######## time_display_driver ########
**time_display_driver: placement by cell class**

Fill, decap, tap and diode cells in gray.
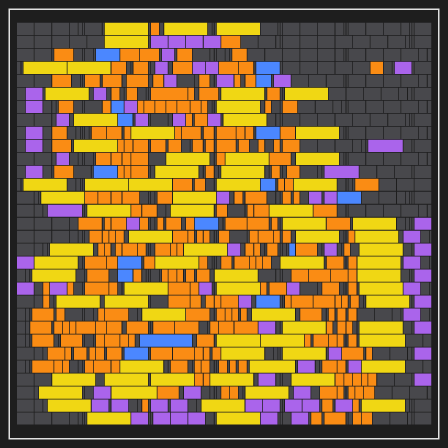
**time_display_driver: sequential cells colored by netlist name**

Other sequential cells in the stronger gray, the rest of the logic in the fainter gray.
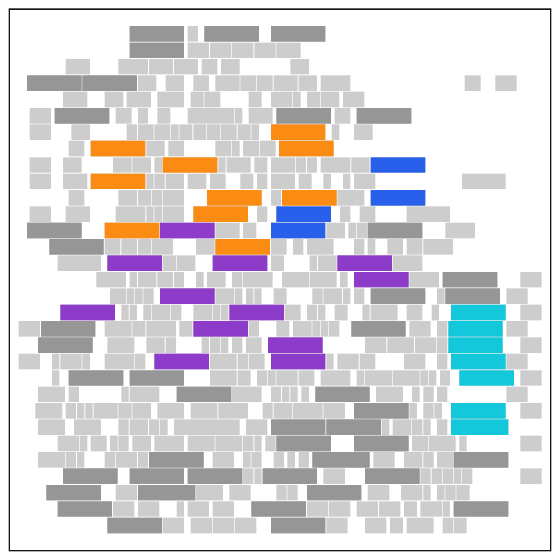
$ cat src/rtl/time_disp_pkg.sv
// Shared types and constants for the time display driver: FSM states,
// active-low 7-segment lookup and the double-dabble nibble correction.
package time_disp_pkg;

    typedef enum logic [1:0] {
        IDLE  = 2'd0,
        SHIFT = 2'd1,
        DONE  = 2'd2
    } disp_state_t;

    localparam logic [6:0] SEG_BLANK = 7'h7F;
    localparam logic [6:0] SEG_ZERO  = 7'b1000000;
    localparam int         BCD_MAX   = 999;

    // Active-low {g,f,e,d,c,b,a}; entry 15 on the left, non-BCD codes blank.
    localparam logic [15:0][6:0] SEG_LUT = {
        SEG_BLANK, SEG_BLANK, SEG_BLANK, SEG_BLANK, SEG_BLANK, SEG_BLANK,
        7'b0010000,  // 9
        7'b0000000,  // 8
        7'b1111000,  // 7
        7'b0000010,  // 6
        7'b0010010,  // 5
        7'b0011001,  // 4
        7'b0110000,  // 3
        7'b0100100,  // 2
        7'b1111001,  // 1
        7'b1000000   // 0
    };

    function automatic logic [11:0] dd_adjust(input logic [11:0] scratch);
        logic [11:0] result;
        logic [3:0]  nib;
        result = scratch;
        for (int i = 0; i < 3; i++) begin
            nib = scratch[4*i +: 4];
            if (nib >= 4'd5) begin
                result[4*i +: 4] = nib + 4'd3;
            end else begin
                result[4*i +: 4] = nib;
            end
        end
        return result;
    endfunction

endpackage

$ cat src/rtl/seg7_decode.sv
// Combinational 4-bit BCD digit to active-low 7-segment pattern.
module seg7_decode
    import time_disp_pkg::*;
(
    input  logic [3:0] digit,
    output logic [6:0] seg
);

    assign seg = SEG_LUT[digit];

endmodule

$ cat src/rtl/time_display_driver.sv
// Converts the countdown time to three BCD digits and drives blinking 7-segment
// displays. Optional macro DISP_LEAD_ZERO_BLANK_EN blanks a leading zero tens digit.
module time_display_driver
    import time_disp_pkg::*;
#(
    parameter int IN_W        = 10,
    parameter int BLINK_TICKS = 5
) (
    input  logic            clk,
    input  logic            rst,
    input  logic [IN_W-1:0] time_in,
    input  logic            stop,
    input  logic            ms100,
    output logic [6:0]      seg_tens,
    output logic [6:0]      seg_ones,
    output logic [6:0]      seg_tenths,
    output logic [11:0]     bcd_out,
    output logic            busy
);

    localparam int              CNT_W      = $clog2(IN_W + 1);
    localparam int              BLK_W      = $clog2(BLINK_TICKS + 1);
    localparam logic [IN_W-1:0] SAMPLE_MAX = IN_W'(BCD_MAX);

    disp_state_t     state_r;
    disp_state_t     state_next_s;
    logic [IN_W-1:0] last_r;
    logic [IN_W-1:0] sample_r;
    logic [IN_W-1:0] clamp_s;
    logic [11:0]     scratch_r;
    logic [11:0]     adj_s;
    logic [11:0]     shifted_s;
    logic [CNT_W-1:0] bit_cnt_r;
    logic            busy_r;
    logic [11:0]     bcd_r;
    logic [6:0]      seg_tens_r;
    logic [6:0]      seg_ones_r;
    logic [6:0]      seg_tenths_r;
    logic [BLK_W-1:0] blink_cnt_r;
    logic [BLK_W-1:0] blink_cnt_next_s;
    logic            blank_r;
    logic            blank_next_s;
    logic            changed_s;
    logic [11:0]     disp_bcd_s;
    logic [6:0]      dec_tens_s;
    logic [6:0]      dec_ones_s;
    logic [6:0]      dec_tenths_s;
    logic [6:0]      tens_vis_s;

    assign changed_s = (time_in != last_r);
    assign clamp_s   = (time_in > SAMPLE_MAX) ? SAMPLE_MAX : time_in;
    assign adj_s     = dd_adjust(scratch_r);
    assign shifted_s = (adj_s << 1) | {11'd0, sample_r[IN_W-1]};

    // State register
    always_ff @(posedge clk or posedge rst) begin
        if (rst) begin
            state_r <= IDLE;
        end else begin
            state_r <= state_next_s;
        end
    end

    // Next-state logic: IDLE -> SHIFT on a new value, IN_W shifts, one DONE cycle
    always_comb begin
        state_next_s = state_r;
        case (state_r)
            IDLE: begin
                if (changed_s) begin
                    state_next_s = SHIFT;
                end else begin
                    state_next_s = IDLE;
                end
            end
            SHIFT: begin
                if (bit_cnt_r == CNT_W'(IN_W - 1)) begin
                    state_next_s = DONE;
                end else begin
                    state_next_s = SHIFT;
                end
            end
            DONE:    state_next_s = IDLE;
            default: state_next_s = IDLE;
        endcase
    end

    // Conversion datapath: sample latch, double-dabble shift, result capture
    always_ff @(posedge clk or posedge rst) begin
        if (rst) begin
            last_r    <= '0;
            sample_r  <= '0;
            scratch_r <= 12'd0;
            bit_cnt_r <= '0;
            busy_r    <= 1'b0;
            bcd_r     <= 12'd0;
        end else begin
            case (state_r)
                IDLE: begin
                    if (changed_s) begin
                        sample_r  <= clamp_s;
                        last_r    <= time_in;
                        scratch_r <= 12'd0;
                        bit_cnt_r <= '0;
                        busy_r    <= 1'b1;
                    end
                end
                SHIFT: begin
                    scratch_r <= shifted_s;
                    sample_r  <= sample_r << 1;
                    bit_cnt_r <= bit_cnt_r + CNT_W'(1);
                end
                DONE: begin
                    bcd_r  <= scratch_r;
                    busy_r <= 1'b0;
                end
                default: busy_r <= 1'b0;
            endcase
        end
    end

    // Blink timebase: counts ms100 pulses while stopped, toggles the blank phase
    always_comb begin
        blink_cnt_next_s = blink_cnt_r;
        blank_next_s     = blank_r;
        if (!stop) begin
            blink_cnt_next_s = '0;
            blank_next_s     = 1'b0;
        end else if (ms100) begin
            if (blink_cnt_r == BLK_W'(BLINK_TICKS - 1)) begin
                blink_cnt_next_s = '0;
                blank_next_s     = ~blank_r;
            end else begin
                blink_cnt_next_s = blink_cnt_r + BLK_W'(1);
                blank_next_s     = blank_r;
            end
        end else begin
            blink_cnt_next_s = blink_cnt_r;
            blank_next_s     = blank_r;
        end
    end

    // Blink state registers
    always_ff @(posedge clk or posedge rst) begin
        if (rst) begin
            blink_cnt_r <= '0;
            blank_r     <= 1'b0;
        end else begin
            blink_cnt_r <= blink_cnt_next_s;
            blank_r     <= blank_next_s;
        end
    end

    // Segments follow the scratch value in DONE so they change with bcd_out
    always_comb begin
        if (state_r == DONE) begin
            disp_bcd_s = scratch_r;
        end else begin
            disp_bcd_s = bcd_r;
        end
    end

    seg7_decode u_dec_tens   (.digit(disp_bcd_s[11:8]), .seg(dec_tens_s));
    seg7_decode u_dec_ones   (.digit(disp_bcd_s[7:4]),  .seg(dec_ones_s));
    seg7_decode u_dec_tenths (.digit(disp_bcd_s[3:0]),  .seg(dec_tenths_s));

    // Tens digit visible pattern, optionally suppressing a leading zero
    always_comb begin
`ifdef DISP_LEAD_ZERO_BLANK_EN
        if (disp_bcd_s[11:8] == 4'd0) begin
            tens_vis_s = SEG_BLANK;
        end else begin
            tens_vis_s = dec_tens_s;
        end
`else
        tens_vis_s = dec_tens_s;
`endif
    end

    // Segment output registers, blanked using the upcoming blink phase
    always_ff @(posedge clk or posedge rst) begin
        if (rst) begin
            seg_tens_r   <= SEG_ZERO;
            seg_ones_r   <= SEG_ZERO;
            seg_tenths_r <= SEG_ZERO;
        end else if (blank_next_s) begin
            seg_tens_r   <= SEG_BLANK;
            seg_ones_r   <= SEG_BLANK;
            seg_tenths_r <= SEG_BLANK;
        end else begin
            seg_tens_r   <= tens_vis_s;
            seg_ones_r   <= dec_ones_s;
            seg_tenths_r <= dec_tenths_s;
        end
    end

    assign seg_tens   = seg_tens_r;
    assign seg_ones   = seg_ones_r;
    assign seg_tenths = seg_tenths_r;
    assign bcd_out    = bcd_r;
    assign busy       = busy_r;

endmodule

$ cat config.mk
export PLATFORM = sky130hd
export DESIGN_NAME = time_display_driver
export DESIGN_NICKNAME = d
export VERILOG_FILES = /design/src/rtl/time_disp_pkg.sv /design/src/rtl/seg7_decode.sv /design/src/rtl/time_display_driver.sv
export SDC_FILE = /design/constraint.sdc
export NUM_CORES = 1
export LEC_CHECK = 0
export CAP_MARGIN = 20
export CORE_UTILIZATION = 50
export CTS_CLUSTER_DIAMETER = 80
export DETAILED_ROUTE_END_ITERATION = 8
export HOLD_SLACK_MARGIN = 0.12
export PLACE_DENSITY = 0.84
export SYNTH_ARGS = -nofsm -noshare
export SYNTH_HDL_FRONTEND = slang
export SYNTH_SLANG_ARGS = --single-unit
$ cat constraint.sdc
create_clock -name clk -period 2.21 [get_ports clk]
set_input_delay 0.442 -clock clk [delete_from_list [all_inputs] [get_ports clk]]
set_output_delay 0.442 -clock clk [all_outputs]
set_load 0.01 [all_outputs]
==> results.txt <==
Status: finished clean
Combinational share of power: 49.6%
CP max stage delay: 0.52 ns
Pwr/cell area: 1460 mW/mm2
Setup crit end kind: register
Final worst slack: 0.319 ns
Most used flip-flop cell after synthesis: dfrtp_1
Clk network pwr share: 15.2%
Post-Synthesis Cells: 353
Drt first pass iters: 4
Final setup vio count: 0
Worst path depth: 7
Commonest cells post-synth: 73 x dfrtp_1, 32 x nand2_1, 30 x o21ai_0, 25 x ha_1, 19 x inv_1
Leakage: 2.20 nW
Max clock buf depth: 2
Netlist Area Pre-Place: 0.00384 mm2
Tool Warnings: 43
Routed Antenna Nets: 0
Synth Seq Share: 49.6%
Power, Total: 7.06 mW
Dpl cell area: 0.00459 mm2
Avg Cell Area, Syn: 10.9 um2
Share of post-route cells with drive strength above 1: 18.2%
MaxCap Viol Count: 0
Crit-path cells: clkdlybuf4s50_1 > xnor2_1 > nand4_1 > nor4_4 > nor2_2 > buf_4 > o21ai_0
DP Cell Count: 515
Tot GR Track Use: 21.8%
Clock group: 1.07 mW
Post-synthesis async set-or-reset flop share: 100%
Yosys top cell by area: dfrtp_1
Combinational power: 3.50 mW
About 'placement by cell class' of time_display_driver:
all other logic -> orange  # cells 269
flip-flops -> yellow  # cells 76
other buffers and delay cells -> purple  # cells 73
clock drivers and dummy loads -> blue  # cells 16

About 'sequential cells colored by netlist name' of time_display_driver:
seg_tens -> cyan  # sequential cells 7
bit_cnt_r -> blue  # sequential cells 4
scratch_r -> purple  # sequential cells 12
sample_r -> orange  # sequential cells 10
not colored = 43

-- cell type report --
class | instances | area, um2 | share of cell area (%)
inverter | 24 | 93.8 | 1.94
multi-input combinational | 245 | 1810 | 37.4
tap | 99 | 124 | 2.56
timing repair buffer | 73 | 703 | 14.5
sequential | 76 | 1910 | 39.4
clock inverter | 6 | 72.6 | 1.50
clock buffer | 10 | 128 | 2.64
-- layer usage --
metal | wire, um | global-route usage, %
met5 | 0 | 0
met3 | 339 | 3.75
met4 | 153 | 11.1
met2 | 3980 | 37.2
met1 | 3370 | 26.7

######## repl_policy_array ########
File: config.mk
export PLATFORM = sky130hd
export DESIGN_NAME = repl_policy_array
export DESIGN_NICKNAME = d
export VERILOG_FILES = /design/src/rtl/repl_policy_array.sv
export SDC_FILE = /design/constraint.sdc
export NUM_CORES = 2
export LEC_CHECK = 0
export CAP_MARGIN = 15
export CORE_ASPECT_RATIO = 0.8
export CORE_MARGIN = 2
export CORE_UTILIZATION = 41
export CTS_CLUSTER_DIAMETER = 100
export DETAILED_ROUTE_END_ITERATION = 16
export PLACE_DENSITY_LB_ADDON = 0.3
export SLEW_MARGIN = 20
export SYNTH_ARGS = -nofsm -noshare
export SYNTH_HDL_FRONTEND = slang
export SYNTH_SLANG_ARGS = --single-unit
File: constraint.sdc
create_clock -name clk -period 40.1 [get_ports clk]
set_input_delay 8.02 -clock clk [delete_from_list [all_inputs] [get_ports clk]]
set_output_delay 8.02 -clock clk [all_outputs]
set_load 0.01 [all_outputs]
File: src/rtl/repl_policy_array.sv
// ---------------------------------------------------------------------------
// repl_policy_array
//
// Per-set replacement state for a set-associative cache. Each set holds either
// true-LRU age counters (POLICY=0, one $clog2(ASSOC)-bit age per way, ages form
// a permutation of 0..ASSOC-1, age ASSOC-1 = LRU) or a tree-PLRU bit vector
// (POLICY=1, ASSOC-1 bits in heap order: node n has children 2n+1 / 2n+2,
// bit 0 points left toward the lower ways, 1 points right).
//
// After reset or init_req the array sweeps one set per cycle to its initial
// state; commands are accepted only once ready is high.
//
// Ports:
//   clk            clock, all state on rising edge
//   rst_n          asynchronous active-low reset
//   init_req       pulse: re-initialise every set
//   ready          sweep complete, commands accepted
//   lkp_valid      victim lookup request
//   lkp_index      set to look up
//   lkp_valid_mask per-way valid bits of that set
//   vic_valid      victim result valid (one cycle after an accepted lookup)
//   vic_way        selected victim way
//   upd_valid      update request
//   upd_op         01 touch (make MRU), 10 demote (make LRU), others ignored
//   upd_index      set to update
//   upd_way        way to update
// ---------------------------------------------------------------------------
module repl_policy_array #(
    parameter int ASSOC      = 8,
    parameter int INDEX_SIZE = 7,
    parameter int POLICY     = 0
) (
    input  logic                     clk,
    input  logic                     rst_n,
    input  logic                     init_req,
    output logic                     ready,
    input  logic                     lkp_valid,
    input  logic [INDEX_SIZE-1:0]    lkp_index,
    input  logic [ASSOC-1:0]         lkp_valid_mask,
    output logic                     vic_valid,
    output logic [$clog2(ASSOC)-1:0] vic_way,
    input  logic                     upd_valid,
    input  logic [1:0]               upd_op,
    input  logic [INDEX_SIZE-1:0]    upd_index,
    input  logic [$clog2(ASSOC)-1:0] upd_way
);

    localparam int SETS  = 2 ** INDEX_SIZE;
    localparam int WAY_W = $clog2(ASSOC);

    typedef enum logic {ST_INIT, ST_READY} state_t;

    state_t                  state_q, state_d;
    logic [INDEX_SIZE-1:0]   sweep_q, sweep_d;
    logic                    sweep_we;
    logic                    lkp_acc;
    logic                    upd_acc;
    logic                    same_set;
    logic [WAY_W-1:0]        victim;

    assign ready    = (state_q == ST_READY);
    assign lkp_acc  = ready && lkp_valid;
    assign upd_acc  = ready && upd_valid && (upd_op == 2'b01 || upd_op == 2'b10);
    // A lookup to the set being updated this cycle sees the post-update state.
    assign same_set = upd_acc && (upd_index == lkp_index);

    function automatic logic [WAY_W-1:0] first_invalid(input logic [ASSOC-1:0] mask);
        logic [WAY_W-1:0] v;
        v = '0;
        for (int i = ASSOC - 1; i >= 0; i--) begin
            if (!mask[WAY_W'(i)]) v = WAY_W'(i);
        end
        return v;
    endfunction

    // -----------------------------------------------------------------------
    // Control FSM: INIT sweeps sets 0..SETS-1, then READY.
    // -----------------------------------------------------------------------
    always_comb begin
        state_d  = state_q;
        sweep_d  = sweep_q;
        sweep_we = 1'b0;
        case (state_q)
            ST_INIT: begin
                sweep_we = 1'b1;
                if (init_req) begin
                    sweep_d = '0;
                end else if (sweep_q == INDEX_SIZE'(SETS - 1)) begin
                    state_d = ST_READY;
                    sweep_d = '0;
                end else begin
                    sweep_d = sweep_q + 1'b1;
                end
            end
            ST_READY: begin
                if (init_req) begin
                    state_d = ST_INIT;
                    sweep_d = '0;
                end
            end
            default: begin
                state_d = ST_INIT;
                sweep_d = '0;
            end
        endcase
    end

    always_ff @(posedge clk or negedge rst_n) begin
        if (!rst_n) begin
            state_q   <= ST_INIT;
            sweep_q   <= '0;
            vic_valid <= 1'b0;
            vic_way   <= '0;
        end else begin
            state_q   <= state_d;
            sweep_q   <= sweep_d;
            vic_valid <= lkp_acc;
            if (lkp_acc) vic_way <= victim;
        end
    end

    // -----------------------------------------------------------------------
    // Policy storage and next-state logic
    // -----------------------------------------------------------------------
    generate
        if (POLICY == 0) begin : g_age
            localparam logic [WAY_W-1:0] AGE_MAX = WAY_W'(ASSOC - 1);
            typedef logic [ASSOC-1:0][WAY_W-1:0] ages_t;

            ages_t age_mem [SETS];
            ages_t upd_cur, upd_next, lkp_cur;

            function automatic ages_t age_init();
                ages_t r;
                for (int i = 0; i < ASSOC; i++) r[WAY_W'(i)] = WAY_W'(i);
                return r;
            endfunction

            // Touch: younger ways age by one, w becomes 0.
            // Demote: older ways get one younger, w becomes the oldest.
            function automatic ages_t age_update(input ages_t cur, input logic demote,
                                                 input logic [WAY_W-1:0] w);
                ages_t r;
                logic [WAY_W-1:0] aw;
                aw = cur[w];
                for (int i = 0; i < ASSOC; i++) begin
                    r[WAY_W'(i)] = cur[WAY_W'(i)];
                    if (WAY_W'(i) == w)
                        r[WAY_W'(i)] = demote ? AGE_MAX : '0;
                    else if (!demote && cur[WAY_W'(i)] < aw)
                        r[WAY_W'(i)] = cur[WAY_W'(i)] + 1'b1;
                    else if (demote && cur[WAY_W'(i)] > aw)
                        r[WAY_W'(i)] = cur[WAY_W'(i)] - 1'b1;
                end
                return r;
            endfunction

            function automatic logic [WAY_W-1:0] age_victim(input ages_t cur);
                logic [WAY_W-1:0] v;
                v = '0;
                for (int i = 0; i < ASSOC; i++) begin
                    if (cur[WAY_W'(i)] == AGE_MAX) v = WAY_W'(i);
                end
                return v;
            endfunction

            always_comb begin
                upd_cur  = age_mem[upd_index];
                upd_next = age_update(upd_cur, upd_op[1], upd_way);
                lkp_cur  = same_set ? upd_next : age_mem[lkp_index];
                victim   = (&lkp_valid_mask) ? age_victim(lkp_cur)
                                             : first_invalid(lkp_valid_mask);
            end

            always_ff @(posedge clk) begin
                if (sweep_we)
                    age_mem[sweep_q] <= age_init();
                else if (upd_acc)
                    age_mem[upd_index] <= upd_next;
            end
        end else begin : g_plru
            localparam int PLRU_W = ASSOC - 1;
            typedef logic [PLRU_W-1:0] tree_t;

            tree_t plru_mem [SETS];
            tree_t upd_cur, upd_next, lkp_cur;

            // Walk w's root-to-leaf path; touch points each node away from w,
            // demote points it toward w. The path bit at level l is w's MSB-first bit l.
            function automatic tree_t plru_update(input tree_t cur, input logic demote,
                                                  input logic [WAY_W-1:0] w);
                tree_t r, bit_sel;
                logic [WAY_W-1:0] s;
                logic dir;
                int node;
                r    = cur;
                node = 0;
                for (int l = 0; l < WAY_W; l++) begin
                    s       = w >> (WAY_W - 1 - l);
                    dir     = s[0];
                    bit_sel = tree_t'(1) << node;
                    if (demote ? dir : !dir) r = r | bit_sel;
                    else                     r = r & ~bit_sel;
                    node = 2 * node + 1 + int'(dir);
                end
                return r;
            endfunction

            function automatic logic [WAY_W-1:0] plru_victim(input tree_t cur);
                logic [WAY_W-1:0] v;
                tree_t t;
                int node;
                v    = '0;
                node = 0;
                for (int l = 0; l < WAY_W; l++) begin
                    t    = cur >> node;
                    v    = (v << 1) | WAY_W'(t[0]);
                    node = 2 * node + 1 + int'(t[0]);
                end
                return v;
            endfunction

            always_comb begin
                upd_cur  = plru_mem[upd_index];
                upd_next = plru_update(upd_cur, upd_op[1], upd_way);
                lkp_cur  = same_set ? upd_next : plru_mem[lkp_index];
                victim   = (&lkp_valid_mask) ? plru_victim(lkp_cur)
                                             : first_invalid(lkp_valid_mask);
            end

            always_ff @(posedge clk) begin
                if (sweep_we)
                    plru_mem[sweep_q] <= '0;
                else if (upd_acc)
                    plru_mem[upd_index] <= upd_next;
            end
        end
    endgenerate

endmodule

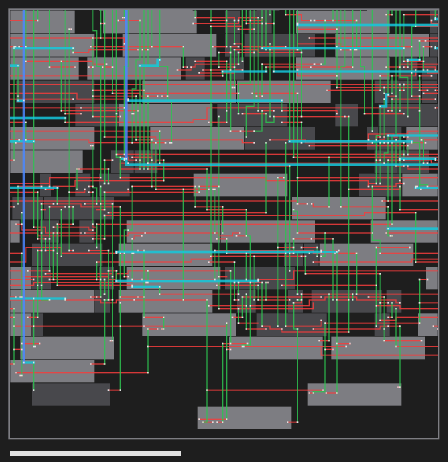
**Above:** repl_policy_array (close-up of the layout).
Bar = 20 um. Window x 89 to 139, y 67 to 117 um. Cells in gray, sequential cells in the stronger gray; small squares are vias.
met4 -> blue
met3 -> cyan
met1 -> red
met2 -> green
cells with their middle in the window = 78
sequential cells in the window = 32
netlist names of flops here include = g_age.age_mem (32)
most frequent = edfxtp_1 (32), mux4_2 (9), o21ai_0 (7)

==> results.txt <==
Slowest CP cell: buf_4
P&R area growth vs syn: 11.6%
Floorplan utilization: 41.2%
Post-Synthesis Cells: 3849
Post-synthesis async set-or-reset flop share: 0.711%
# resized after CTS: 0
Tool Warnings: 40
Crit-path cells: buf_8 > buf_4 > buf_4 > buf_4 > mux4_2 > mux4_2 > mux4_2 > mux2i_1 > mux4_2 > or2_2 > ha_1 > a21oi_1 > nor2_1 > a31oi_1 > nor2_1 > a21oi_1 > o221ai_1 > mux2i_1 > nor3_2 > buf_4 > buf_4
Group drawing the most power: sequential cells
Netlist Area Pre-Place: 0.0676 mm2
Top delay family on crit path: buffers and inverters
Hold path startpoint: sweep_q[2]
Final non-filler cell total: 6185
Aggregate global routing overflow: 0
Hpwl dp: 136000 um
Final worst slack: 23.28 ns
Clock group: 1.38 mW
Drt via density: 6.54
Worst slew margin: 14.2%
Net Sw Frac: 22.9%
Status: finished clean
Core Box Area: 0.164 mm2
Top area cell types: edfxtp_1 68%, mux4_2 15%, mux2i_1 2.7%
Vias: 40.4k
Metal2 WL: 90800 um
Comb area share: 26.8%
Met3 wire len: 28000 um
## final timing paths
path / endpoint / slack (ns) / cells after the start
worst max register to register: g_age.age_mem[120][11] / 32.75 / 19
max in group asynchronous: vic_way[0] / 32.03 / 1
worst min register to register: sweep_q[2] / 0.57 / 1
min in group asynchronous: sweep_q[4] / 7.62 / 1
worst min-delay path: sweep_q[2] / 0.57 / 1
worst max-delay path: g_age.age_mem[120][11] / 23.28 / 21
## cell families after synthesis
kind of cell | synth area share [%]
other cells | 0.00555
buf+inv | 2.06
xor+xnor | 0.143
mux | 17.9
compound gates | 4.80
simple gates | 6.14
fa+ha+maj | 0.333
flops | 68.6

######## seg7_display_mux_flat ########
**seg7_display_mux_flat: close-up of the layout**

Bar = 20 um. Window x 0 to 50, y 3 to 53 um. Cells in gray, sequential cells in the stronger gray; small squares are vias.
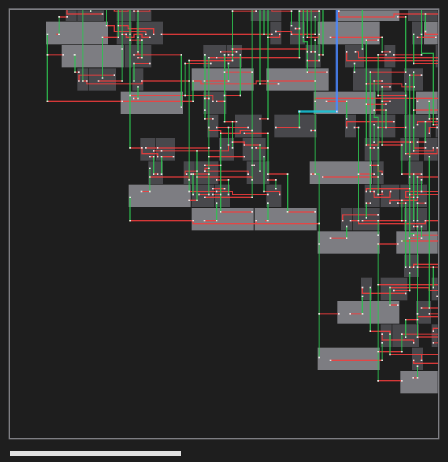
**seg7_display_mux_flat: signal metal coverage by tile**

Bar = 20 um. 15 x 22 tiles, from black (low) to pale yellow (high), scaled to the fullest tile. Values are wire area over tile area, all layers added.
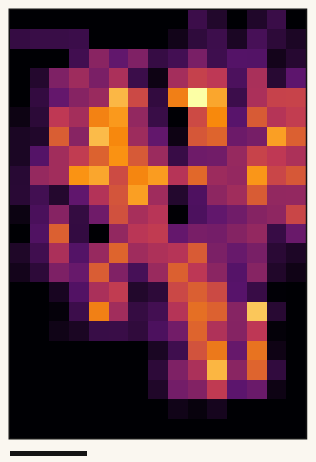
<file path="src/rtl/seg7_pkg.sv">
// Shared constants for the seven-segment display path: segment patterns,
// digit positions and the anode mask helper.
package seg7_pkg;

   localparam int SEG_W = 7;

   typedef logic [SEG_W-1:0] seg_t;
   typedef logic [1:0]       digit_idx_t;
   typedef logic [3:0]       bcd_t;
   typedef logic [3:0]       anode_t;

   // Patterns are {g,f,e,d,c,b,a} for a common-anode display (0 = segment lit)
   localparam seg_t SEG_0     = 7'b1000000;
   localparam seg_t SEG_1     = 7'b1111001;
   localparam seg_t SEG_2     = 7'b0100100;
   localparam seg_t SEG_3     = 7'b0110000;
   localparam seg_t SEG_4     = 7'b0011001;
   localparam seg_t SEG_5     = 7'b0010010;
   localparam seg_t SEG_6     = 7'b0000010;
   localparam seg_t SEG_7     = 7'b1111000;
   localparam seg_t SEG_8     = 7'b0000000;
   localparam seg_t SEG_9     = 7'b0010000;
   localparam seg_t SEG_BLANK = 7'b1111111;

   localparam digit_idx_t DIG_HU = 2'd0;
   localparam digit_idx_t DIG_HL = 2'd1;
   localparam digit_idx_t DIG_MU = 2'd2;
   localparam digit_idx_t DIG_ML = 2'd3;

   localparam anode_t AN_OFF = 4'hF;

   // Digit 0 sits on an[3] (leftmost), so the active-low enable walks right
   function automatic anode_t anodeFor(input digit_idx_t idx);
      return ~(4'b1000 >> idx);
   endfunction

endpackage

</file>
<file path="src/rtl/seg7_display_mux_if.sv">
// Bundle between the timekeeper (master) and the display multiplexer (slave):
// digit values and mode flags in, raw segment/anode/dp drive out.
interface seg7_display_mux_if;
   import seg7_pkg::*;

   logic       setup_mode;
   logic [1:0] loc;
   bcd_t       hour_upper;
   bcd_t       hour_lower;
   bcd_t       minute_upper;
   bcd_t       minute_lower;
   logic [5:0] second_counter;

   seg_t       seg;
   anode_t     an;
   logic       dp;

   modport master (
      output setup_mode, loc, hour_upper, hour_lower,
             minute_upper, minute_lower, second_counter,
      input  seg, an, dp
   );

   modport slave (
      input  setup_mode, loc, hour_upper, hour_lower,
             minute_upper, minute_lower, second_counter,
      output seg, an, dp
   );

endinterface

</file>
<file path="src/rtl/bcd_to_seg7.sv">
// Combinational BCD to active-low seven-segment decoder; codes above 9
// produce a dark digit rather than a garbage glyph.
module bcd_to_seg7
   import seg7_pkg::*;
(
   input  bcd_t bcd_i,
   output seg_t seg_o
);

   always_comb begin
      seg_o = SEG_BLANK;
      case (bcd_i)
         4'd0:    seg_o = SEG_0;
         4'd1:    seg_o = SEG_1;
         4'd2:    seg_o = SEG_2;
         4'd3:    seg_o = SEG_3;
         4'd4:    seg_o = SEG_4;
         4'd5:    seg_o = SEG_5;
         4'd6:    seg_o = SEG_6;
         4'd7:    seg_o = SEG_7;
         4'd8:    seg_o = SEG_8;
         4'd9:    seg_o = SEG_9;
         default: seg_o = SEG_BLANK;
      endcase
   end

endmodule

</file>
<file path="src/rtl/seg7_display_mux.sv">
// Time-multiplexed 4-digit driver: scans digits at the refresh rate, blinks
// the digit under edit in setup mode and drives the colon on digit 1.
module seg7_display_mux
   import seg7_pkg::*;
#(
   parameter int REFRESH_DIV = 49999,
   parameter int BLINK_DIV   = 24999999
)(
   input  logic               clk,
   input  logic               rst_n,
   seg7_display_mux_if.slave  bus
);

   localparam int REF_W = (REFRESH_DIV > 0) ? $clog2(REFRESH_DIV + 1) : 1;
   localparam int BLK_W = (BLINK_DIV   > 0) ? $clog2(BLINK_DIV   + 1) : 1;

   localparam logic [REF_W-1:0] REF_TERM = REF_W'(REFRESH_DIV);
   localparam logic [BLK_W-1:0] BLK_TERM = BLK_W'(BLINK_DIV);

   logic [REF_W-1:0] refreshCnt_q, refreshCnt_d;
   logic [BLK_W-1:0] blinkCnt_q,   blinkCnt_d;
   digit_idx_t       digitIdx_q,   digitIdx_d;
   logic             blinkPhase_q, blinkPhase_d;

   seg_t             seg_q, seg_d;
   anode_t           an_q,  an_d;
   logic             dp_q,  dp_d;

   bcd_t             selDigit;
   seg_t             decodedSeg;
   logic             refreshWrap;
   logic             blinkWrap;
   logic             blankNow;

   // Scan and blink timebases: both free-running, independent of mode
   always_comb begin
      refreshWrap  = (refreshCnt_q == REF_TERM);
      refreshCnt_d = refreshWrap ? '0 : refreshCnt_q + 1'b1;
      digitIdx_d   = refreshWrap ? digitIdx_q + 2'd1 : digitIdx_q;

      blinkWrap    = (blinkCnt_q == BLK_TERM);
      blinkCnt_d   = blinkWrap ? '0 : blinkCnt_q + 1'b1;
      blinkPhase_d = blinkWrap ? ~blinkPhase_q : blinkPhase_q;
   end

   always_comb begin
      selDigit = bus.hour_upper;
      case (digitIdx_q)
         DIG_HU:  selDigit = bus.hour_upper;
         DIG_HL:  selDigit = bus.hour_lower;
         DIG_MU:  selDigit = bus.minute_upper;
         DIG_ML:  selDigit = bus.minute_lower;
         default: selDigit = bus.hour_upper;
      endcase
   end

   bcd_to_seg7 u_decode (
      .bcd_i (selDigit),
      .seg_o (decodedSeg)
   );

   // Outputs are computed from the current digit index so that seg and an
   // land on the same edge; blanking only darkens segments, the anode stays on
   always_comb begin
      blankNow = bus.setup_mode && blinkPhase_q && (digitIdx_q == bus.loc);
      seg_d    = blankNow ? SEG_BLANK : decodedSeg;
      an_d     = anodeFor(digitIdx_q);
      dp_d     = 1'b1;
      if (digitIdx_q == DIG_HL) begin
         dp_d = bus.setup_mode ? 1'b0 : ~bus.second_counter[0];
      end
   end

   always_ff @(posedge clk) begin
      if (!rst_n) begin
         refreshCnt_q <= '0;
         digitIdx_q   <= DIG_HU;
         blinkCnt_q   <= '0;
         blinkPhase_q <= 1'b0;
         seg_q        <= SEG_BLANK;
         an_q         <= AN_OFF;
         dp_q         <= 1'b1;
      end else begin
         refreshCnt_q <= refreshCnt_d;
         digitIdx_q   <= digitIdx_d;
         blinkCnt_q   <= blinkCnt_d;
         blinkPhase_q <= blinkPhase_d;
         seg_q        <= seg_d;
         an_q         <= an_d;
         dp_q         <= dp_d;
      end
   end

   assign bus.seg = seg_q;
   assign bus.an  = an_q;
   assign bus.dp  = dp_q;

endmodule

</file>
<file path="src/flat_wrapper.sv">
// flat-port wrapper written by rule: the top's interface ports become plain ports
module seg7_display_mux_flat import seg7_pkg::*;
#(
   parameter int REFRESH_DIV = 49999,
   parameter int BLINK_DIV   = 24999999
)
  (clk, rst_n, bus_setup_mode, bus_loc, bus_hour_upper, bus_hour_lower, bus_minute_upper, bus_minute_lower, bus_second_counter, bus_seg, bus_an, bus_dp);
  seg7_display_mux_if bus_i ();
  input  logic clk;
  input  logic rst_n;
  input wire logic [$bits(bus_i.setup_mode)-1:0] bus_setup_mode;
  input wire logic [$bits(bus_i.loc)-1:0] bus_loc;
  input wire logic [$bits(bus_i.hour_upper)-1:0] bus_hour_upper;
  input wire logic [$bits(bus_i.hour_lower)-1:0] bus_hour_lower;
  input wire logic [$bits(bus_i.minute_upper)-1:0] bus_minute_upper;
  input wire logic [$bits(bus_i.minute_lower)-1:0] bus_minute_lower;
  input wire logic [$bits(bus_i.second_counter)-1:0] bus_second_counter;
  output wire logic [$bits(bus_i.seg)-1:0] bus_seg;
  output wire logic [$bits(bus_i.an)-1:0] bus_an;
  output wire logic [$bits(bus_i.dp)-1:0] bus_dp;
  assign bus_i.setup_mode = bus_setup_mode;
  assign bus_i.loc = bus_loc;
  assign bus_i.hour_upper = bus_hour_upper;
  assign bus_i.hour_lower = bus_hour_lower;
  assign bus_i.minute_upper = bus_minute_upper;
  assign bus_i.minute_lower = bus_minute_lower;
  assign bus_i.second_counter = bus_second_counter;
  assign bus_seg = bus_i.seg;
  assign bus_an = bus_i.an;
  assign bus_dp = bus_i.dp;
  seg7_display_mux #(.REFRESH_DIV(REFRESH_DIV), .BLINK_DIV(BLINK_DIV)) u_core (.clk(clk), .rst_n(rst_n), .bus(bus_i));
endmodule
</file>
<file path="config.mk">
export PLATFORM = sky130hd
export DESIGN_NAME = seg7_display_mux_flat
export DESIGN_NICKNAME = d
export VERILOG_FILES = /design/src/rtl/seg7_pkg.sv /design/src/rtl/seg7_display_mux_if.sv /design/src/rtl/bcd_to_seg7.sv /design/src/rtl/seg7_display_mux.sv /design/src/flat_wrapper.sv
export SDC_FILE = /design/constraint.sdc
export NUM_CORES = 1
export LEC_CHECK = 0
export CAP_MARGIN = 15
export CORE_ASPECT_RATIO = 1.5
export CORE_MARGIN = 4
export CORE_UTILIZATION = 38
export CTS_CLUSTER_SIZE = 25
export DETAILED_ROUTE_END_ITERATION = 6
export SLEW_MARGIN = 25
export SYNTH_ARGS = -nofsm -noshare
export SYNTH_HDL_FRONTEND = slang
export SYNTH_SLANG_ARGS = --single-unit
</file>
<file path="constraint.sdc">
create_clock -name clk -period 6.9 [get_ports clk]
set_clock_uncertainty 0.2 [all_clocks]
set_input_delay 1.38 -clock clk [delete_from_list [all_inputs] [get_ports clk]]
set_output_delay 1.38 -clock clk [all_outputs]
set_load 0.02 [all_outputs]
</file>
==> results.txt <==
Met3 wire len: 213 um
Final setup vio count: 0
Synth top area share: 42.1%
CTS buffer count: 5
Metal2 WL: 2570 um
Mux area share: 3.15%
Crit-path cells: clkdlybuf4s50_1 > a222oi_1 > mux2i_1 > ha_1 > o21ai_0 > nand3_1
Dpl cell area: 0.00306 mm2
Worst path depth: 6
Status: finished clean
Core Box Area: 0.00685 mm2
Distinct lib cells: 38
# resized after CTS: 0
Seq/total area: 34.9%
Sequential power share: 49.9%
DP Cell Count: 400
Post-synthesis async set-or-reset flop share: 0%
Crit Path Max Fanout: 10
Tool Warnings: 37
Max reg flops: 25
Peak supply drop: 0.101 mV
Adder-Cell Fraction of Synth Area: 4.70%
Pin count of the biggest net entering global routing: 26
MaxCap Viol Count: 0
Worst-path clk slew: 0.10 ns
Post-DR wirelength/cell: 13.1 um
Combinational share of power: 6.8%
Vias in the first global route: 2044
Fmax: 0.318 GHz
Final instance area: 0.00321 mm2
Slowest CP cell: mux2i_1
Setup bufs post-CTS: 0
Net count after synthesis: 334
Drt first pass iters: 5
Crit share post-route: 45.6%
Routed Antenna Nets: 0
H-Tree Level Count: 2
Hold Path Class: register to register
Seq power: 333 uW
Hpwl dp: 3890 um
Nets: 366
R2R Path Start: u_core.digitIdx_q[0]
Gate Area: 0.00145 mm2
Notes on 'close-up of the layout' of seg7_display_mux_flat above:
met3 -> cyan
met4 -> blue
met2 -> green
met1 -> red
netlist names of flops here include = u_core.blinkCnt_q (8), u_core.refreshCnt_q (8)
most frequent = dfxtp_1 (16), nor2_1 (11), nand3_1 (7)
cells with their middle in the window = 71
sequential cells in the window = 16

Notes on 'signal metal coverage by tile' of seg7_display_mux_flat above:
emptiest ninth of the die = lower left
mean over tiles = 0.099
tiles over half the peak = 20%
nearly empty tiles = 26%
densest ninth of the die = center
fullest tile = 0.38

[path summary, 6_finish.rpt]
kind / endpoint / slack, ns
max: u_core.bus.seg[3] / 3.76
min: u_core.blinkCnt_q[0] / 0.28
min reg2reg: u_core.blinkCnt_q[0] / 0.28
max reg2reg: u_core.bus.seg[3] / 4.38
[cells in the final DEF (no fill, tap or decap), drive strengths merged, types with 8 or more instances in the layout]
cell type      instances
nor2                  31
xnor2                 15
nor3                   8
inv                   14
clkdlybuf4s50         33
nand4                  9
nand3                 19
ha                    10
dfxtp                 56
o31ai                 11
or4                   11
nand2                 20
o21ai                  9
a21oi                 14
xor2                  13

######## pc_sequencer ########
**pc_sequencer: placement by cell class**

Fill, decap, tap and diode cells in gray.
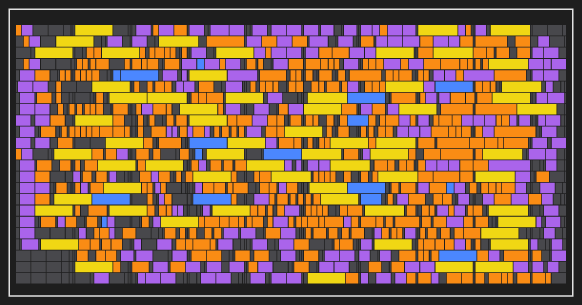
**pc_sequencer: routed metal, one color a layer**

Bar = 50 um. Only two layers are drawn.
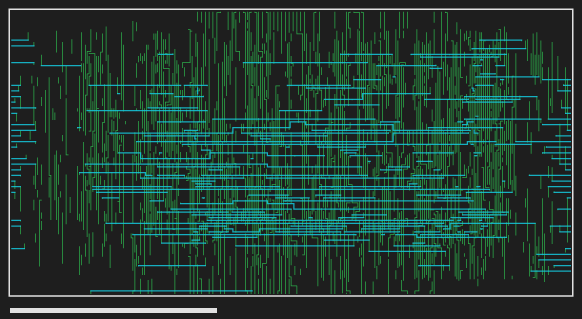
**pc_sequencer: placement view**

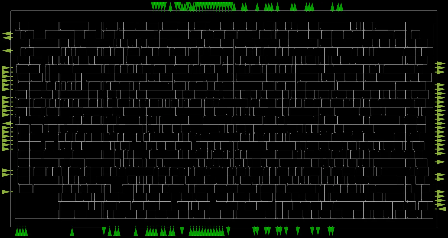
--- config.mk ---
export PLATFORM = sky130hd
export DESIGN_NAME = pc_sequencer
export DESIGN_NICKNAME = d
export VERILOG_FILES = /design/src/rtl/pc_sequencer.sv
export SDC_FILE = /design/constraint.sdc
export NUM_CORES = 1
export LEC_CHECK = 0
export CAP_MARGIN = 15
export CORE_ASPECT_RATIO = 0.5
export CORE_UTILIZATION = 47
export CTS_CLUSTER_DIAMETER = 100
export DETAILED_ROUTE_END_ITERATION = 10
export GPL_TIMING_DRIVEN = 0
export PLACE_DENSITY = 0.82
export SLEW_MARGIN = 25
export SYNTH_ARGS = -nofsm -noshare
export SYNTH_HDL_FRONTEND = slang
export SYNTH_SLANG_ARGS = --single-unit
--- constraint.sdc ---
create_clock -name clk -period 2.17 [get_ports clk]
set_input_delay 0.217 -clock clk [delete_from_list [all_inputs] [get_ports clk]]
set_output_delay 0.217 -clock clk [all_outputs]
set_load 0.02 [all_outputs]
--- src/rtl/pc_sequencer.sv ---
// Fetch-stage program-counter sequencer with valid/ready fetch handshake and buffered redirects.
// Optional PC_MISALIGN_CHECK_EN: misaligned branch/jump targets trap to EXC_VECTOR.
module pc_sequencer #(
    parameter int unsigned XLEN         = 32,
    parameter int unsigned INSTR_BYTES  = 4,
    parameter logic [31:0] RESET_VECTOR = 32'h0000_0000,
    parameter logic [31:0] EXC_VECTOR   = 32'h8000_0180
) (
    input  logic            clk,
    input  logic            Reset,
    input  logic            holdPC,
    input  logic            excReq,
    input  logic            branchReq,
    input  logic [XLEN-1:0] branchTarget,
    input  logic            jumpReq,
    input  logic [XLEN-1:0] jumpTarget,
    input  logic            imemReady,
    output logic [XLEN-1:0] outPC,
    output logic [XLEN-1:0] pcPlus,
    output logic            fetchValid,
    output logic            fetchKill,
    output logic            misalign
);

    localparam logic [XLEN-1:0] RstVec    = XLEN'(RESET_VECTOR);
    localparam logic [XLEN-1:0] ExcVec    = XLEN'(EXC_VECTOR);
    localparam logic [XLEN-1:0] StepBytes = XLEN'(INSTR_BYTES);
    localparam logic [XLEN-1:0] AlignMask = XLEN'(INSTR_BYTES - 1);

    typedef enum logic [1:0] {StBoot, StReq, StHold} state_e;

    state_e          state_q, state_d;
    logic [XLEN-1:0] pc_q, pc_d;
    logic [XLEN-1:0] pend_target_q, pend_target_d;
    logic            pend_valid_q, pend_valid_d;
    logic            pend_mis_q, pend_mis_d;
    logic            misalign_q, misalign_d;

    logic            redir_valid;
    logic            redir_mis;
    logic [XLEN-1:0] raw_target;
    logic [XLEN-1:0] redir_target;

    assign redir_valid = excReq | branchReq | jumpReq;
    assign outPC       = pc_q;
    assign pcPlus      = pc_q + StepBytes;
    assign misalign    = misalign_q;

    // Resolve the winning redirect (exc > branch > jump) to its final target.
    always_comb begin
        raw_target = branchReq ? branchTarget : jumpTarget;
        redir_mis  = 1'b0;
`ifdef PC_MISALIGN_CHECK_EN
        redir_target = raw_target;
        if (|(raw_target & AlignMask)) begin
            redir_target = ExcVec;
            redir_mis    = 1'b1;
        end
`else
        redir_target = raw_target & ~AlignMask;
`endif
        if (excReq) begin
            redir_target = ExcVec;
            redir_mis    = 1'b0;
        end
    end

    always_comb begin
        state_d       = state_q;
        pc_d          = pc_q;
        pend_valid_d  = pend_valid_q;
        pend_target_d = pend_target_q;
        pend_mis_d    = pend_mis_q;
        misalign_d    = 1'b0;
        fetchValid    = 1'b0;
        fetchKill     = 1'b0;

        unique case (state_q)
            StBoot, StHold: begin
                if (redir_valid) begin
                    pc_d       = redir_target;
                    misalign_d = redir_mis;
                end
                state_d = holdPC ? StHold : StReq;
            end
            StReq: begin
                fetchValid = 1'b1;
                if (imemReady) begin
                    pend_valid_d = 1'b0;
                    state_d      = holdPC ? StHold : StReq;
                    if (redir_valid) begin
                        pc_d       = redir_target;
                        misalign_d = redir_mis;
                        fetchKill  = 1'b1;
                    end else if (pend_valid_q) begin
                        pc_d       = pend_target_q;
                        misalign_d = pend_mis_q;
                        fetchKill  = 1'b1;
                    end else begin
                        pc_d = pcPlus;
                    end
                end else if (redir_valid) begin
                    // Request address must stay stable until accepted; park the redirect.
                    pend_valid_d  = 1'b1;
                    pend_target_d = redir_target;
                    pend_mis_d    = redir_mis;
                end
            end
            default: state_d = StBoot;
        endcase
    end

    always_ff @(posedge clk or posedge Reset) begin
        if (Reset) begin
            state_q       <= StBoot;
            pc_q          <= RstVec;
            pend_valid_q  <= 1'b0;
            pend_target_q <= '0;
            pend_mis_q    <= 1'b0;
            misalign_q    <= 1'b0;
        end else begin
            state_q       <= state_d;
            pc_q          <= pc_d;
            pend_valid_q  <= pend_valid_d;
            pend_target_q <= pend_target_d;
            pend_mis_q    <= pend_mis_d;
            misalign_q    <= misalign_d;
        end
    end

endmodule

==> results.txt <==
Post-synth EDFFs: 0
Slew Viols, Final: 0
Hold Path Class: input pin to async pin
DP Cell Count: 750
Max clock buf depth: 2
Comb gates: 394
XOR/XNOR Fraction of Synth Area: 5.84%
Vias: 4922
Worst path depth: 7
Drt first pass iters: 5
Crit Path Category: register to output port
Mux area share: 7.18%
Register Area: 0.00160 mm2
Post-DR wirelength/cell: 20.9 um
Netlist Area Pre-Place: 0.00420 mm2
Min cycle time layout: 2.35 ns
Worst r2r path cells: 8
Failing checks: setup timing
Power, Total: 5.16 mW
Share of post-route cells with drive strength above 1: 25.7%
R2R Path Start: outPC[3]
Most frequent logic cell in the layout: clkdlybuf4s50_1
P&R area growth vs syn: 57.1%
Status: finished, violations left
Routed Antenna Nets: 0
Commonest cells post-synth: 90 x nand2_1, 63 x dfrtp_1, 36 x nor2_1, 29 x mux2i_1, 28 x a21oi_1
Clock Latency Late Sink: 0.34 ns
CTS tree: yes
Nets: 771
Synth warn: 0
Buf+Inv Stages, Crit Path: 3
Gate Area: 0.00266 mm2
Final instance area: 0.00660 mm2
Pwr/cell area: 782 mW/mm2
Most used flip-flop cell after synthesis: dfrtp_1
CP Launch Type: register
Crit-path cells: buf_6 > nand3_4 > nor4_4 > buf_6 > nand4_1 > xnor2_1 > buf_4
Top delay family on crit path: simple AND/OR/NAND/NOR gates
Final setup vio count: 11
Number of non-clock inverters in the layout: 11
Leakage: 2.99 nW
CP max stage delay: 0.42 ns
Die Height: 68.8 um
Final worst slack: -0.179 ns
About 'placement by cell class' of pc_sequencer:
flip-flops -> yellow  # cells 63
clock drivers and dummy loads -> blue  # cells 16
other buffers and delay cells -> purple  # cells 220
all other logic -> orange  # cells 405

About 'routed metal, one color a layer' of pc_sequencer:
met2 -> green  # wire length 7460 um
met3 -> cyan  # wire length 2460 um
Tot GR Track Use: 36.7%
DRT Wirelength: 17000 um

About 'placement view' of pc_sequencer:
TAP cells: 112
row cnt: 23
Flops: 63
Core Box Area: 0.00832 mm2

-- per-layer routing --
| layer | routed length (um) | vias up | track usage (%) |
|---|---|---|---|
| li1 | - | 2202 | - |
| met1 | 6750 | 2328 | 46.2 |
| met2 | 7460 | 345 | 55.2 |
| met3 | 2460 | 47 | 17.7 |
| met4 | 365 | 0 | 13.1 |
| met5 | 0 | - | 0 |
-- report_power, final --
group	internal, mW	switching [mW]
clock	0.827	0.537
combinational	0.941	1.18
sequential	1.42	0.252
total	3.19	1.97

######## serial_cmd_master ########
**serial_cmd_master: sequential cells colored by netlist name**

Other sequential cells in the stronger gray, the rest of the logic in the fainter gray.
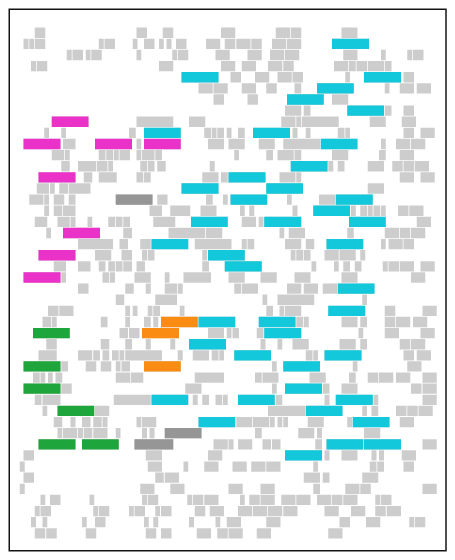
<file path="src/rtl/serial_cmd_master.sv">
// rtl/serial_cmd_master.sv - round-robin two-requester master for the 42-bit serial register link
// Optional feature macro: SERIAL_READBACK_EN (adds the READ state and sdi capture into rdata).
module serial_cmd_master #(
  parameter int CLK_DIV  = 2,
  parameter int GAP_BITS = 2
) (
  input  logic        clk,
  input  logic        rst,
  input  logic        req0,
  input  logic        req1,
  input  logic        rw0,
  input  logic        rw1,
  input  logic [7:0]  addr0,
  input  logic [7:0]  addr1,
  input  logic [31:0] wdata0,
  input  logic [31:0] wdata1,
  output logic        ack0,
  output logic        ack1,
  output logic [31:0] rdata,
  output logic        busy,
  output logic        sclk,
  output logic        en,
  output logic        sda,
  input  logic        sdi
);

  typedef enum logic [2:0] {
    IDLE  = 3'd0,
    LOAD  = 3'd1,
    SHIFT = 3'd2,
    GAP   = 3'd3,
    READ  = 3'd4,
    DONE  = 3'd5
  } state_t;

  localparam logic [7:0] DIV_LAST   = 8'(CLK_DIV - 1);
  localparam logic [5:0] GAP_LAST   = 6'(GAP_BITS - 1);
  localparam logic [5:0] FRAME_LAST = 6'd41;
  localparam logic [5:0] READ_LAST  = 6'd31;

  state_t      state_q, state_d;
  logic        grant_q, grant_d;   // 0 = requester 0, 1 = requester 1
  logic        last_q,  last_d;    // requester granted most recently
  logic        rd_q,    rd_d;      // captured access is a read
  logic [41:0] frame_q, frame_d;
  logic [5:0]  bit_q,   bit_d;
  logic [7:0]  div_q,   div_d;
  logic        phase_q, phase_d;   // 0 = sclk low half, 1 = sclk high half

  logic half_done;
  logic bit_end;
  logic timing_active;

  // A half period ends on the last divider count; a bit ends after the high half.
  assign half_done     = (div_q == DIV_LAST);
  assign bit_end       = half_done && phase_q;
  assign timing_active = (state_q == SHIFT) || (state_q == GAP) || (state_q == READ);

`ifdef SERIAL_READBACK_EN
  logic [31:0] rx_q,    rx_d;
  logic [31:0] rdata_q, rdata_d;
  logic        rise;

  // sclk rises on the edge that ends the low half of a bit period
  assign rise = half_done && !phase_q;

  // Read-back shifter and result register
  always_comb begin
    rx_d    = rx_q;
    rdata_d = rdata_q;
    if (state_q == LOAD) begin
      rx_d = 32'h0;
    end else if (state_q == READ && rise) begin
      rx_d = {rx_q[30:0], sdi};
    end
    if (state_q == DONE && rd_q) begin
      rdata_d = rx_q;
    end
  end

  // Read-back state registers
  always_ff @(posedge clk or posedge rst) begin
    if (rst) begin
      rx_q    <= 32'h0;
      rdata_q <= 32'h0;
    end else begin
      rx_q    <= rx_d;
      rdata_q <= rdata_d;
    end
  end

  assign rdata = rdata_q;
`else
  logic unused_sdi;

  assign unused_sdi = sdi;
  assign rdata      = 32'h0;
`endif

  // Next-state logic: arbitration, frame build, bit timing and sequencing
  always_comb begin
    state_d = state_q;
    grant_d = grant_q;
    last_d  = last_q;
    rd_d    = rd_q;
    frame_d = frame_q;
    bit_d   = bit_q;
    div_d   = div_q;
    phase_d = phase_q;

    if (timing_active) begin
      if (half_done) begin
        div_d   = 8'd0;
        phase_d = ~phase_q;
      end else begin
        div_d = div_q + 8'd1;
      end
    end

    case (state_q)
      IDLE: begin
        if (req0 && req1) begin
          grant_d = ~last_q;
          state_d = LOAD;
        end else if (req0) begin
          grant_d = 1'b0;
          state_d = LOAD;
        end else if (req1) begin
          grant_d = 1'b1;
          state_d = LOAD;
        end
      end

      LOAD: begin
        if (grant_q) begin
          rd_d    = ~rw1;
          frame_d = {addr1, rw1, (rw1 ? wdata1 : 32'h0), 1'b1};
        end else begin
          rd_d    = ~rw0;
          frame_d = {addr0, rw0, (rw0 ? wdata0 : 32'h0), 1'b1};
        end
        bit_d   = 6'd0;
        div_d   = 8'd0;
        phase_d = 1'b0;
        state_d = SHIFT;
      end

      SHIFT: begin
        if (bit_end) begin
          if (bit_q == FRAME_LAST) begin
            bit_d   = 6'd0;
            state_d = GAP;
          end else begin
            bit_d   = bit_q + 6'd1;
            frame_d = {frame_q[40:0], 1'b0};
          end
        end
      end

      GAP: begin
        if (bit_end) begin
          bit_d = 6'd0;
          if (bit_q == GAP_LAST) begin
`ifdef SERIAL_READBACK_EN
            state_d = rd_q ? READ : DONE;
`else
            state_d = DONE;
`endif
          end else begin
            bit_d = bit_q + 6'd1;
          end
        end
      end

`ifdef SERIAL_READBACK_EN
      READ: begin
        if (bit_end) begin
          if (bit_q == READ_LAST) begin
            bit_d   = 6'd0;
            state_d = DONE;
          end else begin
            bit_d = bit_q + 6'd1;
          end
        end
      end
`endif

      DONE: begin
        last_d  = grant_q;
        state_d = IDLE;
      end

      default: begin
        state_d = IDLE;
      end
    endcase
  end

  // State registers
  always_ff @(posedge clk or posedge rst) begin
    if (rst) begin
      state_q <= IDLE;
      grant_q <= 1'b0;
      last_q  <= 1'b1;
      rd_q    <= 1'b0;
      frame_q <= 42'h0;
      bit_q   <= 6'd0;
      div_q   <= 8'd0;
      phase_q <= 1'b0;
    end else begin
      state_q <= state_d;
      grant_q <= grant_d;
      last_q  <= last_d;
      rd_q    <= rd_d;
      frame_q <= frame_d;
      bit_q   <= bit_d;
      div_q   <= div_d;
      phase_q <= phase_d;
    end
  end

  // Link and handshake outputs decoded from registered state only
  assign en   = (state_q == SHIFT);
  assign sda  = (state_q == SHIFT) && frame_q[41];
  assign sclk = ((state_q == SHIFT) || (state_q == READ)) && phase_q;
  assign busy = (state_q != IDLE);
  assign ack0 = (state_q == DONE) && !grant_q;
  assign ack1 = (state_q == DONE) &&  grant_q;

`ifndef SERIAL_READBACK_EN
  logic [5:0] unused_read_last;
  assign unused_read_last = READ_LAST;
`endif

endmodule

</file>
<file path="config.mk">
export PLATFORM = sky130hd
export DESIGN_NAME = serial_cmd_master
export DESIGN_NICKNAME = d
export VERILOG_FILES = /design/src/rtl/serial_cmd_master.sv
export SDC_FILE = /design/constraint.sdc
export NUM_CORES = 1
export LEC_CHECK = 0
export CELL_PAD_IN_SITES_DETAIL_PLACEMENT = 0
export CELL_PAD_IN_SITES_GLOBAL_PLACEMENT = 2
export CORE_ASPECT_RATIO = 1.25
export CORE_MARGIN = 2
export CORE_UTILIZATION = 30
export DETAILED_ROUTE_END_ITERATION = 10
export GPL_ROUTABILITY_DRIVEN = 0
export GPL_TIMING_DRIVEN = 0
export PLACE_DENSITY_LB_ADDON = 0.1
export SYNTH_ARGS = -nofsm -noshare
export SYNTH_HDL_FRONTEND = slang
export SYNTH_SLANG_ARGS = --single-unit
</file>
<file path="constraint.sdc">
create_clock -name clk -period 4.43 [get_ports clk]
set_input_delay 0.443 -clock clk [delete_from_list [all_inputs] [get_ports clk]]
set_output_delay 0.443 -clock clk [all_outputs]
set_load 0.05 [all_outputs]
</file>
==> results.txt <==
Layout clock buffers: 16
Buf+Inv Stages, Crit Path: 4
WHS Path Cells: 1
Top area cell types: dfrtp_1 39%, mux2_2 11%, o21ai_0 6.1%
Initial antenna violation count: 0
Final setup vio count: 0
Vias in the first global route: 3386
Post-Synth Simple-Gate Area: 14.8%
Crit Path Category: register to output port
Critical path arrival: 3.11 ns
Tot GR Track Use: 15.1%
Main logic family after synthesis: AND-OR/OR-AND gates
Met2 usage: 27.1%
Top reg by flops: frame_q
# hold bufs at CTS: 0
Pwr/cell area: 605 mW/mm2
Worst r2r path cells: 7
Top Layer Used: met4
Max clock buf depth: 2
Clk network pwr share: 18.9%
Root Driver: clkbuf_16
# port buffers: 91
Worst-path clk slew: 0.05 ns
Core Box Area: 0.0128 mm2
Ant. Diodes: 0
P&R area growth vs syn: 38.6%
Status: finished clean
Notes on 'sequential cells colored by netlist name' of serial_cmd_master above:
frame_q -> cyan  # sequential cells 42
state_q -> orange  # sequential cells 3
bit_q -> green  # sequential cells 6, where lower left
div_q -> magenta  # sequential cells 8, where upper left
not colored = 3
Post-Route Utilization: 42.7%
Register Area: 0.00155 mm2

-- cell usage in the layout, fill, tap and decap left out, drive strengths merged, types with 9 or more instances in the layout --
master          n
mux2           42
nand2          52
mux2i           9
a22oi          32
dfrtp          61
buf            47
clkbuf         33
o21ai          49
clkdlybuf4s50  91
nor2           20
conb           32
-- through the flow --
step / power [mW] / cell area, um2
final: 3.30 / 5450
after global routing: 3.58 / 5450
after CTS: 3.36 / 5450
after detailed placement: 2.72 / 5190
after global placement: 2.68 / 5170
after floorplan: 2.26 / 4050

######## seq_alu_core ########
**seq_alu_core: placement by cell class**

Fill, decap, tap and diode cells in gray.
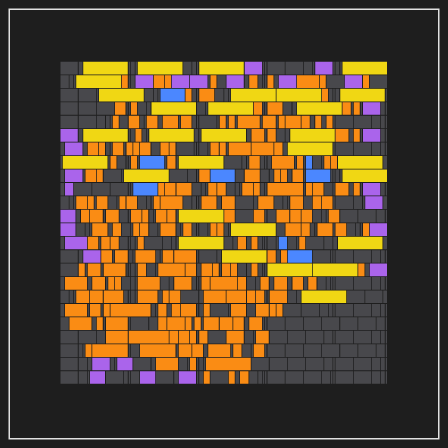
**seq_alu_core: placement view**

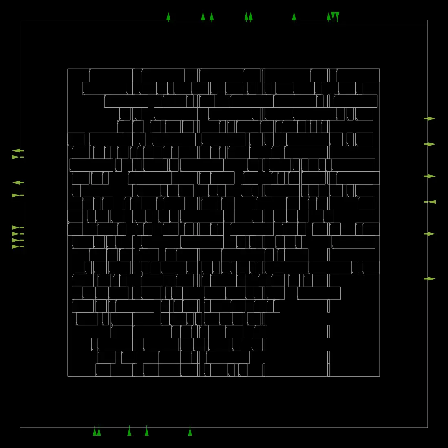
$ cat config.mk
export PLATFORM = sky130hd
export DESIGN_NAME = seq_alu_core
export DESIGN_NICKNAME = d
export VERILOG_FILES = /design/src/rtl/seq_alu_core.sv
export SDC_FILE = /design/constraint.sdc
export NUM_CORES = 1
export LEC_CHECK = 0
export CORE_MARGIN = 10
export CORE_UTILIZATION = 50
export DETAILED_ROUTE_END_ITERATION = 10
export GPL_TIMING_DRIVEN = 0
export PLACE_DENSITY = 0.73
export REMOVE_ABC_BUFFERS = 1
export SLEW_MARGIN = 20
export SYNTH_ARGS = -nofsm -noshare
export SYNTH_HDL_FRONTEND = slang
export SYNTH_SLANG_ARGS = --single-unit
$ cat constraint.sdc
create_clock -name clk -period 2.85 [get_ports clk]
set_input_delay 0.7125 -clock clk [delete_from_list [all_inputs] [get_ports clk]]
set_output_delay 0.7125 -clock clk [all_outputs]
set_load 0.05 [all_outputs]
$ cat src/rtl/seq_alu_core.sv
// Sequential ALU: 1-cycle add/sub/logic/shift, N-cycle shift-add multiply and restoring divide.
// Define SEQ_ALU_DIV_EN to build the divider; otherwise op 111 completes at once with Z=V=1.
module seq_alu_core #(
    parameter int unsigned N = 4
) (
    input  logic           clk,
    input  logic           rst,
    input  logic           start,
    input  logic [2:0]     op,
    input  logic [N-1:0]   a,
    input  logic [N-1:0]   b,
    output logic           busy,
    output logic           done,
    output logic [2*N-1:0] result,
    output logic [3:0]     flags
);

    localparam int unsigned SW = (N > 1) ? $clog2(N) : 1;
    localparam int unsigned CW = (N > 1) ? $clog2(N) : 1;
    localparam logic [CW-1:0] LastCount = CW'(N - 1);

    localparam logic [2:0] OpAdd = 3'b000;
    localparam logic [2:0] OpSub = 3'b001;
    localparam logic [2:0] OpAnd = 3'b010;
    localparam logic [2:0] OpOr  = 3'b011;
    localparam logic [2:0] OpXor = 3'b100;
    localparam logic [2:0] OpShl = 3'b101;
    localparam logic [2:0] OpMul = 3'b110;
    localparam logic [2:0] OpDiv = 3'b111;

    typedef enum logic [1:0] {
        StIdle,
        StCalc,
        StDone
    } state_e;

    state_e         state;
    logic [2*N-1:0] acc;
    logic [N-1:0]   opnd;
    logic [CW-1:0]  count;

    // ------------------------------------------------------------------
    // Single-cycle datapath, evaluated straight off the input operands
    // ------------------------------------------------------------------
    logic [N-1:0]   one_r;
    logic           one_c;
    logic           one_v;
    logic [N:0]     sum_ext;
    logic [N:0]     shl_ext;
    logic [2*N-1:0] one_res;
    logic [3:0]     one_flags;

    always_comb begin
        one_r     = '0;
        one_c     = 1'b0;
        one_v     = 1'b0;
        sum_ext   = '0;
        shl_ext   = '0;
        case (op)
            OpAdd: begin
                sum_ext = {1'b0, a} + {1'b0, b};
                one_r   = sum_ext[N-1:0];
                one_c   = sum_ext[N];
                one_v   = (a[N-1] == b[N-1]) && (one_r[N-1] != a[N-1]);
            end
            OpSub: begin
                one_r = a - b;
                one_c = (a < b);
                one_v = (a[N-1] != b[N-1]) && (one_r[N-1] != a[N-1]);
            end
            OpAnd: one_r = a & b;
            OpOr:  one_r = a | b;
            OpXor: one_r = a ^ b;
            OpShl: begin
                // Bit N of the widened shift is the last bit pushed out (0 for shift 0).
                shl_ext = {1'b0, a} << b[SW-1:0];
                one_r   = shl_ext[N-1:0];
                one_c   = shl_ext[N];
            end
            default: ;
        endcase

        one_res   = {{N{1'b0}}, one_r};
        one_flags = {one_r[N-1], (one_r == '0), one_c, one_v};

        if (op == OpDiv) begin
`ifdef SEQ_ALU_DIV_EN
            one_res   = '1;
            one_flags = 4'b1001;
`else
            one_res   = '0;
            one_flags = 4'b0101;
`endif
        end
    end

    // ------------------------------------------------------------------
    // Multi-cycle step: acc holds {hi, lo} for both multiply and divide
    // ------------------------------------------------------------------
    logic           start_multi;
    logic [N:0]     mul_sum;
    logic [2*N-1:0] mul_next;
    logic [2*N-1:0] step_next;
    logic [3:0]     step_flags;

    // Multiply: add multiplicand into the high half when the low bit is set, then shift right.
    always_comb begin
        mul_sum  = {1'b0, acc[2*N-1:N]} + (acc[0] ? {1'b0, opnd} : '0);
        mul_next = {mul_sum, acc[N-1:1]};
    end

`ifdef SEQ_ALU_DIV_EN
    logic           is_div;
    logic [N:0]     div_trial;
    logic [2*N-1:0] div_next;

    // Restoring divide: {rem, quotient} shifts left; keep the trial subtraction if non-negative.
    always_comb begin
        div_trial = {acc[2*N-1:N], acc[N-1]} - {1'b0, opnd};
        if (!div_trial[N]) begin
            div_next = {div_trial[N-1:0], acc[N-2:0], 1'b1};
        end else begin
            div_next = {acc[2*N-2:0], 1'b0};
        end
    end

    assign start_multi = (op == OpMul) || ((op == OpDiv) && (b != '0));
    assign step_next   = is_div ? div_next : mul_next;
    assign step_flags  = {step_next[2*N-1], (step_next == '0),
                          !is_div && (step_next[2*N-1:N] != '0), 1'b0};
`else
    assign start_multi = (op == OpMul);
    assign step_next   = mul_next;
    assign step_flags  = {step_next[2*N-1], (step_next == '0),
                          (step_next[2*N-1:N] != '0), 1'b0};
`endif

    // ------------------------------------------------------------------
    // Control FSM with registered outputs
    // ------------------------------------------------------------------
    always_ff @(posedge clk or posedge rst) begin
        if (rst) begin
            state  <= StIdle;
            busy   <= 1'b0;
            done   <= 1'b0;
            result <= '0;
            flags  <= '0;
            acc    <= '0;
            opnd   <= '0;
            count  <= '0;
`ifdef SEQ_ALU_DIV_EN
            is_div <= 1'b0;
`endif
        end else begin
            case (state)
                StIdle: begin
                    done <= 1'b0;
                    if (start) begin
                        if (start_multi) begin
                            state <= StCalc;
                            busy  <= 1'b1;
                            count <= '0;
                            // Multiply keeps multiplier in lo; divide keeps dividend in lo.
                            if (op == OpMul) begin
                                opnd <= a;
                                acc  <= {{N{1'b0}}, b};
                            end else begin
                                opnd <= b;
                                acc  <= {{N{1'b0}}, a};
                            end
`ifdef SEQ_ALU_DIV_EN
                            is_div <= (op == OpDiv);
`endif
                        end else begin
                            state  <= StDone;
                            done   <= 1'b1;
                            result <= one_res;
                            flags  <= one_flags;
                        end
                    end
                end
                StCalc: begin
                    acc   <= step_next;
                    count <= count + 1'b1;
                    if (count == LastCount) begin
                        state  <= StDone;
                        busy   <= 1'b0;
                        done   <= 1'b1;
                        result <= step_next;
                        flags  <= step_flags;
                    end
                end
                StDone: begin
                    state <= StIdle;
                    done  <= 1'b0;
                end
                default: begin
                    state <= StIdle;
                    busy  <= 1'b0;
                    done  <= 1'b0;
                end
            endcase
        end
    end

endmodule

==> results.txt <==
Met2 usage: 22.6%
CTS buffer count: 5
Crit Path Max Fanout: 8
Fmax: 0.370 GHz
Ant. Diodes: 0
Post-Synthesis Cells: 255
Drt via density: 5.71
Die Height: 86.6 um
Clock net sink count: 30
Synth Seq Share: 33.9%
Worst r2r path cells: 9
Hold path startpoint: result[5]
Die Wd: 86.6 um
First-pass GRT wire length: 8640 um
Tool Warnings: 34
Status: finished clean
DP Cell Count: 320
Vias in the first global route: 1792
Post-synthesis async set-or-reset flop share: 100%
CP max stage delay: 0.54 ns
Final worst slack: 0.148 ns
About 'placement by cell class' of seq_alu_core:
flip-flops -> yellow  # cells 30
all other logic -> orange  # cells 211
other buffers and delay cells -> purple  # cells 27
clock drivers and dummy loads -> blue  # cells 8

About 'placement view' of seq_alu_core:
TAP cells: 52
Post-Route Utilization: 59.9%
Core Box Area: 0.00432 mm2
fill cell count: 421

==> power by group through the flow <==
stage | logic (mW) | registers [mW] | clock network, mW
2_1_floorplan | 0.404 | 0.883 | 0
3_3_place_gp | 0.897 | 0.671 | 0
3_5_place_dp | 0.914 | 0.676 | 0
4_1_cts | 0.916 | 0.671 | 0.353
5_1_grt | 0.991 | 0.688 | 0.370
6_report | 0.910 | 0.672 | 0.349
==> area by class of cell <==
cell class                 instances  area share (%)
multi-input combinational        192            52.1
sequential                        30            29.0
timing repair buffer              27            10.1
clock buffer                       7            3.33
inverter                          19            2.75
tap                               52            2.51
clock inverter                     1           0.193

######## frame_reader ########
**frame_reader: close-up of the layout**

Bar = 20 um. Window x 13 to 63, y 13 to 63 um. Cells in gray, sequential cells in the stronger gray; small squares are vias.
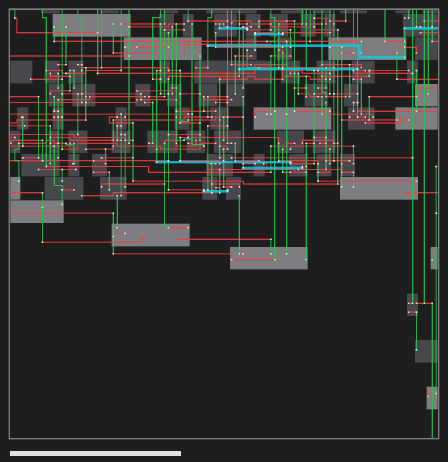
[src/rtl/mem_pkg.sv]
// Shared SRAM geometry and frame-reader FSM encoding for the blocked-SRAM clients.
package mem_pkg;

  localparam int ADDR_W          = 8;
  localparam int BLOCK_BITS      = 64;
  localparam int NUM_BLOCKS      = 256;
  localparam int LEN_W           = 11;
  localparam int BYTES_PER_BLOCK = BLOCK_BITS / 8;

  typedef enum logic [1:0] {
    ST_IDLE = 2'd0,
    ST_RUN  = 2'd1,
    ST_FIN  = 2'd2
  } state_t;

endpackage

[src/rtl/block_fifo2.sv]
// Two-entry block buffer between SRAM read data and the byte serialiser.
module block_fifo2 #(
  parameter int W = 64
) (
  input  logic         clk,
  input  logic         rst_n,
  input  logic         wr_en,
  input  logic [W-1:0] wr_data,
  input  logic         rd_en,
  output logic [W-1:0] rd_data,
  output logic [1:0]   count
);

  logic [W-1:0] slot [2];
  logic         wr_ptr;
  logic         rd_ptr;
  logic         do_wr;
  logic         do_rd;

  // A write into a full buffer is accepted only when the head pops in the same cycle.
  always_comb begin
    do_rd = rd_en && (count != 2'd0);
    do_wr = wr_en && ((count != 2'd2) || do_rd);
  end

  assign rd_data = slot[rd_ptr];

  always_ff @(posedge clk or negedge rst_n) begin
    if (!rst_n) begin
      for (int unsigned i = 0; i < 2; i++) slot[i] <= '0;
      wr_ptr <= 1'b0;
      rd_ptr <= 1'b0;
      count  <= 2'd0;
    end else begin
      if (do_wr) begin
        slot[wr_ptr] <= wr_data;
        wr_ptr       <= ~wr_ptr;
      end
      if (do_rd) rd_ptr <= ~rd_ptr;
      count <= count + {1'b0, do_wr} - {1'b0, do_rd};
    end
  end

endmodule

[src/rtl/frame_reader.sv]
// Egress frame reader: block reads from the SRAM, serialised to a byte stream.
// Define FRAME_READER_STATS_EN to add the frames_sent / bytes_sent counters.
module frame_reader #(
  parameter int ADDR_W     = mem_pkg::ADDR_W,
  parameter int BLOCK_BITS = mem_pkg::BLOCK_BITS,
  parameter int NUM_BLOCKS = mem_pkg::NUM_BLOCKS,
  parameter int LEN_W      = mem_pkg::LEN_W
) (
  input  logic                  clk,
  input  logic                  rst_n,
  input  logic                  cmd_valid,
  output logic                  cmd_ready,
  input  logic [ADDR_W-1:0]     cmd_addr,
  input  logic [LEN_W-1:0]      cmd_len,
  output logic                  mem_re,
  output logic [ADDR_W-1:0]     mem_raddr,
  input  logic [BLOCK_BITS-1:0] mem_rdata,
  input  logic                  mem_rvalid,
  output logic                  out_valid,
  input  logic                  out_ready,
  output logic [7:0]            out_data,
  output logic                  out_last,
  output logic                  done,
  output logic                  busy
`ifdef FRAME_READER_STATS_EN
 ,output logic [15:0]           frames_sent
 ,output logic [31:0]           bytes_sent
`endif
);

  localparam int BPB   = BLOCK_BITS / 8;
  localparam int IDX_W = (BPB > 1) ? $clog2(BPB) : 1;

  mem_pkg::state_t        state;
  logic [ADDR_W-1:0]      next_addr;
  logic [LEN_W-1:0]       blocks_rem;
  logic [LEN_W-1:0]       bytes_left;
  logic [LEN_W-1:0]       cmd_blocks;
  logic [LEN_W:0]         len_round;
  logic [IDX_W-1:0]       byte_idx;
  logic                   rd_pend;
  logic [2:0]             credit_use;
  logic                   issue;
  logic                   fire;
  logic                   pop;
  logic                   fifo_wr;
  logic [1:0]             fifo_count;
  logic [BLOCK_BITS-1:0]  head;

  block_fifo2 #(.W(BLOCK_BITS)) u_fifo (
    .clk     (clk),
    .rst_n   (rst_n),
    .wr_en   (fifo_wr),
    .wr_data (mem_rdata),
    .rd_en   (pop),
    .rd_data (head),
    .count   (fifo_count)
  );

  // rvalid is only trusted for the cycle after an issued read.
  assign fifo_wr = mem_rvalid && rd_pend;

  always_comb begin
    len_round  = {1'b0, cmd_len} + (LEN_W+1)'(BPB - 1);
    cmd_blocks = LEN_W'(len_round / (LEN_W+1)'(BPB));
  end

  // Credits cover buffered blocks, the read on the bus now and the one whose data lands now.
  always_comb begin
    credit_use = 3'(fifo_count) + 3'(mem_re) + 3'(rd_pend);
    issue      = (state == mem_pkg::ST_RUN) && (blocks_rem != '0) && (credit_use < 3'd2);
  end

  assign cmd_ready = (state == mem_pkg::ST_IDLE);
  assign busy      = (state == mem_pkg::ST_RUN);
  assign done      = (state == mem_pkg::ST_FIN);
  assign out_valid = (state == mem_pkg::ST_RUN) && (fifo_count != 2'd0);
  assign out_last  = out_valid && (bytes_left == LEN_W'(1));
  assign out_data  = out_valid ? head[8*int'(byte_idx) +: 8] : 8'h00;
  assign fire      = out_valid && out_ready;
  assign pop       = fire && ((byte_idx == IDX_W'(BPB - 1)) || out_last);

  always_ff @(posedge clk or negedge rst_n) begin
    if (!rst_n) begin
      state      <= mem_pkg::ST_IDLE;
      mem_re     <= 1'b0;
      mem_raddr  <= '0;
      next_addr  <= '0;
      blocks_rem <= '0;
      bytes_left <= '0;
      byte_idx   <= '0;
      rd_pend    <= 1'b0;
    end else begin
      rd_pend <= mem_re;
      mem_re  <= 1'b0;
      case (state)
        mem_pkg::ST_IDLE: begin
          if (cmd_valid) begin
            next_addr  <= cmd_addr;
            bytes_left <= cmd_len;
            blocks_rem <= cmd_blocks;
            byte_idx   <= '0;
            state      <= (cmd_len == '0) ? mem_pkg::ST_FIN : mem_pkg::ST_RUN;
          end
        end
        mem_pkg::ST_RUN: begin
          if (issue) begin
            mem_re     <= 1'b1;
            mem_raddr  <= next_addr;
            next_addr  <= (next_addr == ADDR_W'(NUM_BLOCKS - 1)) ? '0 : next_addr + 1'b1;
            blocks_rem <= blocks_rem - 1'b1;
          end
          if (fire) begin
            bytes_left <= bytes_left - 1'b1;
            byte_idx   <= pop ? '0 : byte_idx + 1'b1;
            if (out_last) state <= mem_pkg::ST_FIN;
          end
        end
        mem_pkg::ST_FIN: state <= mem_pkg::ST_IDLE;
        default:         state <= mem_pkg::ST_IDLE;
      endcase
    end
  end

`ifdef FRAME_READER_STATS_EN
  always_ff @(posedge clk or negedge rst_n) begin
    if (!rst_n) begin
      frames_sent <= '0;
      bytes_sent  <= '0;
    end else begin
      if (done) frames_sent <= frames_sent + 1'b1;
      if (fire) bytes_sent  <= bytes_sent + 1'b1;
    end
  end
`endif

endmodule

[config.mk]
export PLATFORM = sky130hd
export DESIGN_NAME = frame_reader
export DESIGN_NICKNAME = d
export VERILOG_FILES = /design/src/rtl/mem_pkg.sv /design/src/rtl/block_fifo2.sv /design/src/rtl/frame_reader.sv
export SDC_FILE = /design/constraint.sdc
export NUM_CORES = 1
export LEC_CHECK = 0
export ABC_CLOCK_PERIOD_IN_PS = 7290
export CELL_PAD_IN_SITES_DETAIL_PLACEMENT = 1
export CELL_PAD_IN_SITES_GLOBAL_PLACEMENT = 2
export CORE_UTILIZATION = 43
export DETAILED_ROUTE_END_ITERATION = 8
export GPL_ROUTABILITY_DRIVEN = 0
export HOLD_SLACK_MARGIN = 0.08
export PLACE_DENSITY = 0.95
export SYNTH_ARGS = -nofsm -noshare
export SYNTH_HDL_FRONTEND = slang
export SYNTH_HIERARCHICAL = 1
export SYNTH_SLANG_ARGS = --single-unit
[constraint.sdc]
create_clock -name clk -period 7.29 [get_ports clk]
set_input_delay 2.187 -clock clk [delete_from_list [all_inputs] [get_ports clk]]
set_output_delay 2.187 -clock clk [all_outputs]
set_load 0.05 [all_outputs]
==> results.txt <==
Critical path arrival: 3.50 ns
Initial antenna violation count: 0
Top reg by flops: u_fifo/slot
Post-Route Utilization: 52.0%
Ant. Diodes: 0
Top Registers: u_fifo/slot x128, blocks_rem x11, bytes_left x11
CP max stage delay: 0.76 ns
Distinct lib cells: 66
Mux area share: 32.5%
Die Wd: 152 um
Vias: 6279
Top Layer Used: met4
Netlist Area Pre-Place: 0.00962 mm2
Most frequent cell after synthesis: dfrtp_1
Hold Path Class: register to register
Grt peak-use layer: met2
Top delay family on crit path: buffers and inverters
Status: finished clean
Synth Seq Share: 46.0%
Final setup vio count: 0
Min cycle time layout: 5.69 ns
Slowest CP cell: clkdlybuf4s50_1
Pin count of the biggest net entering global routing: 77
Tool Warnings: 28
Post-DR wirelength/cell: 22.4 um
Vias in the first global route: 6875
Post-synthesis compound-gate area fraction: 7.67%
Flip-flop and latch count after synthesis: 177
XOR/XNOR Fraction of Synth Area: 0.637%
Avg Cell Area, Syn: 13.5 um2
H-Tree Level Count: 4
About 'close-up of the layout' of frame_reader:
met3 -> cyan
met2 -> green
met1 -> red
cells with their middle in the window = 65
most frequent = o21ai_0 (10), dfrtp_1 (9), nor2_1 (8)
netlist names of flops here include = bytes_left (9)
sequential cells in the window = 9

## area by class of cell
class	count	area [um2]
clock inverters	15	215
clock buffers	17	425
repair buffers	121	1180
well taps	280	350
flip-flops and latches	177	4430
multi-input cells	474	4710
fillers	2190	10500
inverters	16	60.1
## report_power, final
group	total [mW]	internal [mW]	switching, mW
logic	2.49	1.33	1.16
clock network	0.975	0.481	0.494
registers	1.89	1.47	0.419
total	5.35	3.28	2.07

######## mem_cache ########
**mem_cache: close-up of the layout**

Bar = 20 um. Window x 46 to 96, y 46 to 96 um. Cells in gray, sequential cells in the stronger gray; small squares are vias.
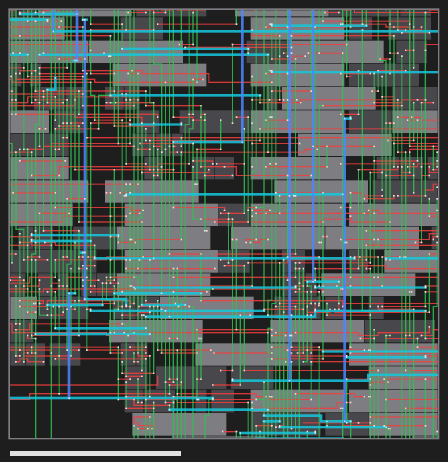
**mem_cache: signal metal coverage by tile**

Bar = 100 um. 28 x 28 tiles, from black (low) to pale yellow (high), scaled to the fullest tile. Values are wire area over tile area, all layers added.
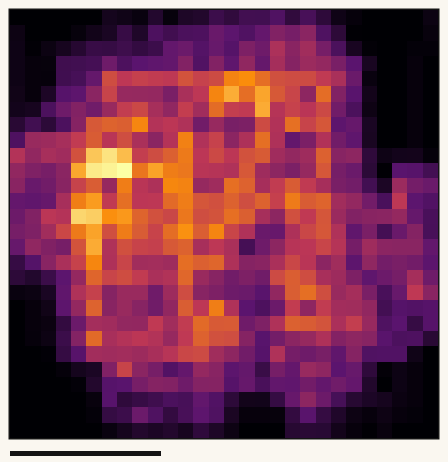
$ cat config.mk
export PLATFORM = sky130hd
export DESIGN_NAME = mem_cache
export DESIGN_NICKNAME = d
export VERILOG_FILES = /design/src/rtl/cache_pkg.sv /design/src/rtl/cache_way_array.sv /design/src/rtl/mem_cache.sv
export SDC_FILE = /design/constraint.sdc
export NUM_CORES = 1
export LEC_CHECK = 0
export CORE_MARGIN = 2
export CORE_UTILIZATION = 46
export CTS_BUF_LIST = sky130_fd_sc_hd__clkbuf_8
export CTS_CLUSTER_SIZE = 24
export DETAILED_ROUTE_END_ITERATION = 10
export PLACE_DENSITY = 0.67
export RECOVER_POWER = 25
export SETUP_SLACK_MARGIN = 0.02
export SYNTH_ARGS = -nofsm -noshare
export SYNTH_HDL_FRONTEND = slang
export SYNTH_SLANG_ARGS = --single-unit
$ cat constraint.sdc
create_clock -name clk -period 6.75 [get_ports clk]
set_clock_uncertainty 0.05 [all_clocks]
set_input_delay 0.675 -clock clk [delete_from_list [all_inputs] [get_ports clk]]
set_output_delay 0.675 -clock clk [all_outputs]
set_load 0.02 [all_outputs]
$ cat src/rtl/cache_pkg.sv
// -----------------------------------------------------------------------------
// cache_pkg
// Shared definitions for the mem_cache slice:
//   - CACHE_WORD_SIZE : default data/address word width
//   - cache_state_t   : controller FSM state encoding
//   - clog2()         : field-width helper for offset/index/tag splits
// -----------------------------------------------------------------------------
package cache_pkg;

   localparam int CACHE_WORD_SIZE = 16;

   typedef enum logic [2:0] {
      ST_IDLE,
      ST_TAG,
      ST_WRITEBACK,
      ST_FILL,
      ST_RESPOND
   } cache_state_t;

   function automatic int clog2(input int n);
      return $clog2(n);
   endfunction

endpackage

$ cat src/rtl/cache_way_array.sv
// -----------------------------------------------------------------------------
// cache_way_array
// Storage for one way: per-set valid, dirty, tag and data line.
// Ports:
//   clk, rst        clock, asynchronous active-high reset (clears valid/dirty)
//   rd_index        set being looked up
//   rd_valid/dirty  state bits of that set
//   rd_tag/rd_line  tag and full line of that set (combinational read)
//   we, wr_index    single write port enable and target set
//   wr_valid/dirty  new state bits
//   wr_tag/wr_line  new tag and full line
// -----------------------------------------------------------------------------
module cache_way_array
   import cache_pkg::*;
#(
   parameter  int SETS   = 4,
   parameter  int TAG_W  = 12,
   parameter  int LINE_W = 64,
   localparam int IDX_W  = clog2(SETS)
) (
   input  logic              clk,
   input  logic              rst,
   input  logic [IDX_W-1:0]  rd_index,
   output logic              rd_valid,
   output logic              rd_dirty,
   output logic [TAG_W-1:0]  rd_tag,
   output logic [LINE_W-1:0] rd_line,
   input  logic              we,
   input  logic [IDX_W-1:0]  wr_index,
   input  logic              wr_valid,
   input  logic              wr_dirty,
   input  logic [TAG_W-1:0]  wr_tag,
   input  logic [LINE_W-1:0] wr_line
);

   logic [SETS-1:0]   valid;
   logic [SETS-1:0]   dirty;
   logic [TAG_W-1:0]  tag_mem  [SETS];
   logic [LINE_W-1:0] data_mem [SETS];

   // Only the state bits are reset; tag/data are don't-care while invalid.
   always_ff @(posedge clk or posedge rst) begin
      if (rst) begin
         valid <= '0;
         dirty <= '0;
      end else if (we) begin
         valid[wr_index] <= wr_valid;
         dirty[wr_index] <= wr_dirty;
      end
   end

   always_ff @(posedge clk) begin
      if (we) begin
         tag_mem[wr_index]  <= wr_tag;
         data_mem[wr_index] <= wr_line;
      end
   end

   assign rd_valid = valid[rd_index];
   assign rd_dirty = dirty[rd_index];
   assign rd_tag   = tag_mem[rd_index];
   assign rd_line  = data_mem[rd_index];

endmodule

$ cat src/rtl/mem_cache.sv
// -----------------------------------------------------------------------------
// mem_cache
// Write-back, write-allocate, 1- or 2-way set-associative cache between the
// datapath request port and a line-wide memory port.
// Ports:
//   clk, reset_n                  clock, asynchronous active-high reset
//   read_cache, write_cache       requests, held until ready_cache
//   address_cache, wdata_cache    word address and store data
//   rdata_cache, ready_cache      load data and one-cycle completion pulse
//   doneWrite                     completion pulse for writes
//   address_memory                line base for readM/writeM
//   readM, writeM, mem_ack        line fill / writeback handshake
//   mem_wdata, mem_rdata          victim line out, fill line in (word 0 LSBs)
//   hit_count, access_count       wrapping statistics counters
// -----------------------------------------------------------------------------
module mem_cache
   import cache_pkg::*;
#(
   parameter int WORD_SIZE  = CACHE_WORD_SIZE,
   parameter int WAYS       = 2,
   parameter int SETS       = 4,
   parameter int LINE_WORDS = 4
) (
   input  logic                            clk,
   input  logic                            reset_n,
   input  logic                            read_cache,
   input  logic                            write_cache,
   input  logic [WORD_SIZE-1:0]            address_cache,
   input  logic [WORD_SIZE-1:0]            wdata_cache,
   output logic [WORD_SIZE-1:0]            rdata_cache,
   output logic                            ready_cache,
   output logic                            doneWrite,
   output logic [WORD_SIZE-1:0]            address_memory,
   output logic                            readM,
   output logic                            writeM,
   output logic [LINE_WORDS*WORD_SIZE-1:0] mem_wdata,
   input  logic [LINE_WORDS*WORD_SIZE-1:0] mem_rdata,
   input  logic                            mem_ack,
   output logic [15:0]                     hit_count,
   output logic [15:0]                     access_count
);

   localparam int OFF_W  = clog2(LINE_WORDS);
   localparam int IDX_W  = clog2(SETS);
   localparam int TAG_W  = WORD_SIZE - OFF_W - IDX_W;
   localparam int LINE_W = LINE_WORDS * WORD_SIZE;

   cache_state_t         state;
   logic [WORD_SIZE-1:0] addr_q;
   logic [WORD_SIZE-1:0] wdata_q;
   logic                 op_write_q;
   logic                 way_q;      // hit way, or victim way on a miss
   logic [SETS-1:0]      lru;        // per set: the way to evict next

   logic [TAG_W-1:0]     tag_q;
   logic [IDX_W-1:0]     idx_q;
   logic [OFF_W-1:0]     off_q;

   assign tag_q = addr_q[WORD_SIZE-1 -: TAG_W];
   assign idx_q = addr_q[OFF_W +: IDX_W];
   assign off_q = addr_q[0 +: OFF_W];

   function automatic logic [WORD_SIZE-1:0] get_word(input logic [LINE_W-1:0] line,
                                                     input logic [OFF_W-1:0]  off);
      return line[int'(off)*WORD_SIZE +: WORD_SIZE];
   endfunction

   function automatic logic [LINE_W-1:0] put_word(input logic [LINE_W-1:0]    line,
                                                  input logic [OFF_W-1:0]     off,
                                                  input logic [WORD_SIZE-1:0] word);
      logic [LINE_W-1:0] res;
      res = line;
      res[int'(off)*WORD_SIZE +: WORD_SIZE] = word;
      return res;
   endfunction

   function automatic logic [WORD_SIZE-1:0] line_base(input logic [TAG_W-1:0] tag,
                                                      input logic [IDX_W-1:0] idx);
      return {tag, idx, {OFF_W{1'b0}}};
   endfunction

   // Way storage is always modelled as two slots; the second is tied off
   // when WAYS=1 so it can never hit or be chosen as a victim.
   logic [1:0]        rd_valid;
   logic [1:0]        rd_dirty;
   logic [TAG_W-1:0]  rd_tag  [2];
   logic [LINE_W-1:0] rd_line [2];
   logic [1:0]        we;
   logic              wr_valid;
   logic              wr_dirty;
   logic [TAG_W-1:0]  wr_tag;
   logic [LINE_W-1:0] wr_line;

   for (genvar w = 0; w < 2; w++) begin : g_way
      if (w < WAYS) begin : g_inst
         cache_way_array #(
            .SETS   (SETS),
            .TAG_W  (TAG_W),
            .LINE_W (LINE_W)
         ) u_way (
            .clk      (clk),
            .rst      (reset_n),
            .rd_index (idx_q),
            .rd_valid (rd_valid[w]),
            .rd_dirty (rd_dirty[w]),
            .rd_tag   (rd_tag[w]),
            .rd_line  (rd_line[w]),
            .we       (we[w]),
            .wr_index (idx_q),
            .wr_valid (wr_valid),
            .wr_dirty (wr_dirty),
            .wr_tag   (wr_tag),
            .wr_line  (wr_line)
         );
      end else begin : g_tie
         assign rd_valid[w] = 1'b0;
         assign rd_dirty[w] = 1'b0;
         assign rd_tag[w]   = '0;
         assign rd_line[w]  = '0;
      end
   end

   logic [1:0] hit_vec;
   logic       hit_any;
   logic       hit_way;
   logic       victim;

   assign hit_vec[0] = rd_valid[0] && (rd_tag[0] == tag_q);
   assign hit_vec[1] = rd_valid[1] && (rd_tag[1] == tag_q);
   assign hit_any    = |hit_vec;
   assign hit_way    = hit_vec[1];

   always_comb begin
      if (WAYS == 1)         victim = 1'b0;
      else if (!rd_valid[0]) victim = 1'b0;
      else if (!rd_valid[1]) victim = 1'b1;
      else                   victim = lru[idx_q];
   end

   // Array write port: write hit, dirty clear after writeback, line install.
   always_comb begin
      we       = '0;
      wr_valid = 1'b1;
      wr_dirty = 1'b0;
      wr_tag   = tag_q;
      wr_line  = rd_line[way_q];
      case (state)
         ST_TAG: begin
            if (hit_any && op_write_q) begin
               we[hit_way] = 1'b1;
               wr_dirty    = 1'b1;
               wr_line     = put_word(rd_line[hit_way], off_q, wdata_q);
            end
         end
         ST_WRITEBACK: begin
            if (mem_ack) begin
               we[way_q] = 1'b1;
               wr_tag    = rd_tag[way_q];
            end
         end
         ST_FILL: begin
            if (mem_ack) begin
               we[way_q] = 1'b1;
               wr_dirty  = op_write_q;
               wr_line   = op_write_q ? put_word(mem_rdata, off_q, wdata_q) : mem_rdata;
            end
         end
         default: ;
      endcase
   end

   always_ff @(posedge clk or posedge reset_n) begin
      if (reset_n) begin
         state          <= ST_IDLE;
         addr_q         <= '0;
         wdata_q        <= '0;
         op_write_q     <= 1'b0;
         way_q          <= 1'b0;
         lru            <= '0;
         rdata_cache    <= '0;
         ready_cache    <= 1'b0;
         doneWrite      <= 1'b0;
         address_memory <= '0;
         readM          <= 1'b0;
         writeM         <= 1'b0;
         mem_wdata      <= '0;
         hit_count      <= '0;
         access_count   <= '0;
      end else begin
         ready_cache <= 1'b0;
         doneWrite   <= 1'b0;
         case (state)
            ST_IDLE: begin
               // The cycle showing ready_cache still sees the old request held.
               if ((read_cache || write_cache) && !ready_cache) begin
                  addr_q       <= address_cache;
                  wdata_q      <= wdata_cache;
                  op_write_q   <= write_cache;
                  access_count <= access_count + 16'd1;
                  state        <= ST_TAG;
               end
            end
            ST_TAG: begin
               if (hit_any) begin
                  hit_count    <= hit_count + 16'd1;
                  way_q        <= hit_way;
                  lru[idx_q]   <= ~hit_way;
                  state        <= ST_RESPOND;
               end else begin
                  way_q <= victim;
                  if (rd_valid[victim] && rd_dirty[victim]) begin
                     writeM         <= 1'b1;
                     address_memory <= line_base(rd_tag[victim], idx_q);
                     mem_wdata      <= rd_line[victim];
                     state          <= ST_WRITEBACK;
                  end else begin
                     readM          <= 1'b1;
                     address_memory <= line_base(tag_q, idx_q);
                     state          <= ST_FILL;
                  end
               end
            end
            ST_WRITEBACK: begin
               if (mem_ack) begin
                  writeM         <= 1'b0;
                  readM          <= 1'b1;
                  address_memory <= line_base(tag_q, idx_q);
                  state          <= ST_FILL;
               end
            end
            ST_FILL: begin
               if (mem_ack) begin
                  readM      <= 1'b0;
                  lru[idx_q] <= ~way_q;
                  state      <= ST_RESPOND;
               end
            end
            ST_RESPOND: begin
               ready_cache <= 1'b1;
               doneWrite   <= op_write_q;
               rdata_cache <= get_word(rd_line[way_q], off_q);
               state       <= ST_IDLE;
            end
            default: state <= ST_IDLE;
         endcase
      end
   end

endmodule

==> results.txt <==
Status: finished, violations left
Failing checks: capacitance limit, slew limit
Slew @ Worst Pin: 3.13 ns
Worst slew margin: -109%
Leakage: 15.2 nW
Buf+Inv Stages, Crit Path: 3
Flop2flop setup slack: 1.31 ns
Nets: 2844
Worst Setup SP: addr_q[3]
# resized after CTS: 0
Post-Synthesis Cells: 2493
MaxCap Viol Count: 4
Pwr/cell area: 516 mW/mm2
Row cnt: 102
Most frequent cell after synthesis: edfxtp_1
Yosys stat chip area: 0.0360 mm2
Metal2 WL: 49900 um
Dominant logic cell types in the final layout: 608 x edfxtp_1, 237 x a21oi_1, 190 x nor2_1
Mux area share: 15.7%
Setup TNS after final layout: 0 ns
IO Count: 233
Combinational share of power: 43.3%
RD Place Congestion: 0.911
Hold Path Class: input pin to register
Slew Viols, Final: 236
RSZ-0062 raised after global routing: no
Group drawing the most power: combinational cells
Wl on met1: 43000 um
Top Layer Used: met5
Tool Warnings: 34
## Picture notes: 'close-up of the layout' of mem_cache
met2 -> green
met3 -> cyan
met4 -> blue
met1 -> red
cells with their middle in the window = 107
most frequent = edfxtp_1 (36), a21oi_1 (10)
sequential cells in the window = 36
netlist names of flops here include = g_way.g_inst.u_way.data_mem (36)

## Picture notes: 'signal metal coverage by tile' of mem_cache
nearly empty tiles = 15%
fullest tile = 0.74
mean over tiles = 0.24
tiles over half the peak = 22%
DRT Wirelength: 111000 um
vias: 24.3k

## layout make-up
class / instances / area [um2]
sequential: 795 / 22900
inverter: 11 / 45.0
tap: 1040 / 1300
timing repair buffer: 288 / 2870
multi-input combinational: 1505 / 12300
antenna: 1 / 2.50
clock inverter: 98 / 561
fill: 6229 / 35400
clock buffer: 148 / 2040
## metal layers
layer | global-route usage [%] | vias up
li1 | - | 10167
met1 | 38.2 | 12296
met2 | 41.2 | 1640
met3 | 7.39 | 236
met4 | 10.3 | 4
met5 | 0 | -

######## major_state_seq ########
**major_state_seq: signal metal coverage by tile**

Bar = 10 um. 8 x 8 tiles, from black (low) to pale yellow (high), scaled to the fullest tile. Values are wire area over tile area, all layers added.
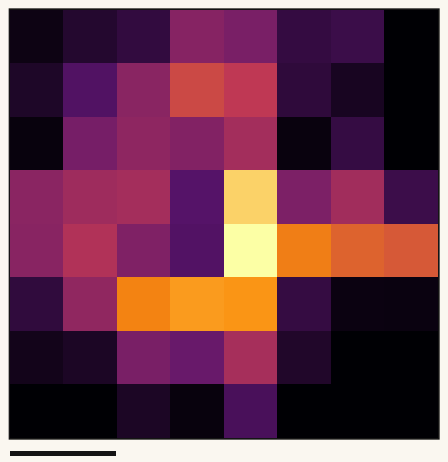
**major_state_seq: placement view**

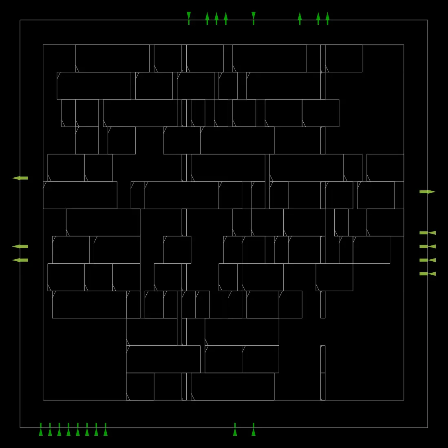
==> src/rtl/major_state_seq.sv <==
// Fetch/Defer/Execute major-state sequencer with run/halt/single-step control.
// Each major state lasts PHASES cycles. The next state is decoded from busIR in the last phase.
module major_state_seq #(
  parameter int PHASES = 4
) (
  input  logic                       CLK,
  input  logic                       RESET,
  input  logic                       run,
  input  logic                       step,
  input  logic [11:0]                busIR,
  output logic                       stateFetch,
  output logic                       stateDefer,
  output logic                       stateExec,
  output logic [$clog2(PHASES)-1:0]  phase,
  output logic                       ckFetch,
  output logic                       ckDefer,
  output logic                       ckExec,
  output logic                       instDone,
  output logic                       running
);

  localparam int PW = $clog2(PHASES);
  localparam logic [PW-1:0] LAST_PHASE = PW'(PHASES - 1);
  localparam logic [PW-1:0] STROBE_PHASE = PW'(1);

  typedef enum logic [1:0] {
    ST_HALT,
    ST_FETCH,
    ST_DEFER,
    ST_EXEC
  } state_t;

  state_t          r_state;
  state_t          w_state_next;
  logic [PW-1:0]   r_phase;
  logic [PW-1:0]   w_phase_next;
  logic            r_step_d;
  logic            r_single;
  logic            w_single_next;
  logic            w_complete;
  logic [2:0]      w_op;
  logic            w_ind;
  logic            w_unused;

  assign w_op     = busIR[11:9];
  assign w_ind    = busIR[8];
  assign w_unused = ^busIR[7:0];
  assign phase    = r_phase;

  always_comb begin
    w_state_next  = r_state;
    w_phase_next  = r_phase;
    w_single_next = r_single;
    w_complete    = 1'b0;
    case (r_state)
      ST_HALT: begin
        w_phase_next = '0;
        if (run) begin
          w_state_next  = ST_FETCH;
          w_single_next = 1'b0;
        end else if (step && !r_step_d) begin
          w_state_next  = ST_FETCH;
          w_single_next = 1'b1;
        end
      end
      ST_FETCH, ST_DEFER, ST_EXEC: begin
        if (r_phase == LAST_PHASE) begin
          w_phase_next = '0;
          if (r_state == ST_FETCH) begin
            // IOT/OPR never defer; JMP direct finishes in FETCH.
            if (w_op >= 3'd6)      w_complete   = 1'b1;
            else if (w_ind)        w_state_next = ST_DEFER;
            else if (w_op == 3'd5) w_complete   = 1'b1;
            else                   w_state_next = ST_EXEC;
          end else if (r_state == ST_DEFER) begin
            if (w_op <= 3'd4) w_state_next = ST_EXEC;
            else              w_complete   = 1'b1;
          end else begin
            w_complete = 1'b1;
          end
        end else begin
          w_phase_next = r_phase + 1'b1;
        end
      end
      default: begin
        w_state_next = ST_HALT;
        w_phase_next = '0;
      end
    endcase
    if (w_complete) begin
      w_single_next = 1'b0;
      w_state_next  = (run && !r_single) ? ST_FETCH : ST_HALT;
    end
  end

  // Outputs are registered from the next-state values, so they align with r_state/r_phase.
  always_ff @(posedge CLK) begin
    if (RESET) begin
      r_state    <= ST_HALT;
      r_phase    <= '0;
      r_step_d   <= 1'b0;
      r_single   <= 1'b0;
      stateFetch <= 1'b0;
      stateDefer <= 1'b0;
      stateExec  <= 1'b0;
      ckFetch    <= 1'b0;
      ckDefer    <= 1'b0;
      ckExec     <= 1'b0;
      instDone   <= 1'b0;
      running    <= 1'b0;
    end else begin
      r_state    <= w_state_next;
      r_phase    <= w_phase_next;
      r_step_d   <= step;
      r_single   <= w_single_next;
      stateFetch <= (w_state_next == ST_FETCH);
      stateDefer <= (w_state_next == ST_DEFER);
      stateExec  <= (w_state_next == ST_EXEC);
      ckFetch    <= (w_state_next == ST_FETCH) && (w_phase_next == STROBE_PHASE);
      ckDefer    <= (w_state_next == ST_DEFER) && (w_phase_next == STROBE_PHASE);
      ckExec     <= (w_state_next == ST_EXEC)  && (w_phase_next == STROBE_PHASE);
      instDone   <= w_complete;
      running    <= (w_state_next != ST_HALT);
    end
  end

endmodule
==> config.mk <==
export PLATFORM = sky130hd
export DESIGN_NAME = major_state_seq
export DESIGN_NICKNAME = d
export VERILOG_FILES = /design/src/rtl/major_state_seq.sv
export SDC_FILE = /design/constraint.sdc
export NUM_CORES = 1
export LEC_CHECK = 0
export CAP_MARGIN = 10
export CORE_MARGIN = 2
export CORE_UTILIZATION = 40
export DETAILED_ROUTE_END_ITERATION = 10
export PLACE_DENSITY = 0.83
export SKIP_LAST_GASP = 1
export SLEW_MARGIN = 20
export SYNTH_ARGS = -nofsm -noshare
export SYNTH_HDL_FRONTEND = slang
export SYNTH_SLANG_ARGS = --single-unit
==> constraint.sdc <==
create_clock -name CLK -period 3.6 [get_ports CLK]
set_clock_uncertainty 0.2 [all_clocks]
set_input_delay 0.9 -clock CLK [delete_from_list [all_inputs] [get_ports CLK]]
set_output_delay 0.9 -clock CLK [all_outputs]
set_load 0.05 [all_outputs]
==> results.txt <==
Grt peak-use layer: met2
Post-synthesis async set-or-reset flop share: 0%
Row cnt: 13
Synth warn: 0
# resized after CTS: 0
Avg Cell Area, Syn: 9.89 um2
M3 GR Usage: 3.33%
Number of non-clock inverters in the layout: 3
Final setup vio count: 0
Wl on met1: 450 um
Crit Path Max Fanout: 7
Synth Seq Share: 52.5%
Status: finished clean
Peak supply drop: 0.212 mV
Tool Warnings: 34
CTS tree: yes
R2R Path End: ckDefer
Slew Viols, Final: 0
Fmax: 0.389 GHz
Min cycle time layout: 2.57 ns
Die Height: 40.5 um
Met3 wire len: 47 um
Buffers, non-clock: 17
Clock Latency Late Sink: 0.27 ns
Worst r2r path cells: 4
Routed Antenna Nets: 0
Hold path startpoint: r_single
Tot GR Track Use: 14.7%
Power, Total: 330 uW
Die footprint: 0.00164 mm2
Synth top area share: 52.5%
Worst slew margin: 66.6%
GR Util met1: 17.7%
CP Launch Type: input pin
Fill cell count: 128
WHS Path Cells: 2
Top area cell types: dfxtp_1 52%, mux2i_4 4.2%, nor2_1 4.2%
Crit Path Category: input pin to register
Post-Synthesis Cells: 54
DR iter-0 viols: 10
Final clock-cell share: 4.80%
Yosys cell count: 54
## Picture notes: 'signal metal coverage by tile' of major_state_seq
fullest tile = 0.36
nearly empty tiles = 16%
densest ninth of the die = center
tiles over half the peak = 16%
emptiest ninth of the die = lower right

## Picture notes: 'placement view' of major_state_seq
TAP cells: 15
Flops: 14
Core Box Area: 0.00127 mm2
Post-Route Utilization: 59.6%

-- where the power goes --
part	internal [mW]	leakage (nW)	switching [mW]
registers	0.161	0.115	0.00377
clock network	0.0615	0.0210	0.0478
logic	0.0240	0.163	0.0316
-- tightest hold or removal path: cells and delay by family, from the launching register on --
kind | cells | cell delay, ns
flops | 1 | 0.31
simple gates | 2 | 0.15
-- logic make-up after synthesis --
group / count (synthesis) / synth area share [%]
AOI/OAI and AO/OA: 10 / 11.9
adders and majority gates: 1 / 2.34
buffers and inverters: 4 / 2.81
DFF: 14 / 52.5
muxes: 1 / 4.22
and+or+nand+nor: 24 / 26.2

######## lot_occupancy_multi_flat ########
**lot_occupancy_multi_flat: signal metal coverage by tile**

Bar = 20 um. 16 x 10 tiles, from black (low) to pale yellow (high), scaled to the fullest tile. Values are wire area over tile area, all layers added.
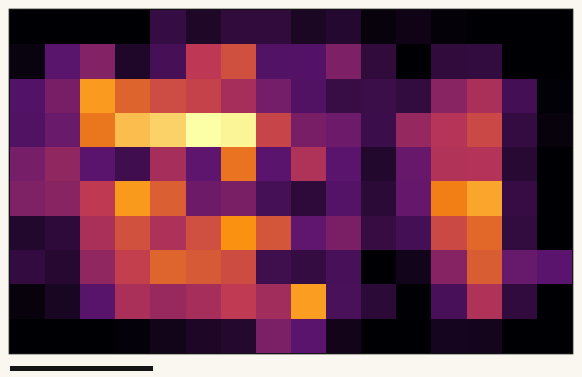
**lot_occupancy_multi_flat: sequential cells colored by netlist name**

Other sequential cells in the stronger gray, the rest of the logic in the fainter gray.
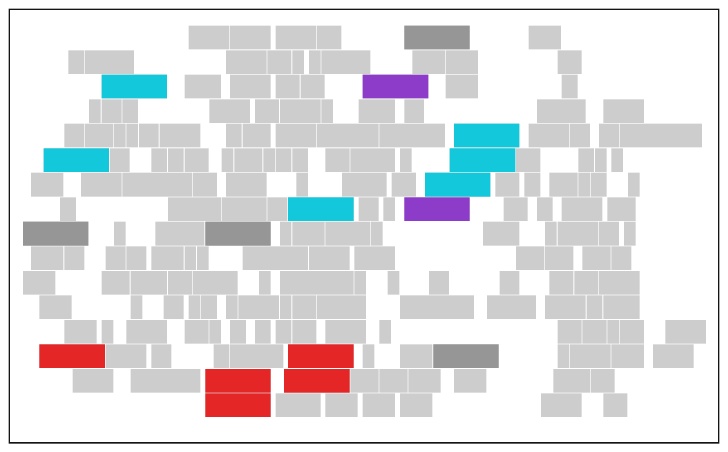
**config.mk**
```make
export PLATFORM = sky130hd
export DESIGN_NAME = lot_occupancy_multi_flat
export DESIGN_NICKNAME = d
export VERILOG_FILES = /design/src/rtl/lot_occupancy_multi_if.sv /design/src/rtl/lot_occupancy_multi.sv /design/src/flat_wrapper.sv
export SDC_FILE = /design/constraint.sdc
export NUM_CORES = 1
export LEC_CHECK = 0
export CAP_MARGIN = 30
export CORE_ASPECT_RATIO = 0.6
export CORE_UTILIZATION = 45
export CTS_CLUSTER_DIAMETER = 30
export DETAILED_ROUTE_END_ITERATION = 7
export PLACE_DENSITY = 0.67
export SYNTH_ARGS = -nofsm -noshare
export SYNTH_HDL_FRONTEND = slang
export SYNTH_HIERARCHICAL = 1
export SYNTH_SLANG_ARGS = --single-unit
```
**constraint.sdc**
```tcl
create_clock -name clk -period 3.85 [get_ports clk]
set_input_delay 0.77 -clock clk [delete_from_list [all_inputs] [get_ports clk]]
set_output_delay 0.77 -clock clk [all_outputs]
set_load 0.02 [all_outputs]
```
**src/rtl/lot_occupancy_multi_if.sv**
```systemverilog
// Sensor/status bundle for lot_occupancy_multi.
// The peak output exists only when PEAK_TRACK_EN is defined.
interface lot_occupancy_multi_if #(
  parameter int NUM_GATES = 2,
  parameter int CAPACITY  = 16
);
  localparam int CW = $clog2(CAPACITY + 1);

  logic [NUM_GATES-1:0] sens_a;
  logic [NUM_GATES-1:0] sens_b;
  logic                 clr_err;
  logic [CW-1:0]        count;
  logic                 full;
  logic                 empty;
  logic [NUM_GATES-1:0] enter_pulse;
  logic [NUM_GATES-1:0] exit_pulse;
  logic                 ovf;
  logic                 unf;
`ifdef PEAK_TRACK_EN
  logic [CW-1:0]        peak;

  modport master (output sens_a, sens_b, clr_err,
                  input  count, full, empty, enter_pulse, exit_pulse, ovf, unf, peak);
  modport slave  (input  sens_a, sens_b, clr_err,
                  output count, full, empty, enter_pulse, exit_pulse, ovf, unf, peak);
`else
  modport master (output sens_a, sens_b, clr_err,
                  input  count, full, empty, enter_pulse, exit_pulse, ovf, unf);
  modport slave  (input  sens_a, sens_b, clr_err,
                  output count, full, empty, enter_pulse, exit_pulse, ovf, unf);
`endif
endinterface

```
**src/rtl/lot_occupancy_multi.sv**
```systemverilog
// Multi-gate parking-lot occupancy counter: per-gate direction FSMs feed one
// saturating count with sticky ovf/unf. Optional peak tracking: PEAK_TRACK_EN.
module lot_gate_fsm (
  input  logic clk,
  input  logic reset,
  input  logic a,
  input  logic b,
  output logic enter_ev,
  output logic exit_ev,
  output logic enter_pulse,
  output logic exit_pulse
);
  typedef enum logic [2:0] {IDLE, IN1, IN2, IN3, OUT1, OUT2, OUT3} state_t;
  state_t state;
  logic [1:0] ab;

  assign ab = {a, b};
  // Same-cycle event strobes let the count move on the very edge that samples 00.
  assign enter_ev = (state == IN3)  && (ab == 2'b00);
  assign exit_ev  = (state == OUT3) && (ab == 2'b00);

  always_ff @(posedge clk) begin
    if (reset) begin
      state       <= IDLE;
      enter_pulse <= 1'b0;
      exit_pulse  <= 1'b0;
    end else begin
      enter_pulse <= enter_ev;
      exit_pulse  <= exit_ev;
      case (state)
        IDLE: if (ab == 2'b10) state <= IN1;
              else if (ab == 2'b01) state <= OUT1;
        IN1:  if (ab == 2'b11) state <= IN2;
              else if (ab != 2'b10) state <= IDLE;
        IN2:  case (ab)
                2'b01:   state <= IN3;
                2'b10:   state <= IN1;
                2'b00:   state <= IDLE;
                default: state <= IN2;
              endcase
        IN3:  case (ab)
                2'b11:   state <= IN2;
                2'b01:   state <= IN3;
                default: state <= IDLE;
              endcase
        OUT1: if (ab == 2'b11) state <= OUT2;
              else if (ab != 2'b01) state <= IDLE;
        OUT2: case (ab)
                2'b10:   state <= OUT3;
                2'b01:   state <= OUT1;
                2'b00:   state <= IDLE;
                default: state <= OUT2;
              endcase
        OUT3: case (ab)
                2'b11:   state <= OUT2;
                2'b10:   state <= OUT3;
                default: state <= IDLE;
              endcase
        default: state <= IDLE;
      endcase
    end
  end
endmodule

module lot_occupancy_multi #(
  parameter int NUM_GATES = 2,
  parameter int CAPACITY  = 16
) (
  input  logic                  clk,
  input  logic                  reset,
  lot_occupancy_multi_if.slave  bus
);
  localparam int CW = $clog2(CAPACITY + 1);
  // Headroom so count + NUM_GATES never wraps even for tiny CAPACITY.
  localparam int NW = CW + 5;
  localparam logic signed [NW-1:0] CAP_S = NW'(CAPACITY);

  logic [NUM_GATES-1:0] enter_ev, exit_ev, enter_q, exit_q;
  logic [CW-1:0]        count_q, cnext;
  logic signed [NW-1:0] n_ent, n_ext, nxt;
  logic                 clamp_hi, clamp_lo, ovf_q, unf_q;

  for (genvar g = 0; g < NUM_GATES; g++) begin : g_gate
    lot_gate_fsm u_gate (
      .clk         (clk),
      .reset       (reset),
      .a           (bus.sens_a[g]),
      .b           (bus.sens_b[g]),
      .enter_ev    (enter_ev[g]),
      .exit_ev     (exit_ev[g]),
      .enter_pulse (enter_q[g]),
      .exit_pulse  (exit_q[g])
    );
  end

  always_comb begin
    n_ent = '0;
    n_ext = '0;
    for (int g = 0; g < NUM_GATES; g++) begin
      n_ent = n_ent + NW'(enter_ev[g]);
      n_ext = n_ext + NW'(exit_ev[g]);
    end
    nxt      = $signed({{(NW-CW){1'b0}}, count_q}) + n_ent - n_ext;
    clamp_hi = nxt > CAP_S;
    clamp_lo = nxt < 0;
    if (clamp_hi)      cnext = CW'(CAPACITY);
    else if (clamp_lo) cnext = '0;
    else               cnext = nxt[CW-1:0];
  end

  always_ff @(posedge clk) begin
    if (reset) begin
      count_q <= '0;
      ovf_q   <= 1'b0;
      unf_q   <= 1'b0;
    end else begin
      count_q <= cnext;
      // A fresh clamp outranks a simultaneous clear.
      if (clamp_hi)         ovf_q <= 1'b1;
      else if (bus.clr_err) ovf_q <= 1'b0;
      if (clamp_lo)         unf_q <= 1'b1;
      else if (bus.clr_err) unf_q <= 1'b0;
    end
  end

`ifdef PEAK_TRACK_EN
  logic [CW-1:0] peak_q;
  always_ff @(posedge clk) begin
    if (reset)                peak_q <= '0;
    else if (bus.clr_err)     peak_q <= cnext;
    else if (cnext > peak_q)  peak_q <= cnext;
  end
  assign bus.peak = peak_q;
`endif

  assign bus.count       = count_q;
  assign bus.full        = (count_q == CW'(CAPACITY));
  assign bus.empty       = (count_q == '0);
  assign bus.enter_pulse = enter_q;
  assign bus.exit_pulse  = exit_q;
  assign bus.ovf         = ovf_q;
  assign bus.unf         = unf_q;
endmodule

```
**src/flat_wrapper.sv**
```systemverilog
// flat-port wrapper written by rule: the top's interface ports become plain ports
module lot_occupancy_multi_flat 
#(
  parameter int NUM_GATES = 2,
  parameter int CAPACITY  = 16
)
  (clk, reset, bus_sens_a, bus_sens_b, bus_clr_err, bus_count, bus_full, bus_empty, bus_enter_pulse, bus_exit_pulse, bus_ovf, bus_unf);
  lot_occupancy_multi_if #(.NUM_GATES(NUM_GATES), .CAPACITY(CAPACITY)) bus_i ();
  input  logic clk;
  input  logic reset;
  input wire logic [$bits(bus_i.sens_a)-1:0] bus_sens_a;
  input wire logic [$bits(bus_i.sens_b)-1:0] bus_sens_b;
  input wire logic [$bits(bus_i.clr_err)-1:0] bus_clr_err;
  output wire logic [$bits(bus_i.count)-1:0] bus_count;
  output wire logic [$bits(bus_i.full)-1:0] bus_full;
  output wire logic [$bits(bus_i.empty)-1:0] bus_empty;
  output wire logic [$bits(bus_i.enter_pulse)-1:0] bus_enter_pulse;
  output wire logic [$bits(bus_i.exit_pulse)-1:0] bus_exit_pulse;
  output wire logic [$bits(bus_i.ovf)-1:0] bus_ovf;
  output wire logic [$bits(bus_i.unf)-1:0] bus_unf;
  assign bus_i.sens_a = bus_sens_a;
  assign bus_i.sens_b = bus_sens_b;
  assign bus_i.clr_err = bus_clr_err;
  assign bus_count = bus_i.count;
  assign bus_full = bus_i.full;
  assign bus_empty = bus_i.empty;
  assign bus_enter_pulse = bus_i.enter_pulse;
  assign bus_exit_pulse = bus_i.exit_pulse;
  assign bus_ovf = bus_i.ovf;
  assign bus_unf = bus_i.unf;
  lot_occupancy_multi #(.NUM_GATES(NUM_GATES), .CAPACITY(CAPACITY)) u_core (.clk(clk), .reset(reset), .bus(bus_i));
endmodule
```
==> results.txt <==
Crit Path Category: input pin to register
Fmax: 0.284 GHz
Most used flip-flop cell after synthesis: dfxtp_1
Yosys stat chip area: 0.00158 mm2
Nets: 230
Combinational share of power: 47.2%
Top area cell types: dfxtp_1 22%, ha_1 17%, fa_1 3.8%
Hold Path Class: register to register
Dominant logic cell types in the final layout: 18 x ha_1, 17 x dfxtp_1, 16 x buf_4
DR iter-0 viols: 48
Hold slack final: 0.495 ns
Setup crit end kind: register
DRC viols: 0
Number of non-clock inverters in the layout: 16
Most frequent cell after synthesis: ha_1
Status: finished clean
Worst slew margin: 68.8%
Clock skew: 0.00324 ns
Die Wd: 78.6 um
CTS buffer count: 3
Top delay family on crit path: adder cells
Netlist Area Pre-Place: 0.00158 mm2
Layout clock buffers: 4
Clock group: 133 uW
Drt via density: 5.33
Notes on 'signal metal coverage by tile' of lot_occupancy_multi_flat above:
emptiest ninth of the die = upper right
mean over tiles = 0.14
fullest tile = 0.49
densest ninth of the die = middle left

Notes on 'sequential cells colored by netlist name' of lot_occupancy_multi_flat above:
u_core/g_gate.u_gate/exit_pulse -> purple  # sequential cells 2
u_core/g_gate.u_gate/state -> cyan  # sequential cells 6
u_core/bus.count -> red  # sequential cells 5

## final timing paths
path,startpoint,endpoint
max,bus_sens_b[1],u_core/bus.ovf
min,u_core/bus.unf,u_core/bus.unf
max reg2reg,u_core/g_gate[1].u_gate/state[0],u_core/bus.ovf
min reg2reg,u_core/bus.unf,u_core/bus.unf
## layer usage
layer	GRT usage [%]	part of all wire, %	vias to the layer above
li1	-	-	647
met1	25.3	48	617
met2	30.4	46	30
met3	3.43	5.5	2
met4	4.44	0.27	0
met5	0	0	-

######## ldst_control_sequencer ########
**ldst_control_sequencer: routed metal, one color a layer**

Bar = 20 um. Only two layers are drawn.
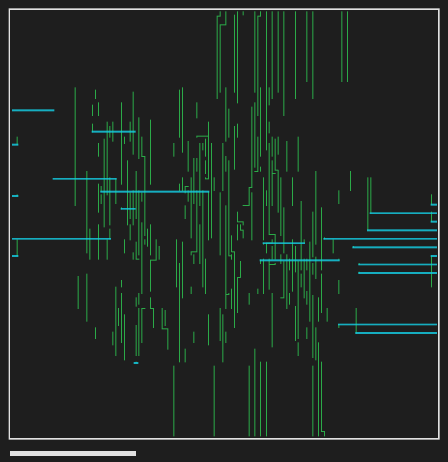
**ldst_control_sequencer: met1 routing**

Bar = 20 um. Supply wires on this layer in gray.
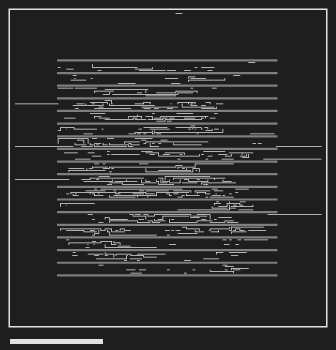
**ldst_control_sequencer: placement by cell class**

Fill, decap, tap and diode cells in gray.
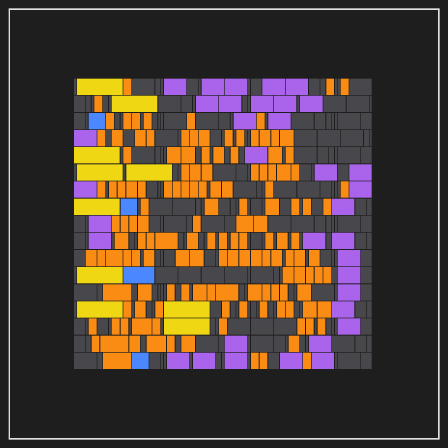
[src/rtl/cpu_ctrl_pkg.sv]
// ----------------------------------------------------------------------------
// cpu_ctrl_pkg
// Shared constants and types for the hardwired control sequencer of the
// 1-bus datapath: opcode values, ALU function selects, the step (state)
// encoding exposed on the "step" port, the decoded instruction class and
// the bundle of one-bit datapath control strobes.
// ----------------------------------------------------------------------------
package cpu_ctrl_pkg;

    // Opcode field values (IR[31:27])
    localparam logic [4:0] OP_LD   = 5'b00000;
    localparam logic [4:0] OP_LDI  = 5'b00001;
    localparam logic [4:0] OP_ST   = 5'b00010;
    localparam logic [4:0] OP_ADDI = 5'b01100;

    // ALU function selects
    localparam logic [4:0] ALU_NOP = 5'd0;
    localparam logic [4:0] ALU_ADD = 5'd3;

    // Step encoding; the numeric values are visible on the step output
    typedef enum logic [3:0] {
        S_IDLE = 4'd0,
        S_T0   = 4'd1,
        S_T1   = 4'd2,
        S_T2   = 4'd3,
        S_T3   = 4'd4,
        S_T4   = 4'd5,
        S_T5   = 4'd6,
        S_T6   = 4'd7,
        S_T7   = 4'd8,
        S_HALT = 4'd15
    } step_e;

    // Decoded instruction class
    typedef enum logic [2:0] {
        INS_LD   = 3'd0,
        INS_LDI  = 3'd1,
        INS_ST   = 3'd2,
        INS_ADDI = 3'd3,
        INS_ILL  = 3'd4
    } instr_e;

    // One-bit datapath control strobes
    typedef struct packed {
        logic pcout;
        logic zlowout;
        logic mdrout;
        logic cout;
        logic baout;
        logic rout;
        logic marin;
        logic zin;
        logic pcin;
        logic mdrin;
        logic irin;
        logic yin;
        logic rin;
        logic incpc;
        logic read;
        logic write;
        logic gra;
        logic grb;
        logic grc;
    } ctrl_t;

    // Map an opcode onto its instruction class; anything not listed is illegal.
    function automatic instr_e decode_op(input logic [4:0] op);
        instr_e res;
        case (op)
            OP_LD:   res = INS_LD;
            OP_LDI:  res = INS_LDI;
            OP_ST:   res = INS_ST;
            OP_ADDI: res = INS_ADDI;
            default: res = INS_ILL;
        endcase
        return res;
    endfunction

endpackage

[src/rtl/mem_wait_timer.sv]
// ----------------------------------------------------------------------------
// mem_wait_timer
// Counts consecutive not-ready cycles of a memory (or I/O) handshake and
// flags a timeout once TIMEOUT such cycles have elapsed without ready.
//
// Ports:
//   clk      in   clock, all state on rising edge
//   clear    in   synchronous active-high reset
//   active   in   a handshake wait step is in progress
//   ready    in   the far side completed the transfer
//   count    out  number of not-ready cycles seen in the current step
//   timeout  out  this is the TIMEOUT-th consecutive not-ready cycle
// ----------------------------------------------------------------------------
module mem_wait_timer #(
    parameter int TIMEOUT = 15,
    parameter int CNT_W   = 4
) (
    input  logic             clk,
    input  logic             clear,
    input  logic             active,
    input  logic             ready,
    output logic [CNT_W-1:0] count,
    output logic             timeout
);

    logic [CNT_W-1:0] cnt_q;
    logic [CNT_W-1:0] cnt_d;

    always_comb begin
        cnt_d   = '0;
        timeout = 1'b0;
        if (active && !ready) begin
            // count already holds TIMEOUT-1 earlier misses, so this miss is the last allowed
            if (cnt_q == CNT_W'(TIMEOUT - 1)) begin
                timeout = 1'b1;
            end else begin
                cnt_d = cnt_q + 1'b1;
            end
        end
        // any cycle that is not a stalled wait (ready seen, or step left) restarts the count
    end

    always_ff @(posedge clk) begin
        if (clear) begin
            cnt_q <= '0;
        end else begin
            cnt_q <= cnt_d;
        end
    end

    assign count = cnt_q;

endmodule

[src/rtl/ldst_control_sequencer.sv]
// ----------------------------------------------------------------------------
// ldst_control_sequencer
// Hardwired control-step generator for the 1-bus datapath. Runs the fetch
// steps T0..T2 and the execute steps for ld, ldi, st and addi, with a
// memory-ready handshake (bounded by MEM_TIMEOUT), run gating between
// instructions and a sticky HALT on an illegal opcode or memory timeout.
//
// Ports:
//   clk                                in   clock, all state on rising edge
//   clear                              in   synchronous active-high reset
//   run                                in   permit a new fetch from IDLE / instruction end
//   ir_opcode[OPCODE_W-1:0]            in   IR opcode field, valid from T3 onward
//   mem_ready                          in   memory completed current Read/Write
//   PCout Zlowout MDRout Cout BAout Rout  out  bus drivers
//   MARin Zin PCin MDRin IRin Yin Rin     out  register loads
//   IncPC Read Write Gra Grb Grc          out  PC increment, memory strobes, reg select
//   alu_op[ALUOP_W-1:0]                out  ALU function (ADD in T0/T4, else NOP)
//   step[3:0]                          out  current step encoding
//   done                               out  pulse in the last step of an instruction
//   illegal                            out  sticky: undecoded opcode seen
//   mem_fault                          out  sticky: mem_ready timeout
// ----------------------------------------------------------------------------
module ldst_control_sequencer
    import cpu_ctrl_pkg::*;
#(
    parameter int OPCODE_W    = 5,
    parameter int ALUOP_W     = 5,
    parameter int MEM_TIMEOUT = 15,
    parameter int TMO_W       = 4
) (
    input  logic                clk,
    input  logic                clear,
    input  logic                run,
    input  logic [OPCODE_W-1:0] ir_opcode,
    input  logic                mem_ready,
    output logic                PCout,
    output logic                Zlowout,
    output logic                MDRout,
    output logic                Cout,
    output logic                BAout,
    output logic                Rout,
    output logic                MARin,
    output logic                Zin,
    output logic                PCin,
    output logic                MDRin,
    output logic                IRin,
    output logic                Yin,
    output logic                Rin,
    output logic                IncPC,
    output logic                Read,
    output logic                Write,
    output logic                Gra,
    output logic                Grb,
    output logic                Grc,
    output logic [ALUOP_W-1:0]  alu_op,
    output logic [3:0]          step,
    output logic                done,
    output logic                illegal,
    output logic                mem_fault
);

    step_e            state_q, state_d;
    logic             illegal_q, illegal_d;
    logic             mem_fault_q, mem_fault_d;

    instr_e           ins;
    ctrl_t            ctl;
    logic             wait_active;
    logic             tmo_hit;
    logic [TMO_W-1:0] tmo_count;

    // Opcode constants are 5 bits wide; the field is resized to match them.
    assign ins = decode_op(5'(ir_opcode));

    // Steps that stall on mem_ready: instruction fetch, ld data read, st write.
    assign wait_active = (state_q == S_T1)
                      || ((state_q == S_T6) && (ins == INS_LD))
                      || ((state_q == S_T7) && (ins == INS_ST));

    mem_wait_timer #(
        .TIMEOUT (MEM_TIMEOUT),
        .CNT_W   (TMO_W)
    ) u_mem_wait_timer (
        .clk     (clk),
        .clear   (clear),
        .active  (wait_active),
        .ready   (mem_ready),
        .count   (tmo_count),
        .timeout (tmo_hit)
    );

    always_comb begin
        state_d     = state_q;
        illegal_d   = illegal_q;
        mem_fault_d = mem_fault_q;
        ctl         = '0;
        alu_op      = ALUOP_W'(ALU_NOP);
        done        = 1'b0;

        case (state_q)
            S_IDLE: begin
                if (run) begin
                    state_d = S_T0;
                end
            end

            S_T0: begin
                ctl.pcout = 1'b1;
                ctl.marin = 1'b1;
                ctl.incpc = 1'b1;
                ctl.zin   = 1'b1;
                alu_op    = ALUOP_W'(ALU_ADD);
                state_d   = S_T1;
            end

            S_T1: begin
                ctl.zlowout = 1'b1;
                ctl.read    = 1'b1;
                ctl.mdrin   = 1'b1;
                // a zero miss count marks the first T1 cycle; a stall must not reload PC
                ctl.pcin    = (tmo_count == '0);
                if (tmo_hit) begin
                    mem_fault_d = 1'b1;
                    state_d     = S_HALT;
                end else if (mem_ready) begin
                    state_d = S_T2;
                end
            end

            S_T2: begin
                ctl.mdrout = 1'b1;
                ctl.irin   = 1'b1;
                state_d    = S_T3;
            end

            S_T3: begin
                case (ins)
                    INS_LD, INS_LDI, INS_ST: begin
                        ctl.grb   = 1'b1;
                        ctl.baout = 1'b1;
                        ctl.yin   = 1'b1;
                        state_d   = S_T4;
                    end
                    INS_ADDI: begin
                        ctl.grb  = 1'b1;
                        ctl.rout = 1'b1;
                        ctl.yin  = 1'b1;
                        state_d  = S_T4;
                    end
                    default: begin
                        illegal_d = 1'b1;
                        state_d   = S_HALT;
                    end
                endcase
            end

            S_T4: begin
                ctl.cout = 1'b1;
                ctl.zin  = 1'b1;
                alu_op   = ALUOP_W'(ALU_ADD);
                state_d  = S_T5;
            end

            S_T5: begin
                ctl.zlowout = 1'b1;
                if ((ins == INS_LD) || (ins == INS_ST)) begin
                    // effective address goes to MAR for the data access
                    ctl.marin = 1'b1;
                    state_d   = S_T6;
                end else begin
                    ctl.gra = 1'b1;
                    ctl.rin = 1'b1;
                    done    = 1'b1;
                    state_d = run ? S_T0 : S_IDLE;
                end
            end

            S_T6: begin
                if (ins == INS_LD) begin
                    ctl.read  = 1'b1;
                    ctl.mdrin = 1'b1;
                    if (tmo_hit) begin
                        mem_fault_d = 1'b1;
                        state_d     = S_HALT;
                    end else if (mem_ready) begin
                        state_d = S_T7;
                    end
                end else begin
                    // st: Read stays low so MDR captures the register from the bus
                    ctl.gra   = 1'b1;
                    ctl.rout  = 1'b1;
                    ctl.mdrin = 1'b1;
                    state_d   = S_T7;
                end
            end

            S_T7: begin
                if (ins == INS_LD) begin
                    ctl.mdrout = 1'b1;
                    ctl.gra    = 1'b1;
                    ctl.rin    = 1'b1;
                    done       = 1'b1;
                    state_d    = run ? S_T0 : S_IDLE;
                end else begin
                    ctl.write = 1'b1;
                    if (tmo_hit) begin
                        mem_fault_d = 1'b1;
                        state_d     = S_HALT;
                    end else if (mem_ready) begin
                        done    = 1'b1;
                        state_d = run ? S_T0 : S_IDLE;
                    end
                end
            end

            S_HALT: begin
                state_d = S_HALT;
            end

            default: begin
                // unused encodings are treated as a fault condition
                state_d = S_HALT;
            end
        endcase
    end

    always_ff @(posedge clk) begin
        if (clear) begin
            state_q     <= S_IDLE;
            illegal_q   <= 1'b0;
            mem_fault_q <= 1'b0;
        end else begin
            state_q     <= state_d;
            illegal_q   <= illegal_d;
            mem_fault_q <= mem_fault_d;
        end
    end

    assign PCout     = ctl.pcout;
    assign Zlowout   = ctl.zlowout;
    assign MDRout    = ctl.mdrout;
    assign Cout      = ctl.cout;
    assign BAout     = ctl.baout;
    assign Rout      = ctl.rout;
    assign MARin     = ctl.marin;
    assign Zin       = ctl.zin;
    assign PCin      = ctl.pcin;
    assign MDRin     = ctl.mdrin;
    assign IRin      = ctl.irin;
    assign Yin       = ctl.yin;
    assign Rin       = ctl.rin;
    assign IncPC     = ctl.incpc;
    assign Read      = ctl.read;
    assign Write     = ctl.write;
    assign Gra       = ctl.gra;
    assign Grb       = ctl.grb;
    assign Grc       = ctl.grc;
    assign step      = state_q;
    assign illegal   = illegal_q;
    assign mem_fault = mem_fault_q;

endmodule

[config.mk]
export PLATFORM = sky130hd
export DESIGN_NAME = ldst_control_sequencer
export DESIGN_NICKNAME = d
export VERILOG_FILES = /design/src/rtl/cpu_ctrl_pkg.sv /design/src/rtl/mem_wait_timer.sv /design/src/rtl/ldst_control_sequencer.sv
export SDC_FILE = /design/constraint.sdc
export NUM_CORES = 1
export LEC_CHECK = 0
export ABC_AREA = 1
export CAP_MARGIN = 20
export CORE_MARGIN = 10
export CORE_UTILIZATION = 40
export CTS_CLUSTER_SIZE = 12
export DETAILED_ROUTE_END_ITERATION = 7
export PLACE_DENSITY_LB_ADDON = 0.05
export SLEW_MARGIN = 20
export SYNTH_ARGS = -nofsm -noshare
export SYNTH_HDL_FRONTEND = slang
export SYNTH_SLANG_ARGS = --single-unit
[constraint.sdc]
create_clock -name clk -period 4.5 [get_ports clk]
set_clock_uncertainty 0.1 [all_clocks]
set_input_delay 0.9 -clock clk [delete_from_list [all_inputs] [get_ports clk]]
set_output_delay 0.9 -clock clk [all_outputs]
set_load 0.01 [all_outputs]
==> results.txt <==
Number of non-clock inverters in the layout: 34
Synth Seq Share: 21.8%
Adder-Cell Fraction of Synth Area: 4.08%
Critical path arrival: 2.87 ns
Top area cell types: dfxtp_1 22%, inv_1 13%, nand2_1 11%
Fill cell count: 225
Post-Synth Simple-Gate Area: 42.2%
Status: finished clean
Aggregate global routing overflow: 0
Buffers, non-clock: 35
Vias in the first global route: 972
Flops: 10
P&R area growth vs syn: 40.5%
DRC viols: 0
Nets: 205
CP Launch Type: input pin
About 'routed metal, one color a layer' of ldst_control_sequencer:
met3 -> cyan  # wire length 185 um
met2 -> green  # wire length 1310 um
post-DR wirelength/cell: 12.1 um
vias: 1023

About 'met1 routing' of ldst_control_sequencer:
share of all routed wire = 42%
main direction = horizontal
GR Util met1: 14.0%
DRT Wirelength: 2650 um

About 'placement by cell class' of ldst_control_sequencer:
clock drivers and dummy loads -> blue  # cells 4
all other logic -> orange  # cells 143
flip-flops -> yellow  # cells 10
other buffers and delay cells -> purple  # cells 35
Post-Route Utilization: 59.0%
Seq/total area: 15.5%
Core Box Area: 0.00219 mm2
row cnt: 17

[cell usage after synthesis]
cell type  number
buf_4           8
nand3_2         2
nand2_2         4
nand3_1        11
o21ai_1         1
nand2_1        27
nor4_1          1
a21oi_1         8
o21ai_0         5
o211ai_1        1
dfxtp_1        10
nor3_1          1
conb_1          1
and3_1          1
a21boi_1        1
xnor2_1         1
ha_1            3
nand4_1         7
nor2_2          5
xor2_1          1
nor2_1         25
inv_1          31
inv_2           3
[state kept, by name (all words and copies together), names as in the netlist]
register,count
illegal,1
mem_fault,1
step,4
u_mem_wait_timer.count,4


==> layout pictures side by side <==
Close-up of the layout.
shot_01.png
Bar = 20 um. Window x 0 to 50, y 0 to 50 um. Cells in gray, sequential cells in the stronger gray; small squares are vias.
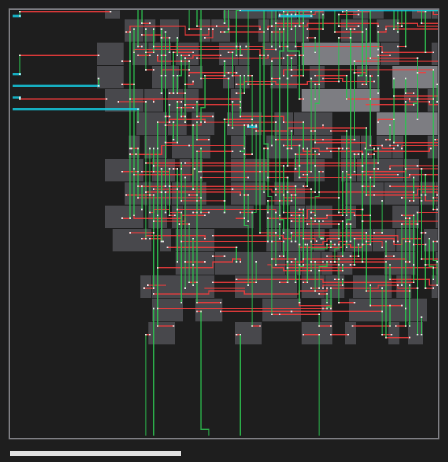
shot_02.png
Bar = 20 um. Window x 0 to 50, y 0 to 50 um. Cells in gray, sequential cells in the stronger gray; small squares are vias.
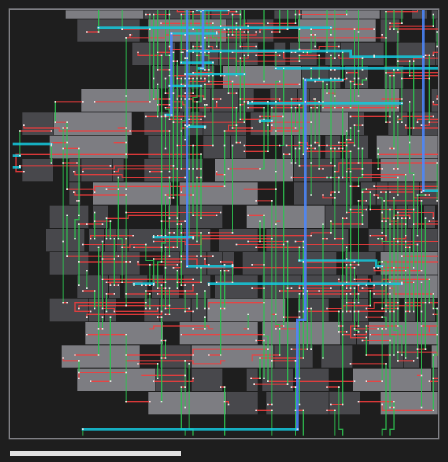
shot_03.png
Bar = 20 um. Window x 2 to 52, y 8 to 58 um. Cells in gray, sequential cells in the stronger gray; small squares are vias.
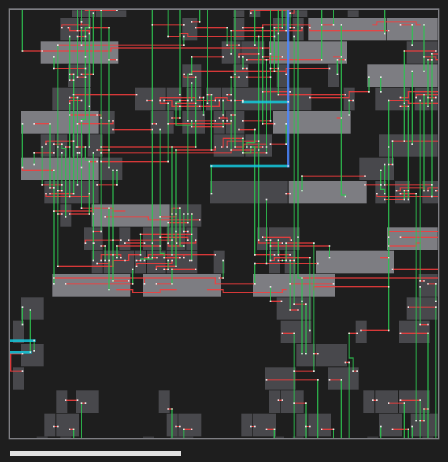
shot_03.png: serial_cmd_master
shot_02.png: time_display_driver
shot_01.png: seq_alu_core
The one with the largest die is shot_03.png.

Key to shot_02.png:
met4 -> blue
met1 -> red
met3 -> cyan
met2 -> green
sequential cells in the window = 27
netlist names of flops here include = scratch_r (9), bcd_out (8), seg_tenths (7)
cells with their middle in the window = 161
most frequent = dfrtp_1 (26)


## Gallery

Placement view.
Plate I
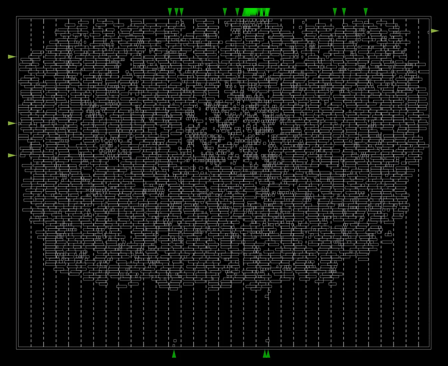
Plate II
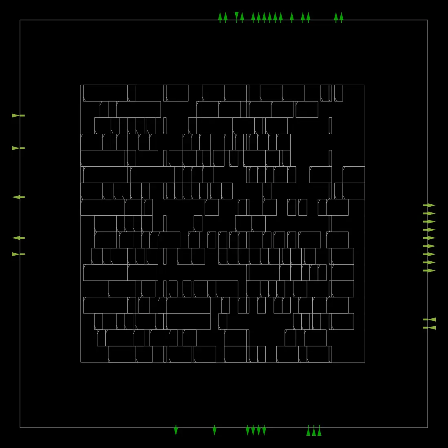
Plate III
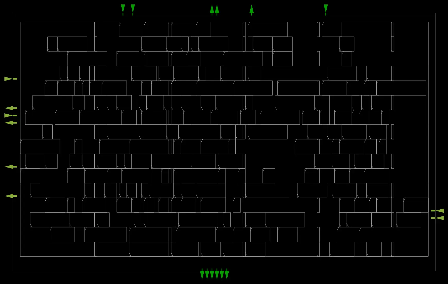
Plate IV
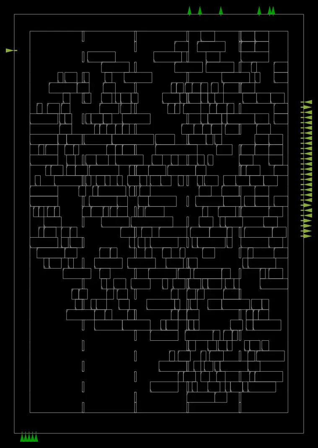
Plate V
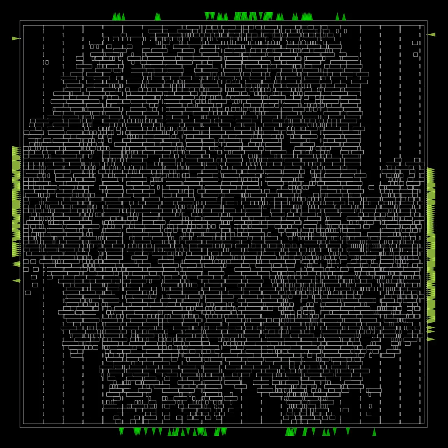
Plate VI
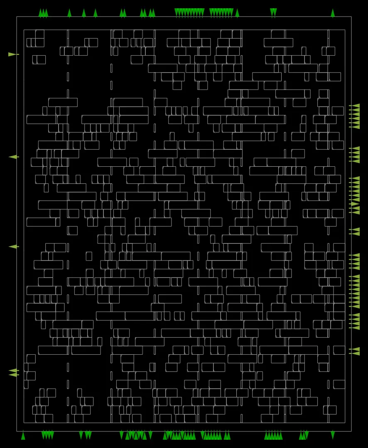
| picture | from |
|---|---|
| Plate VI | serial_cmd_master |
| Plate II | ldst_control_sequencer |
| Plate IV | seg7_display_mux_flat |
| Plate I | repl_policy_array |
| Plate V | mem_cache |
| Plate III | lot_occupancy_multi_flat |

Power is estimated from default activity; no workload was simulated.
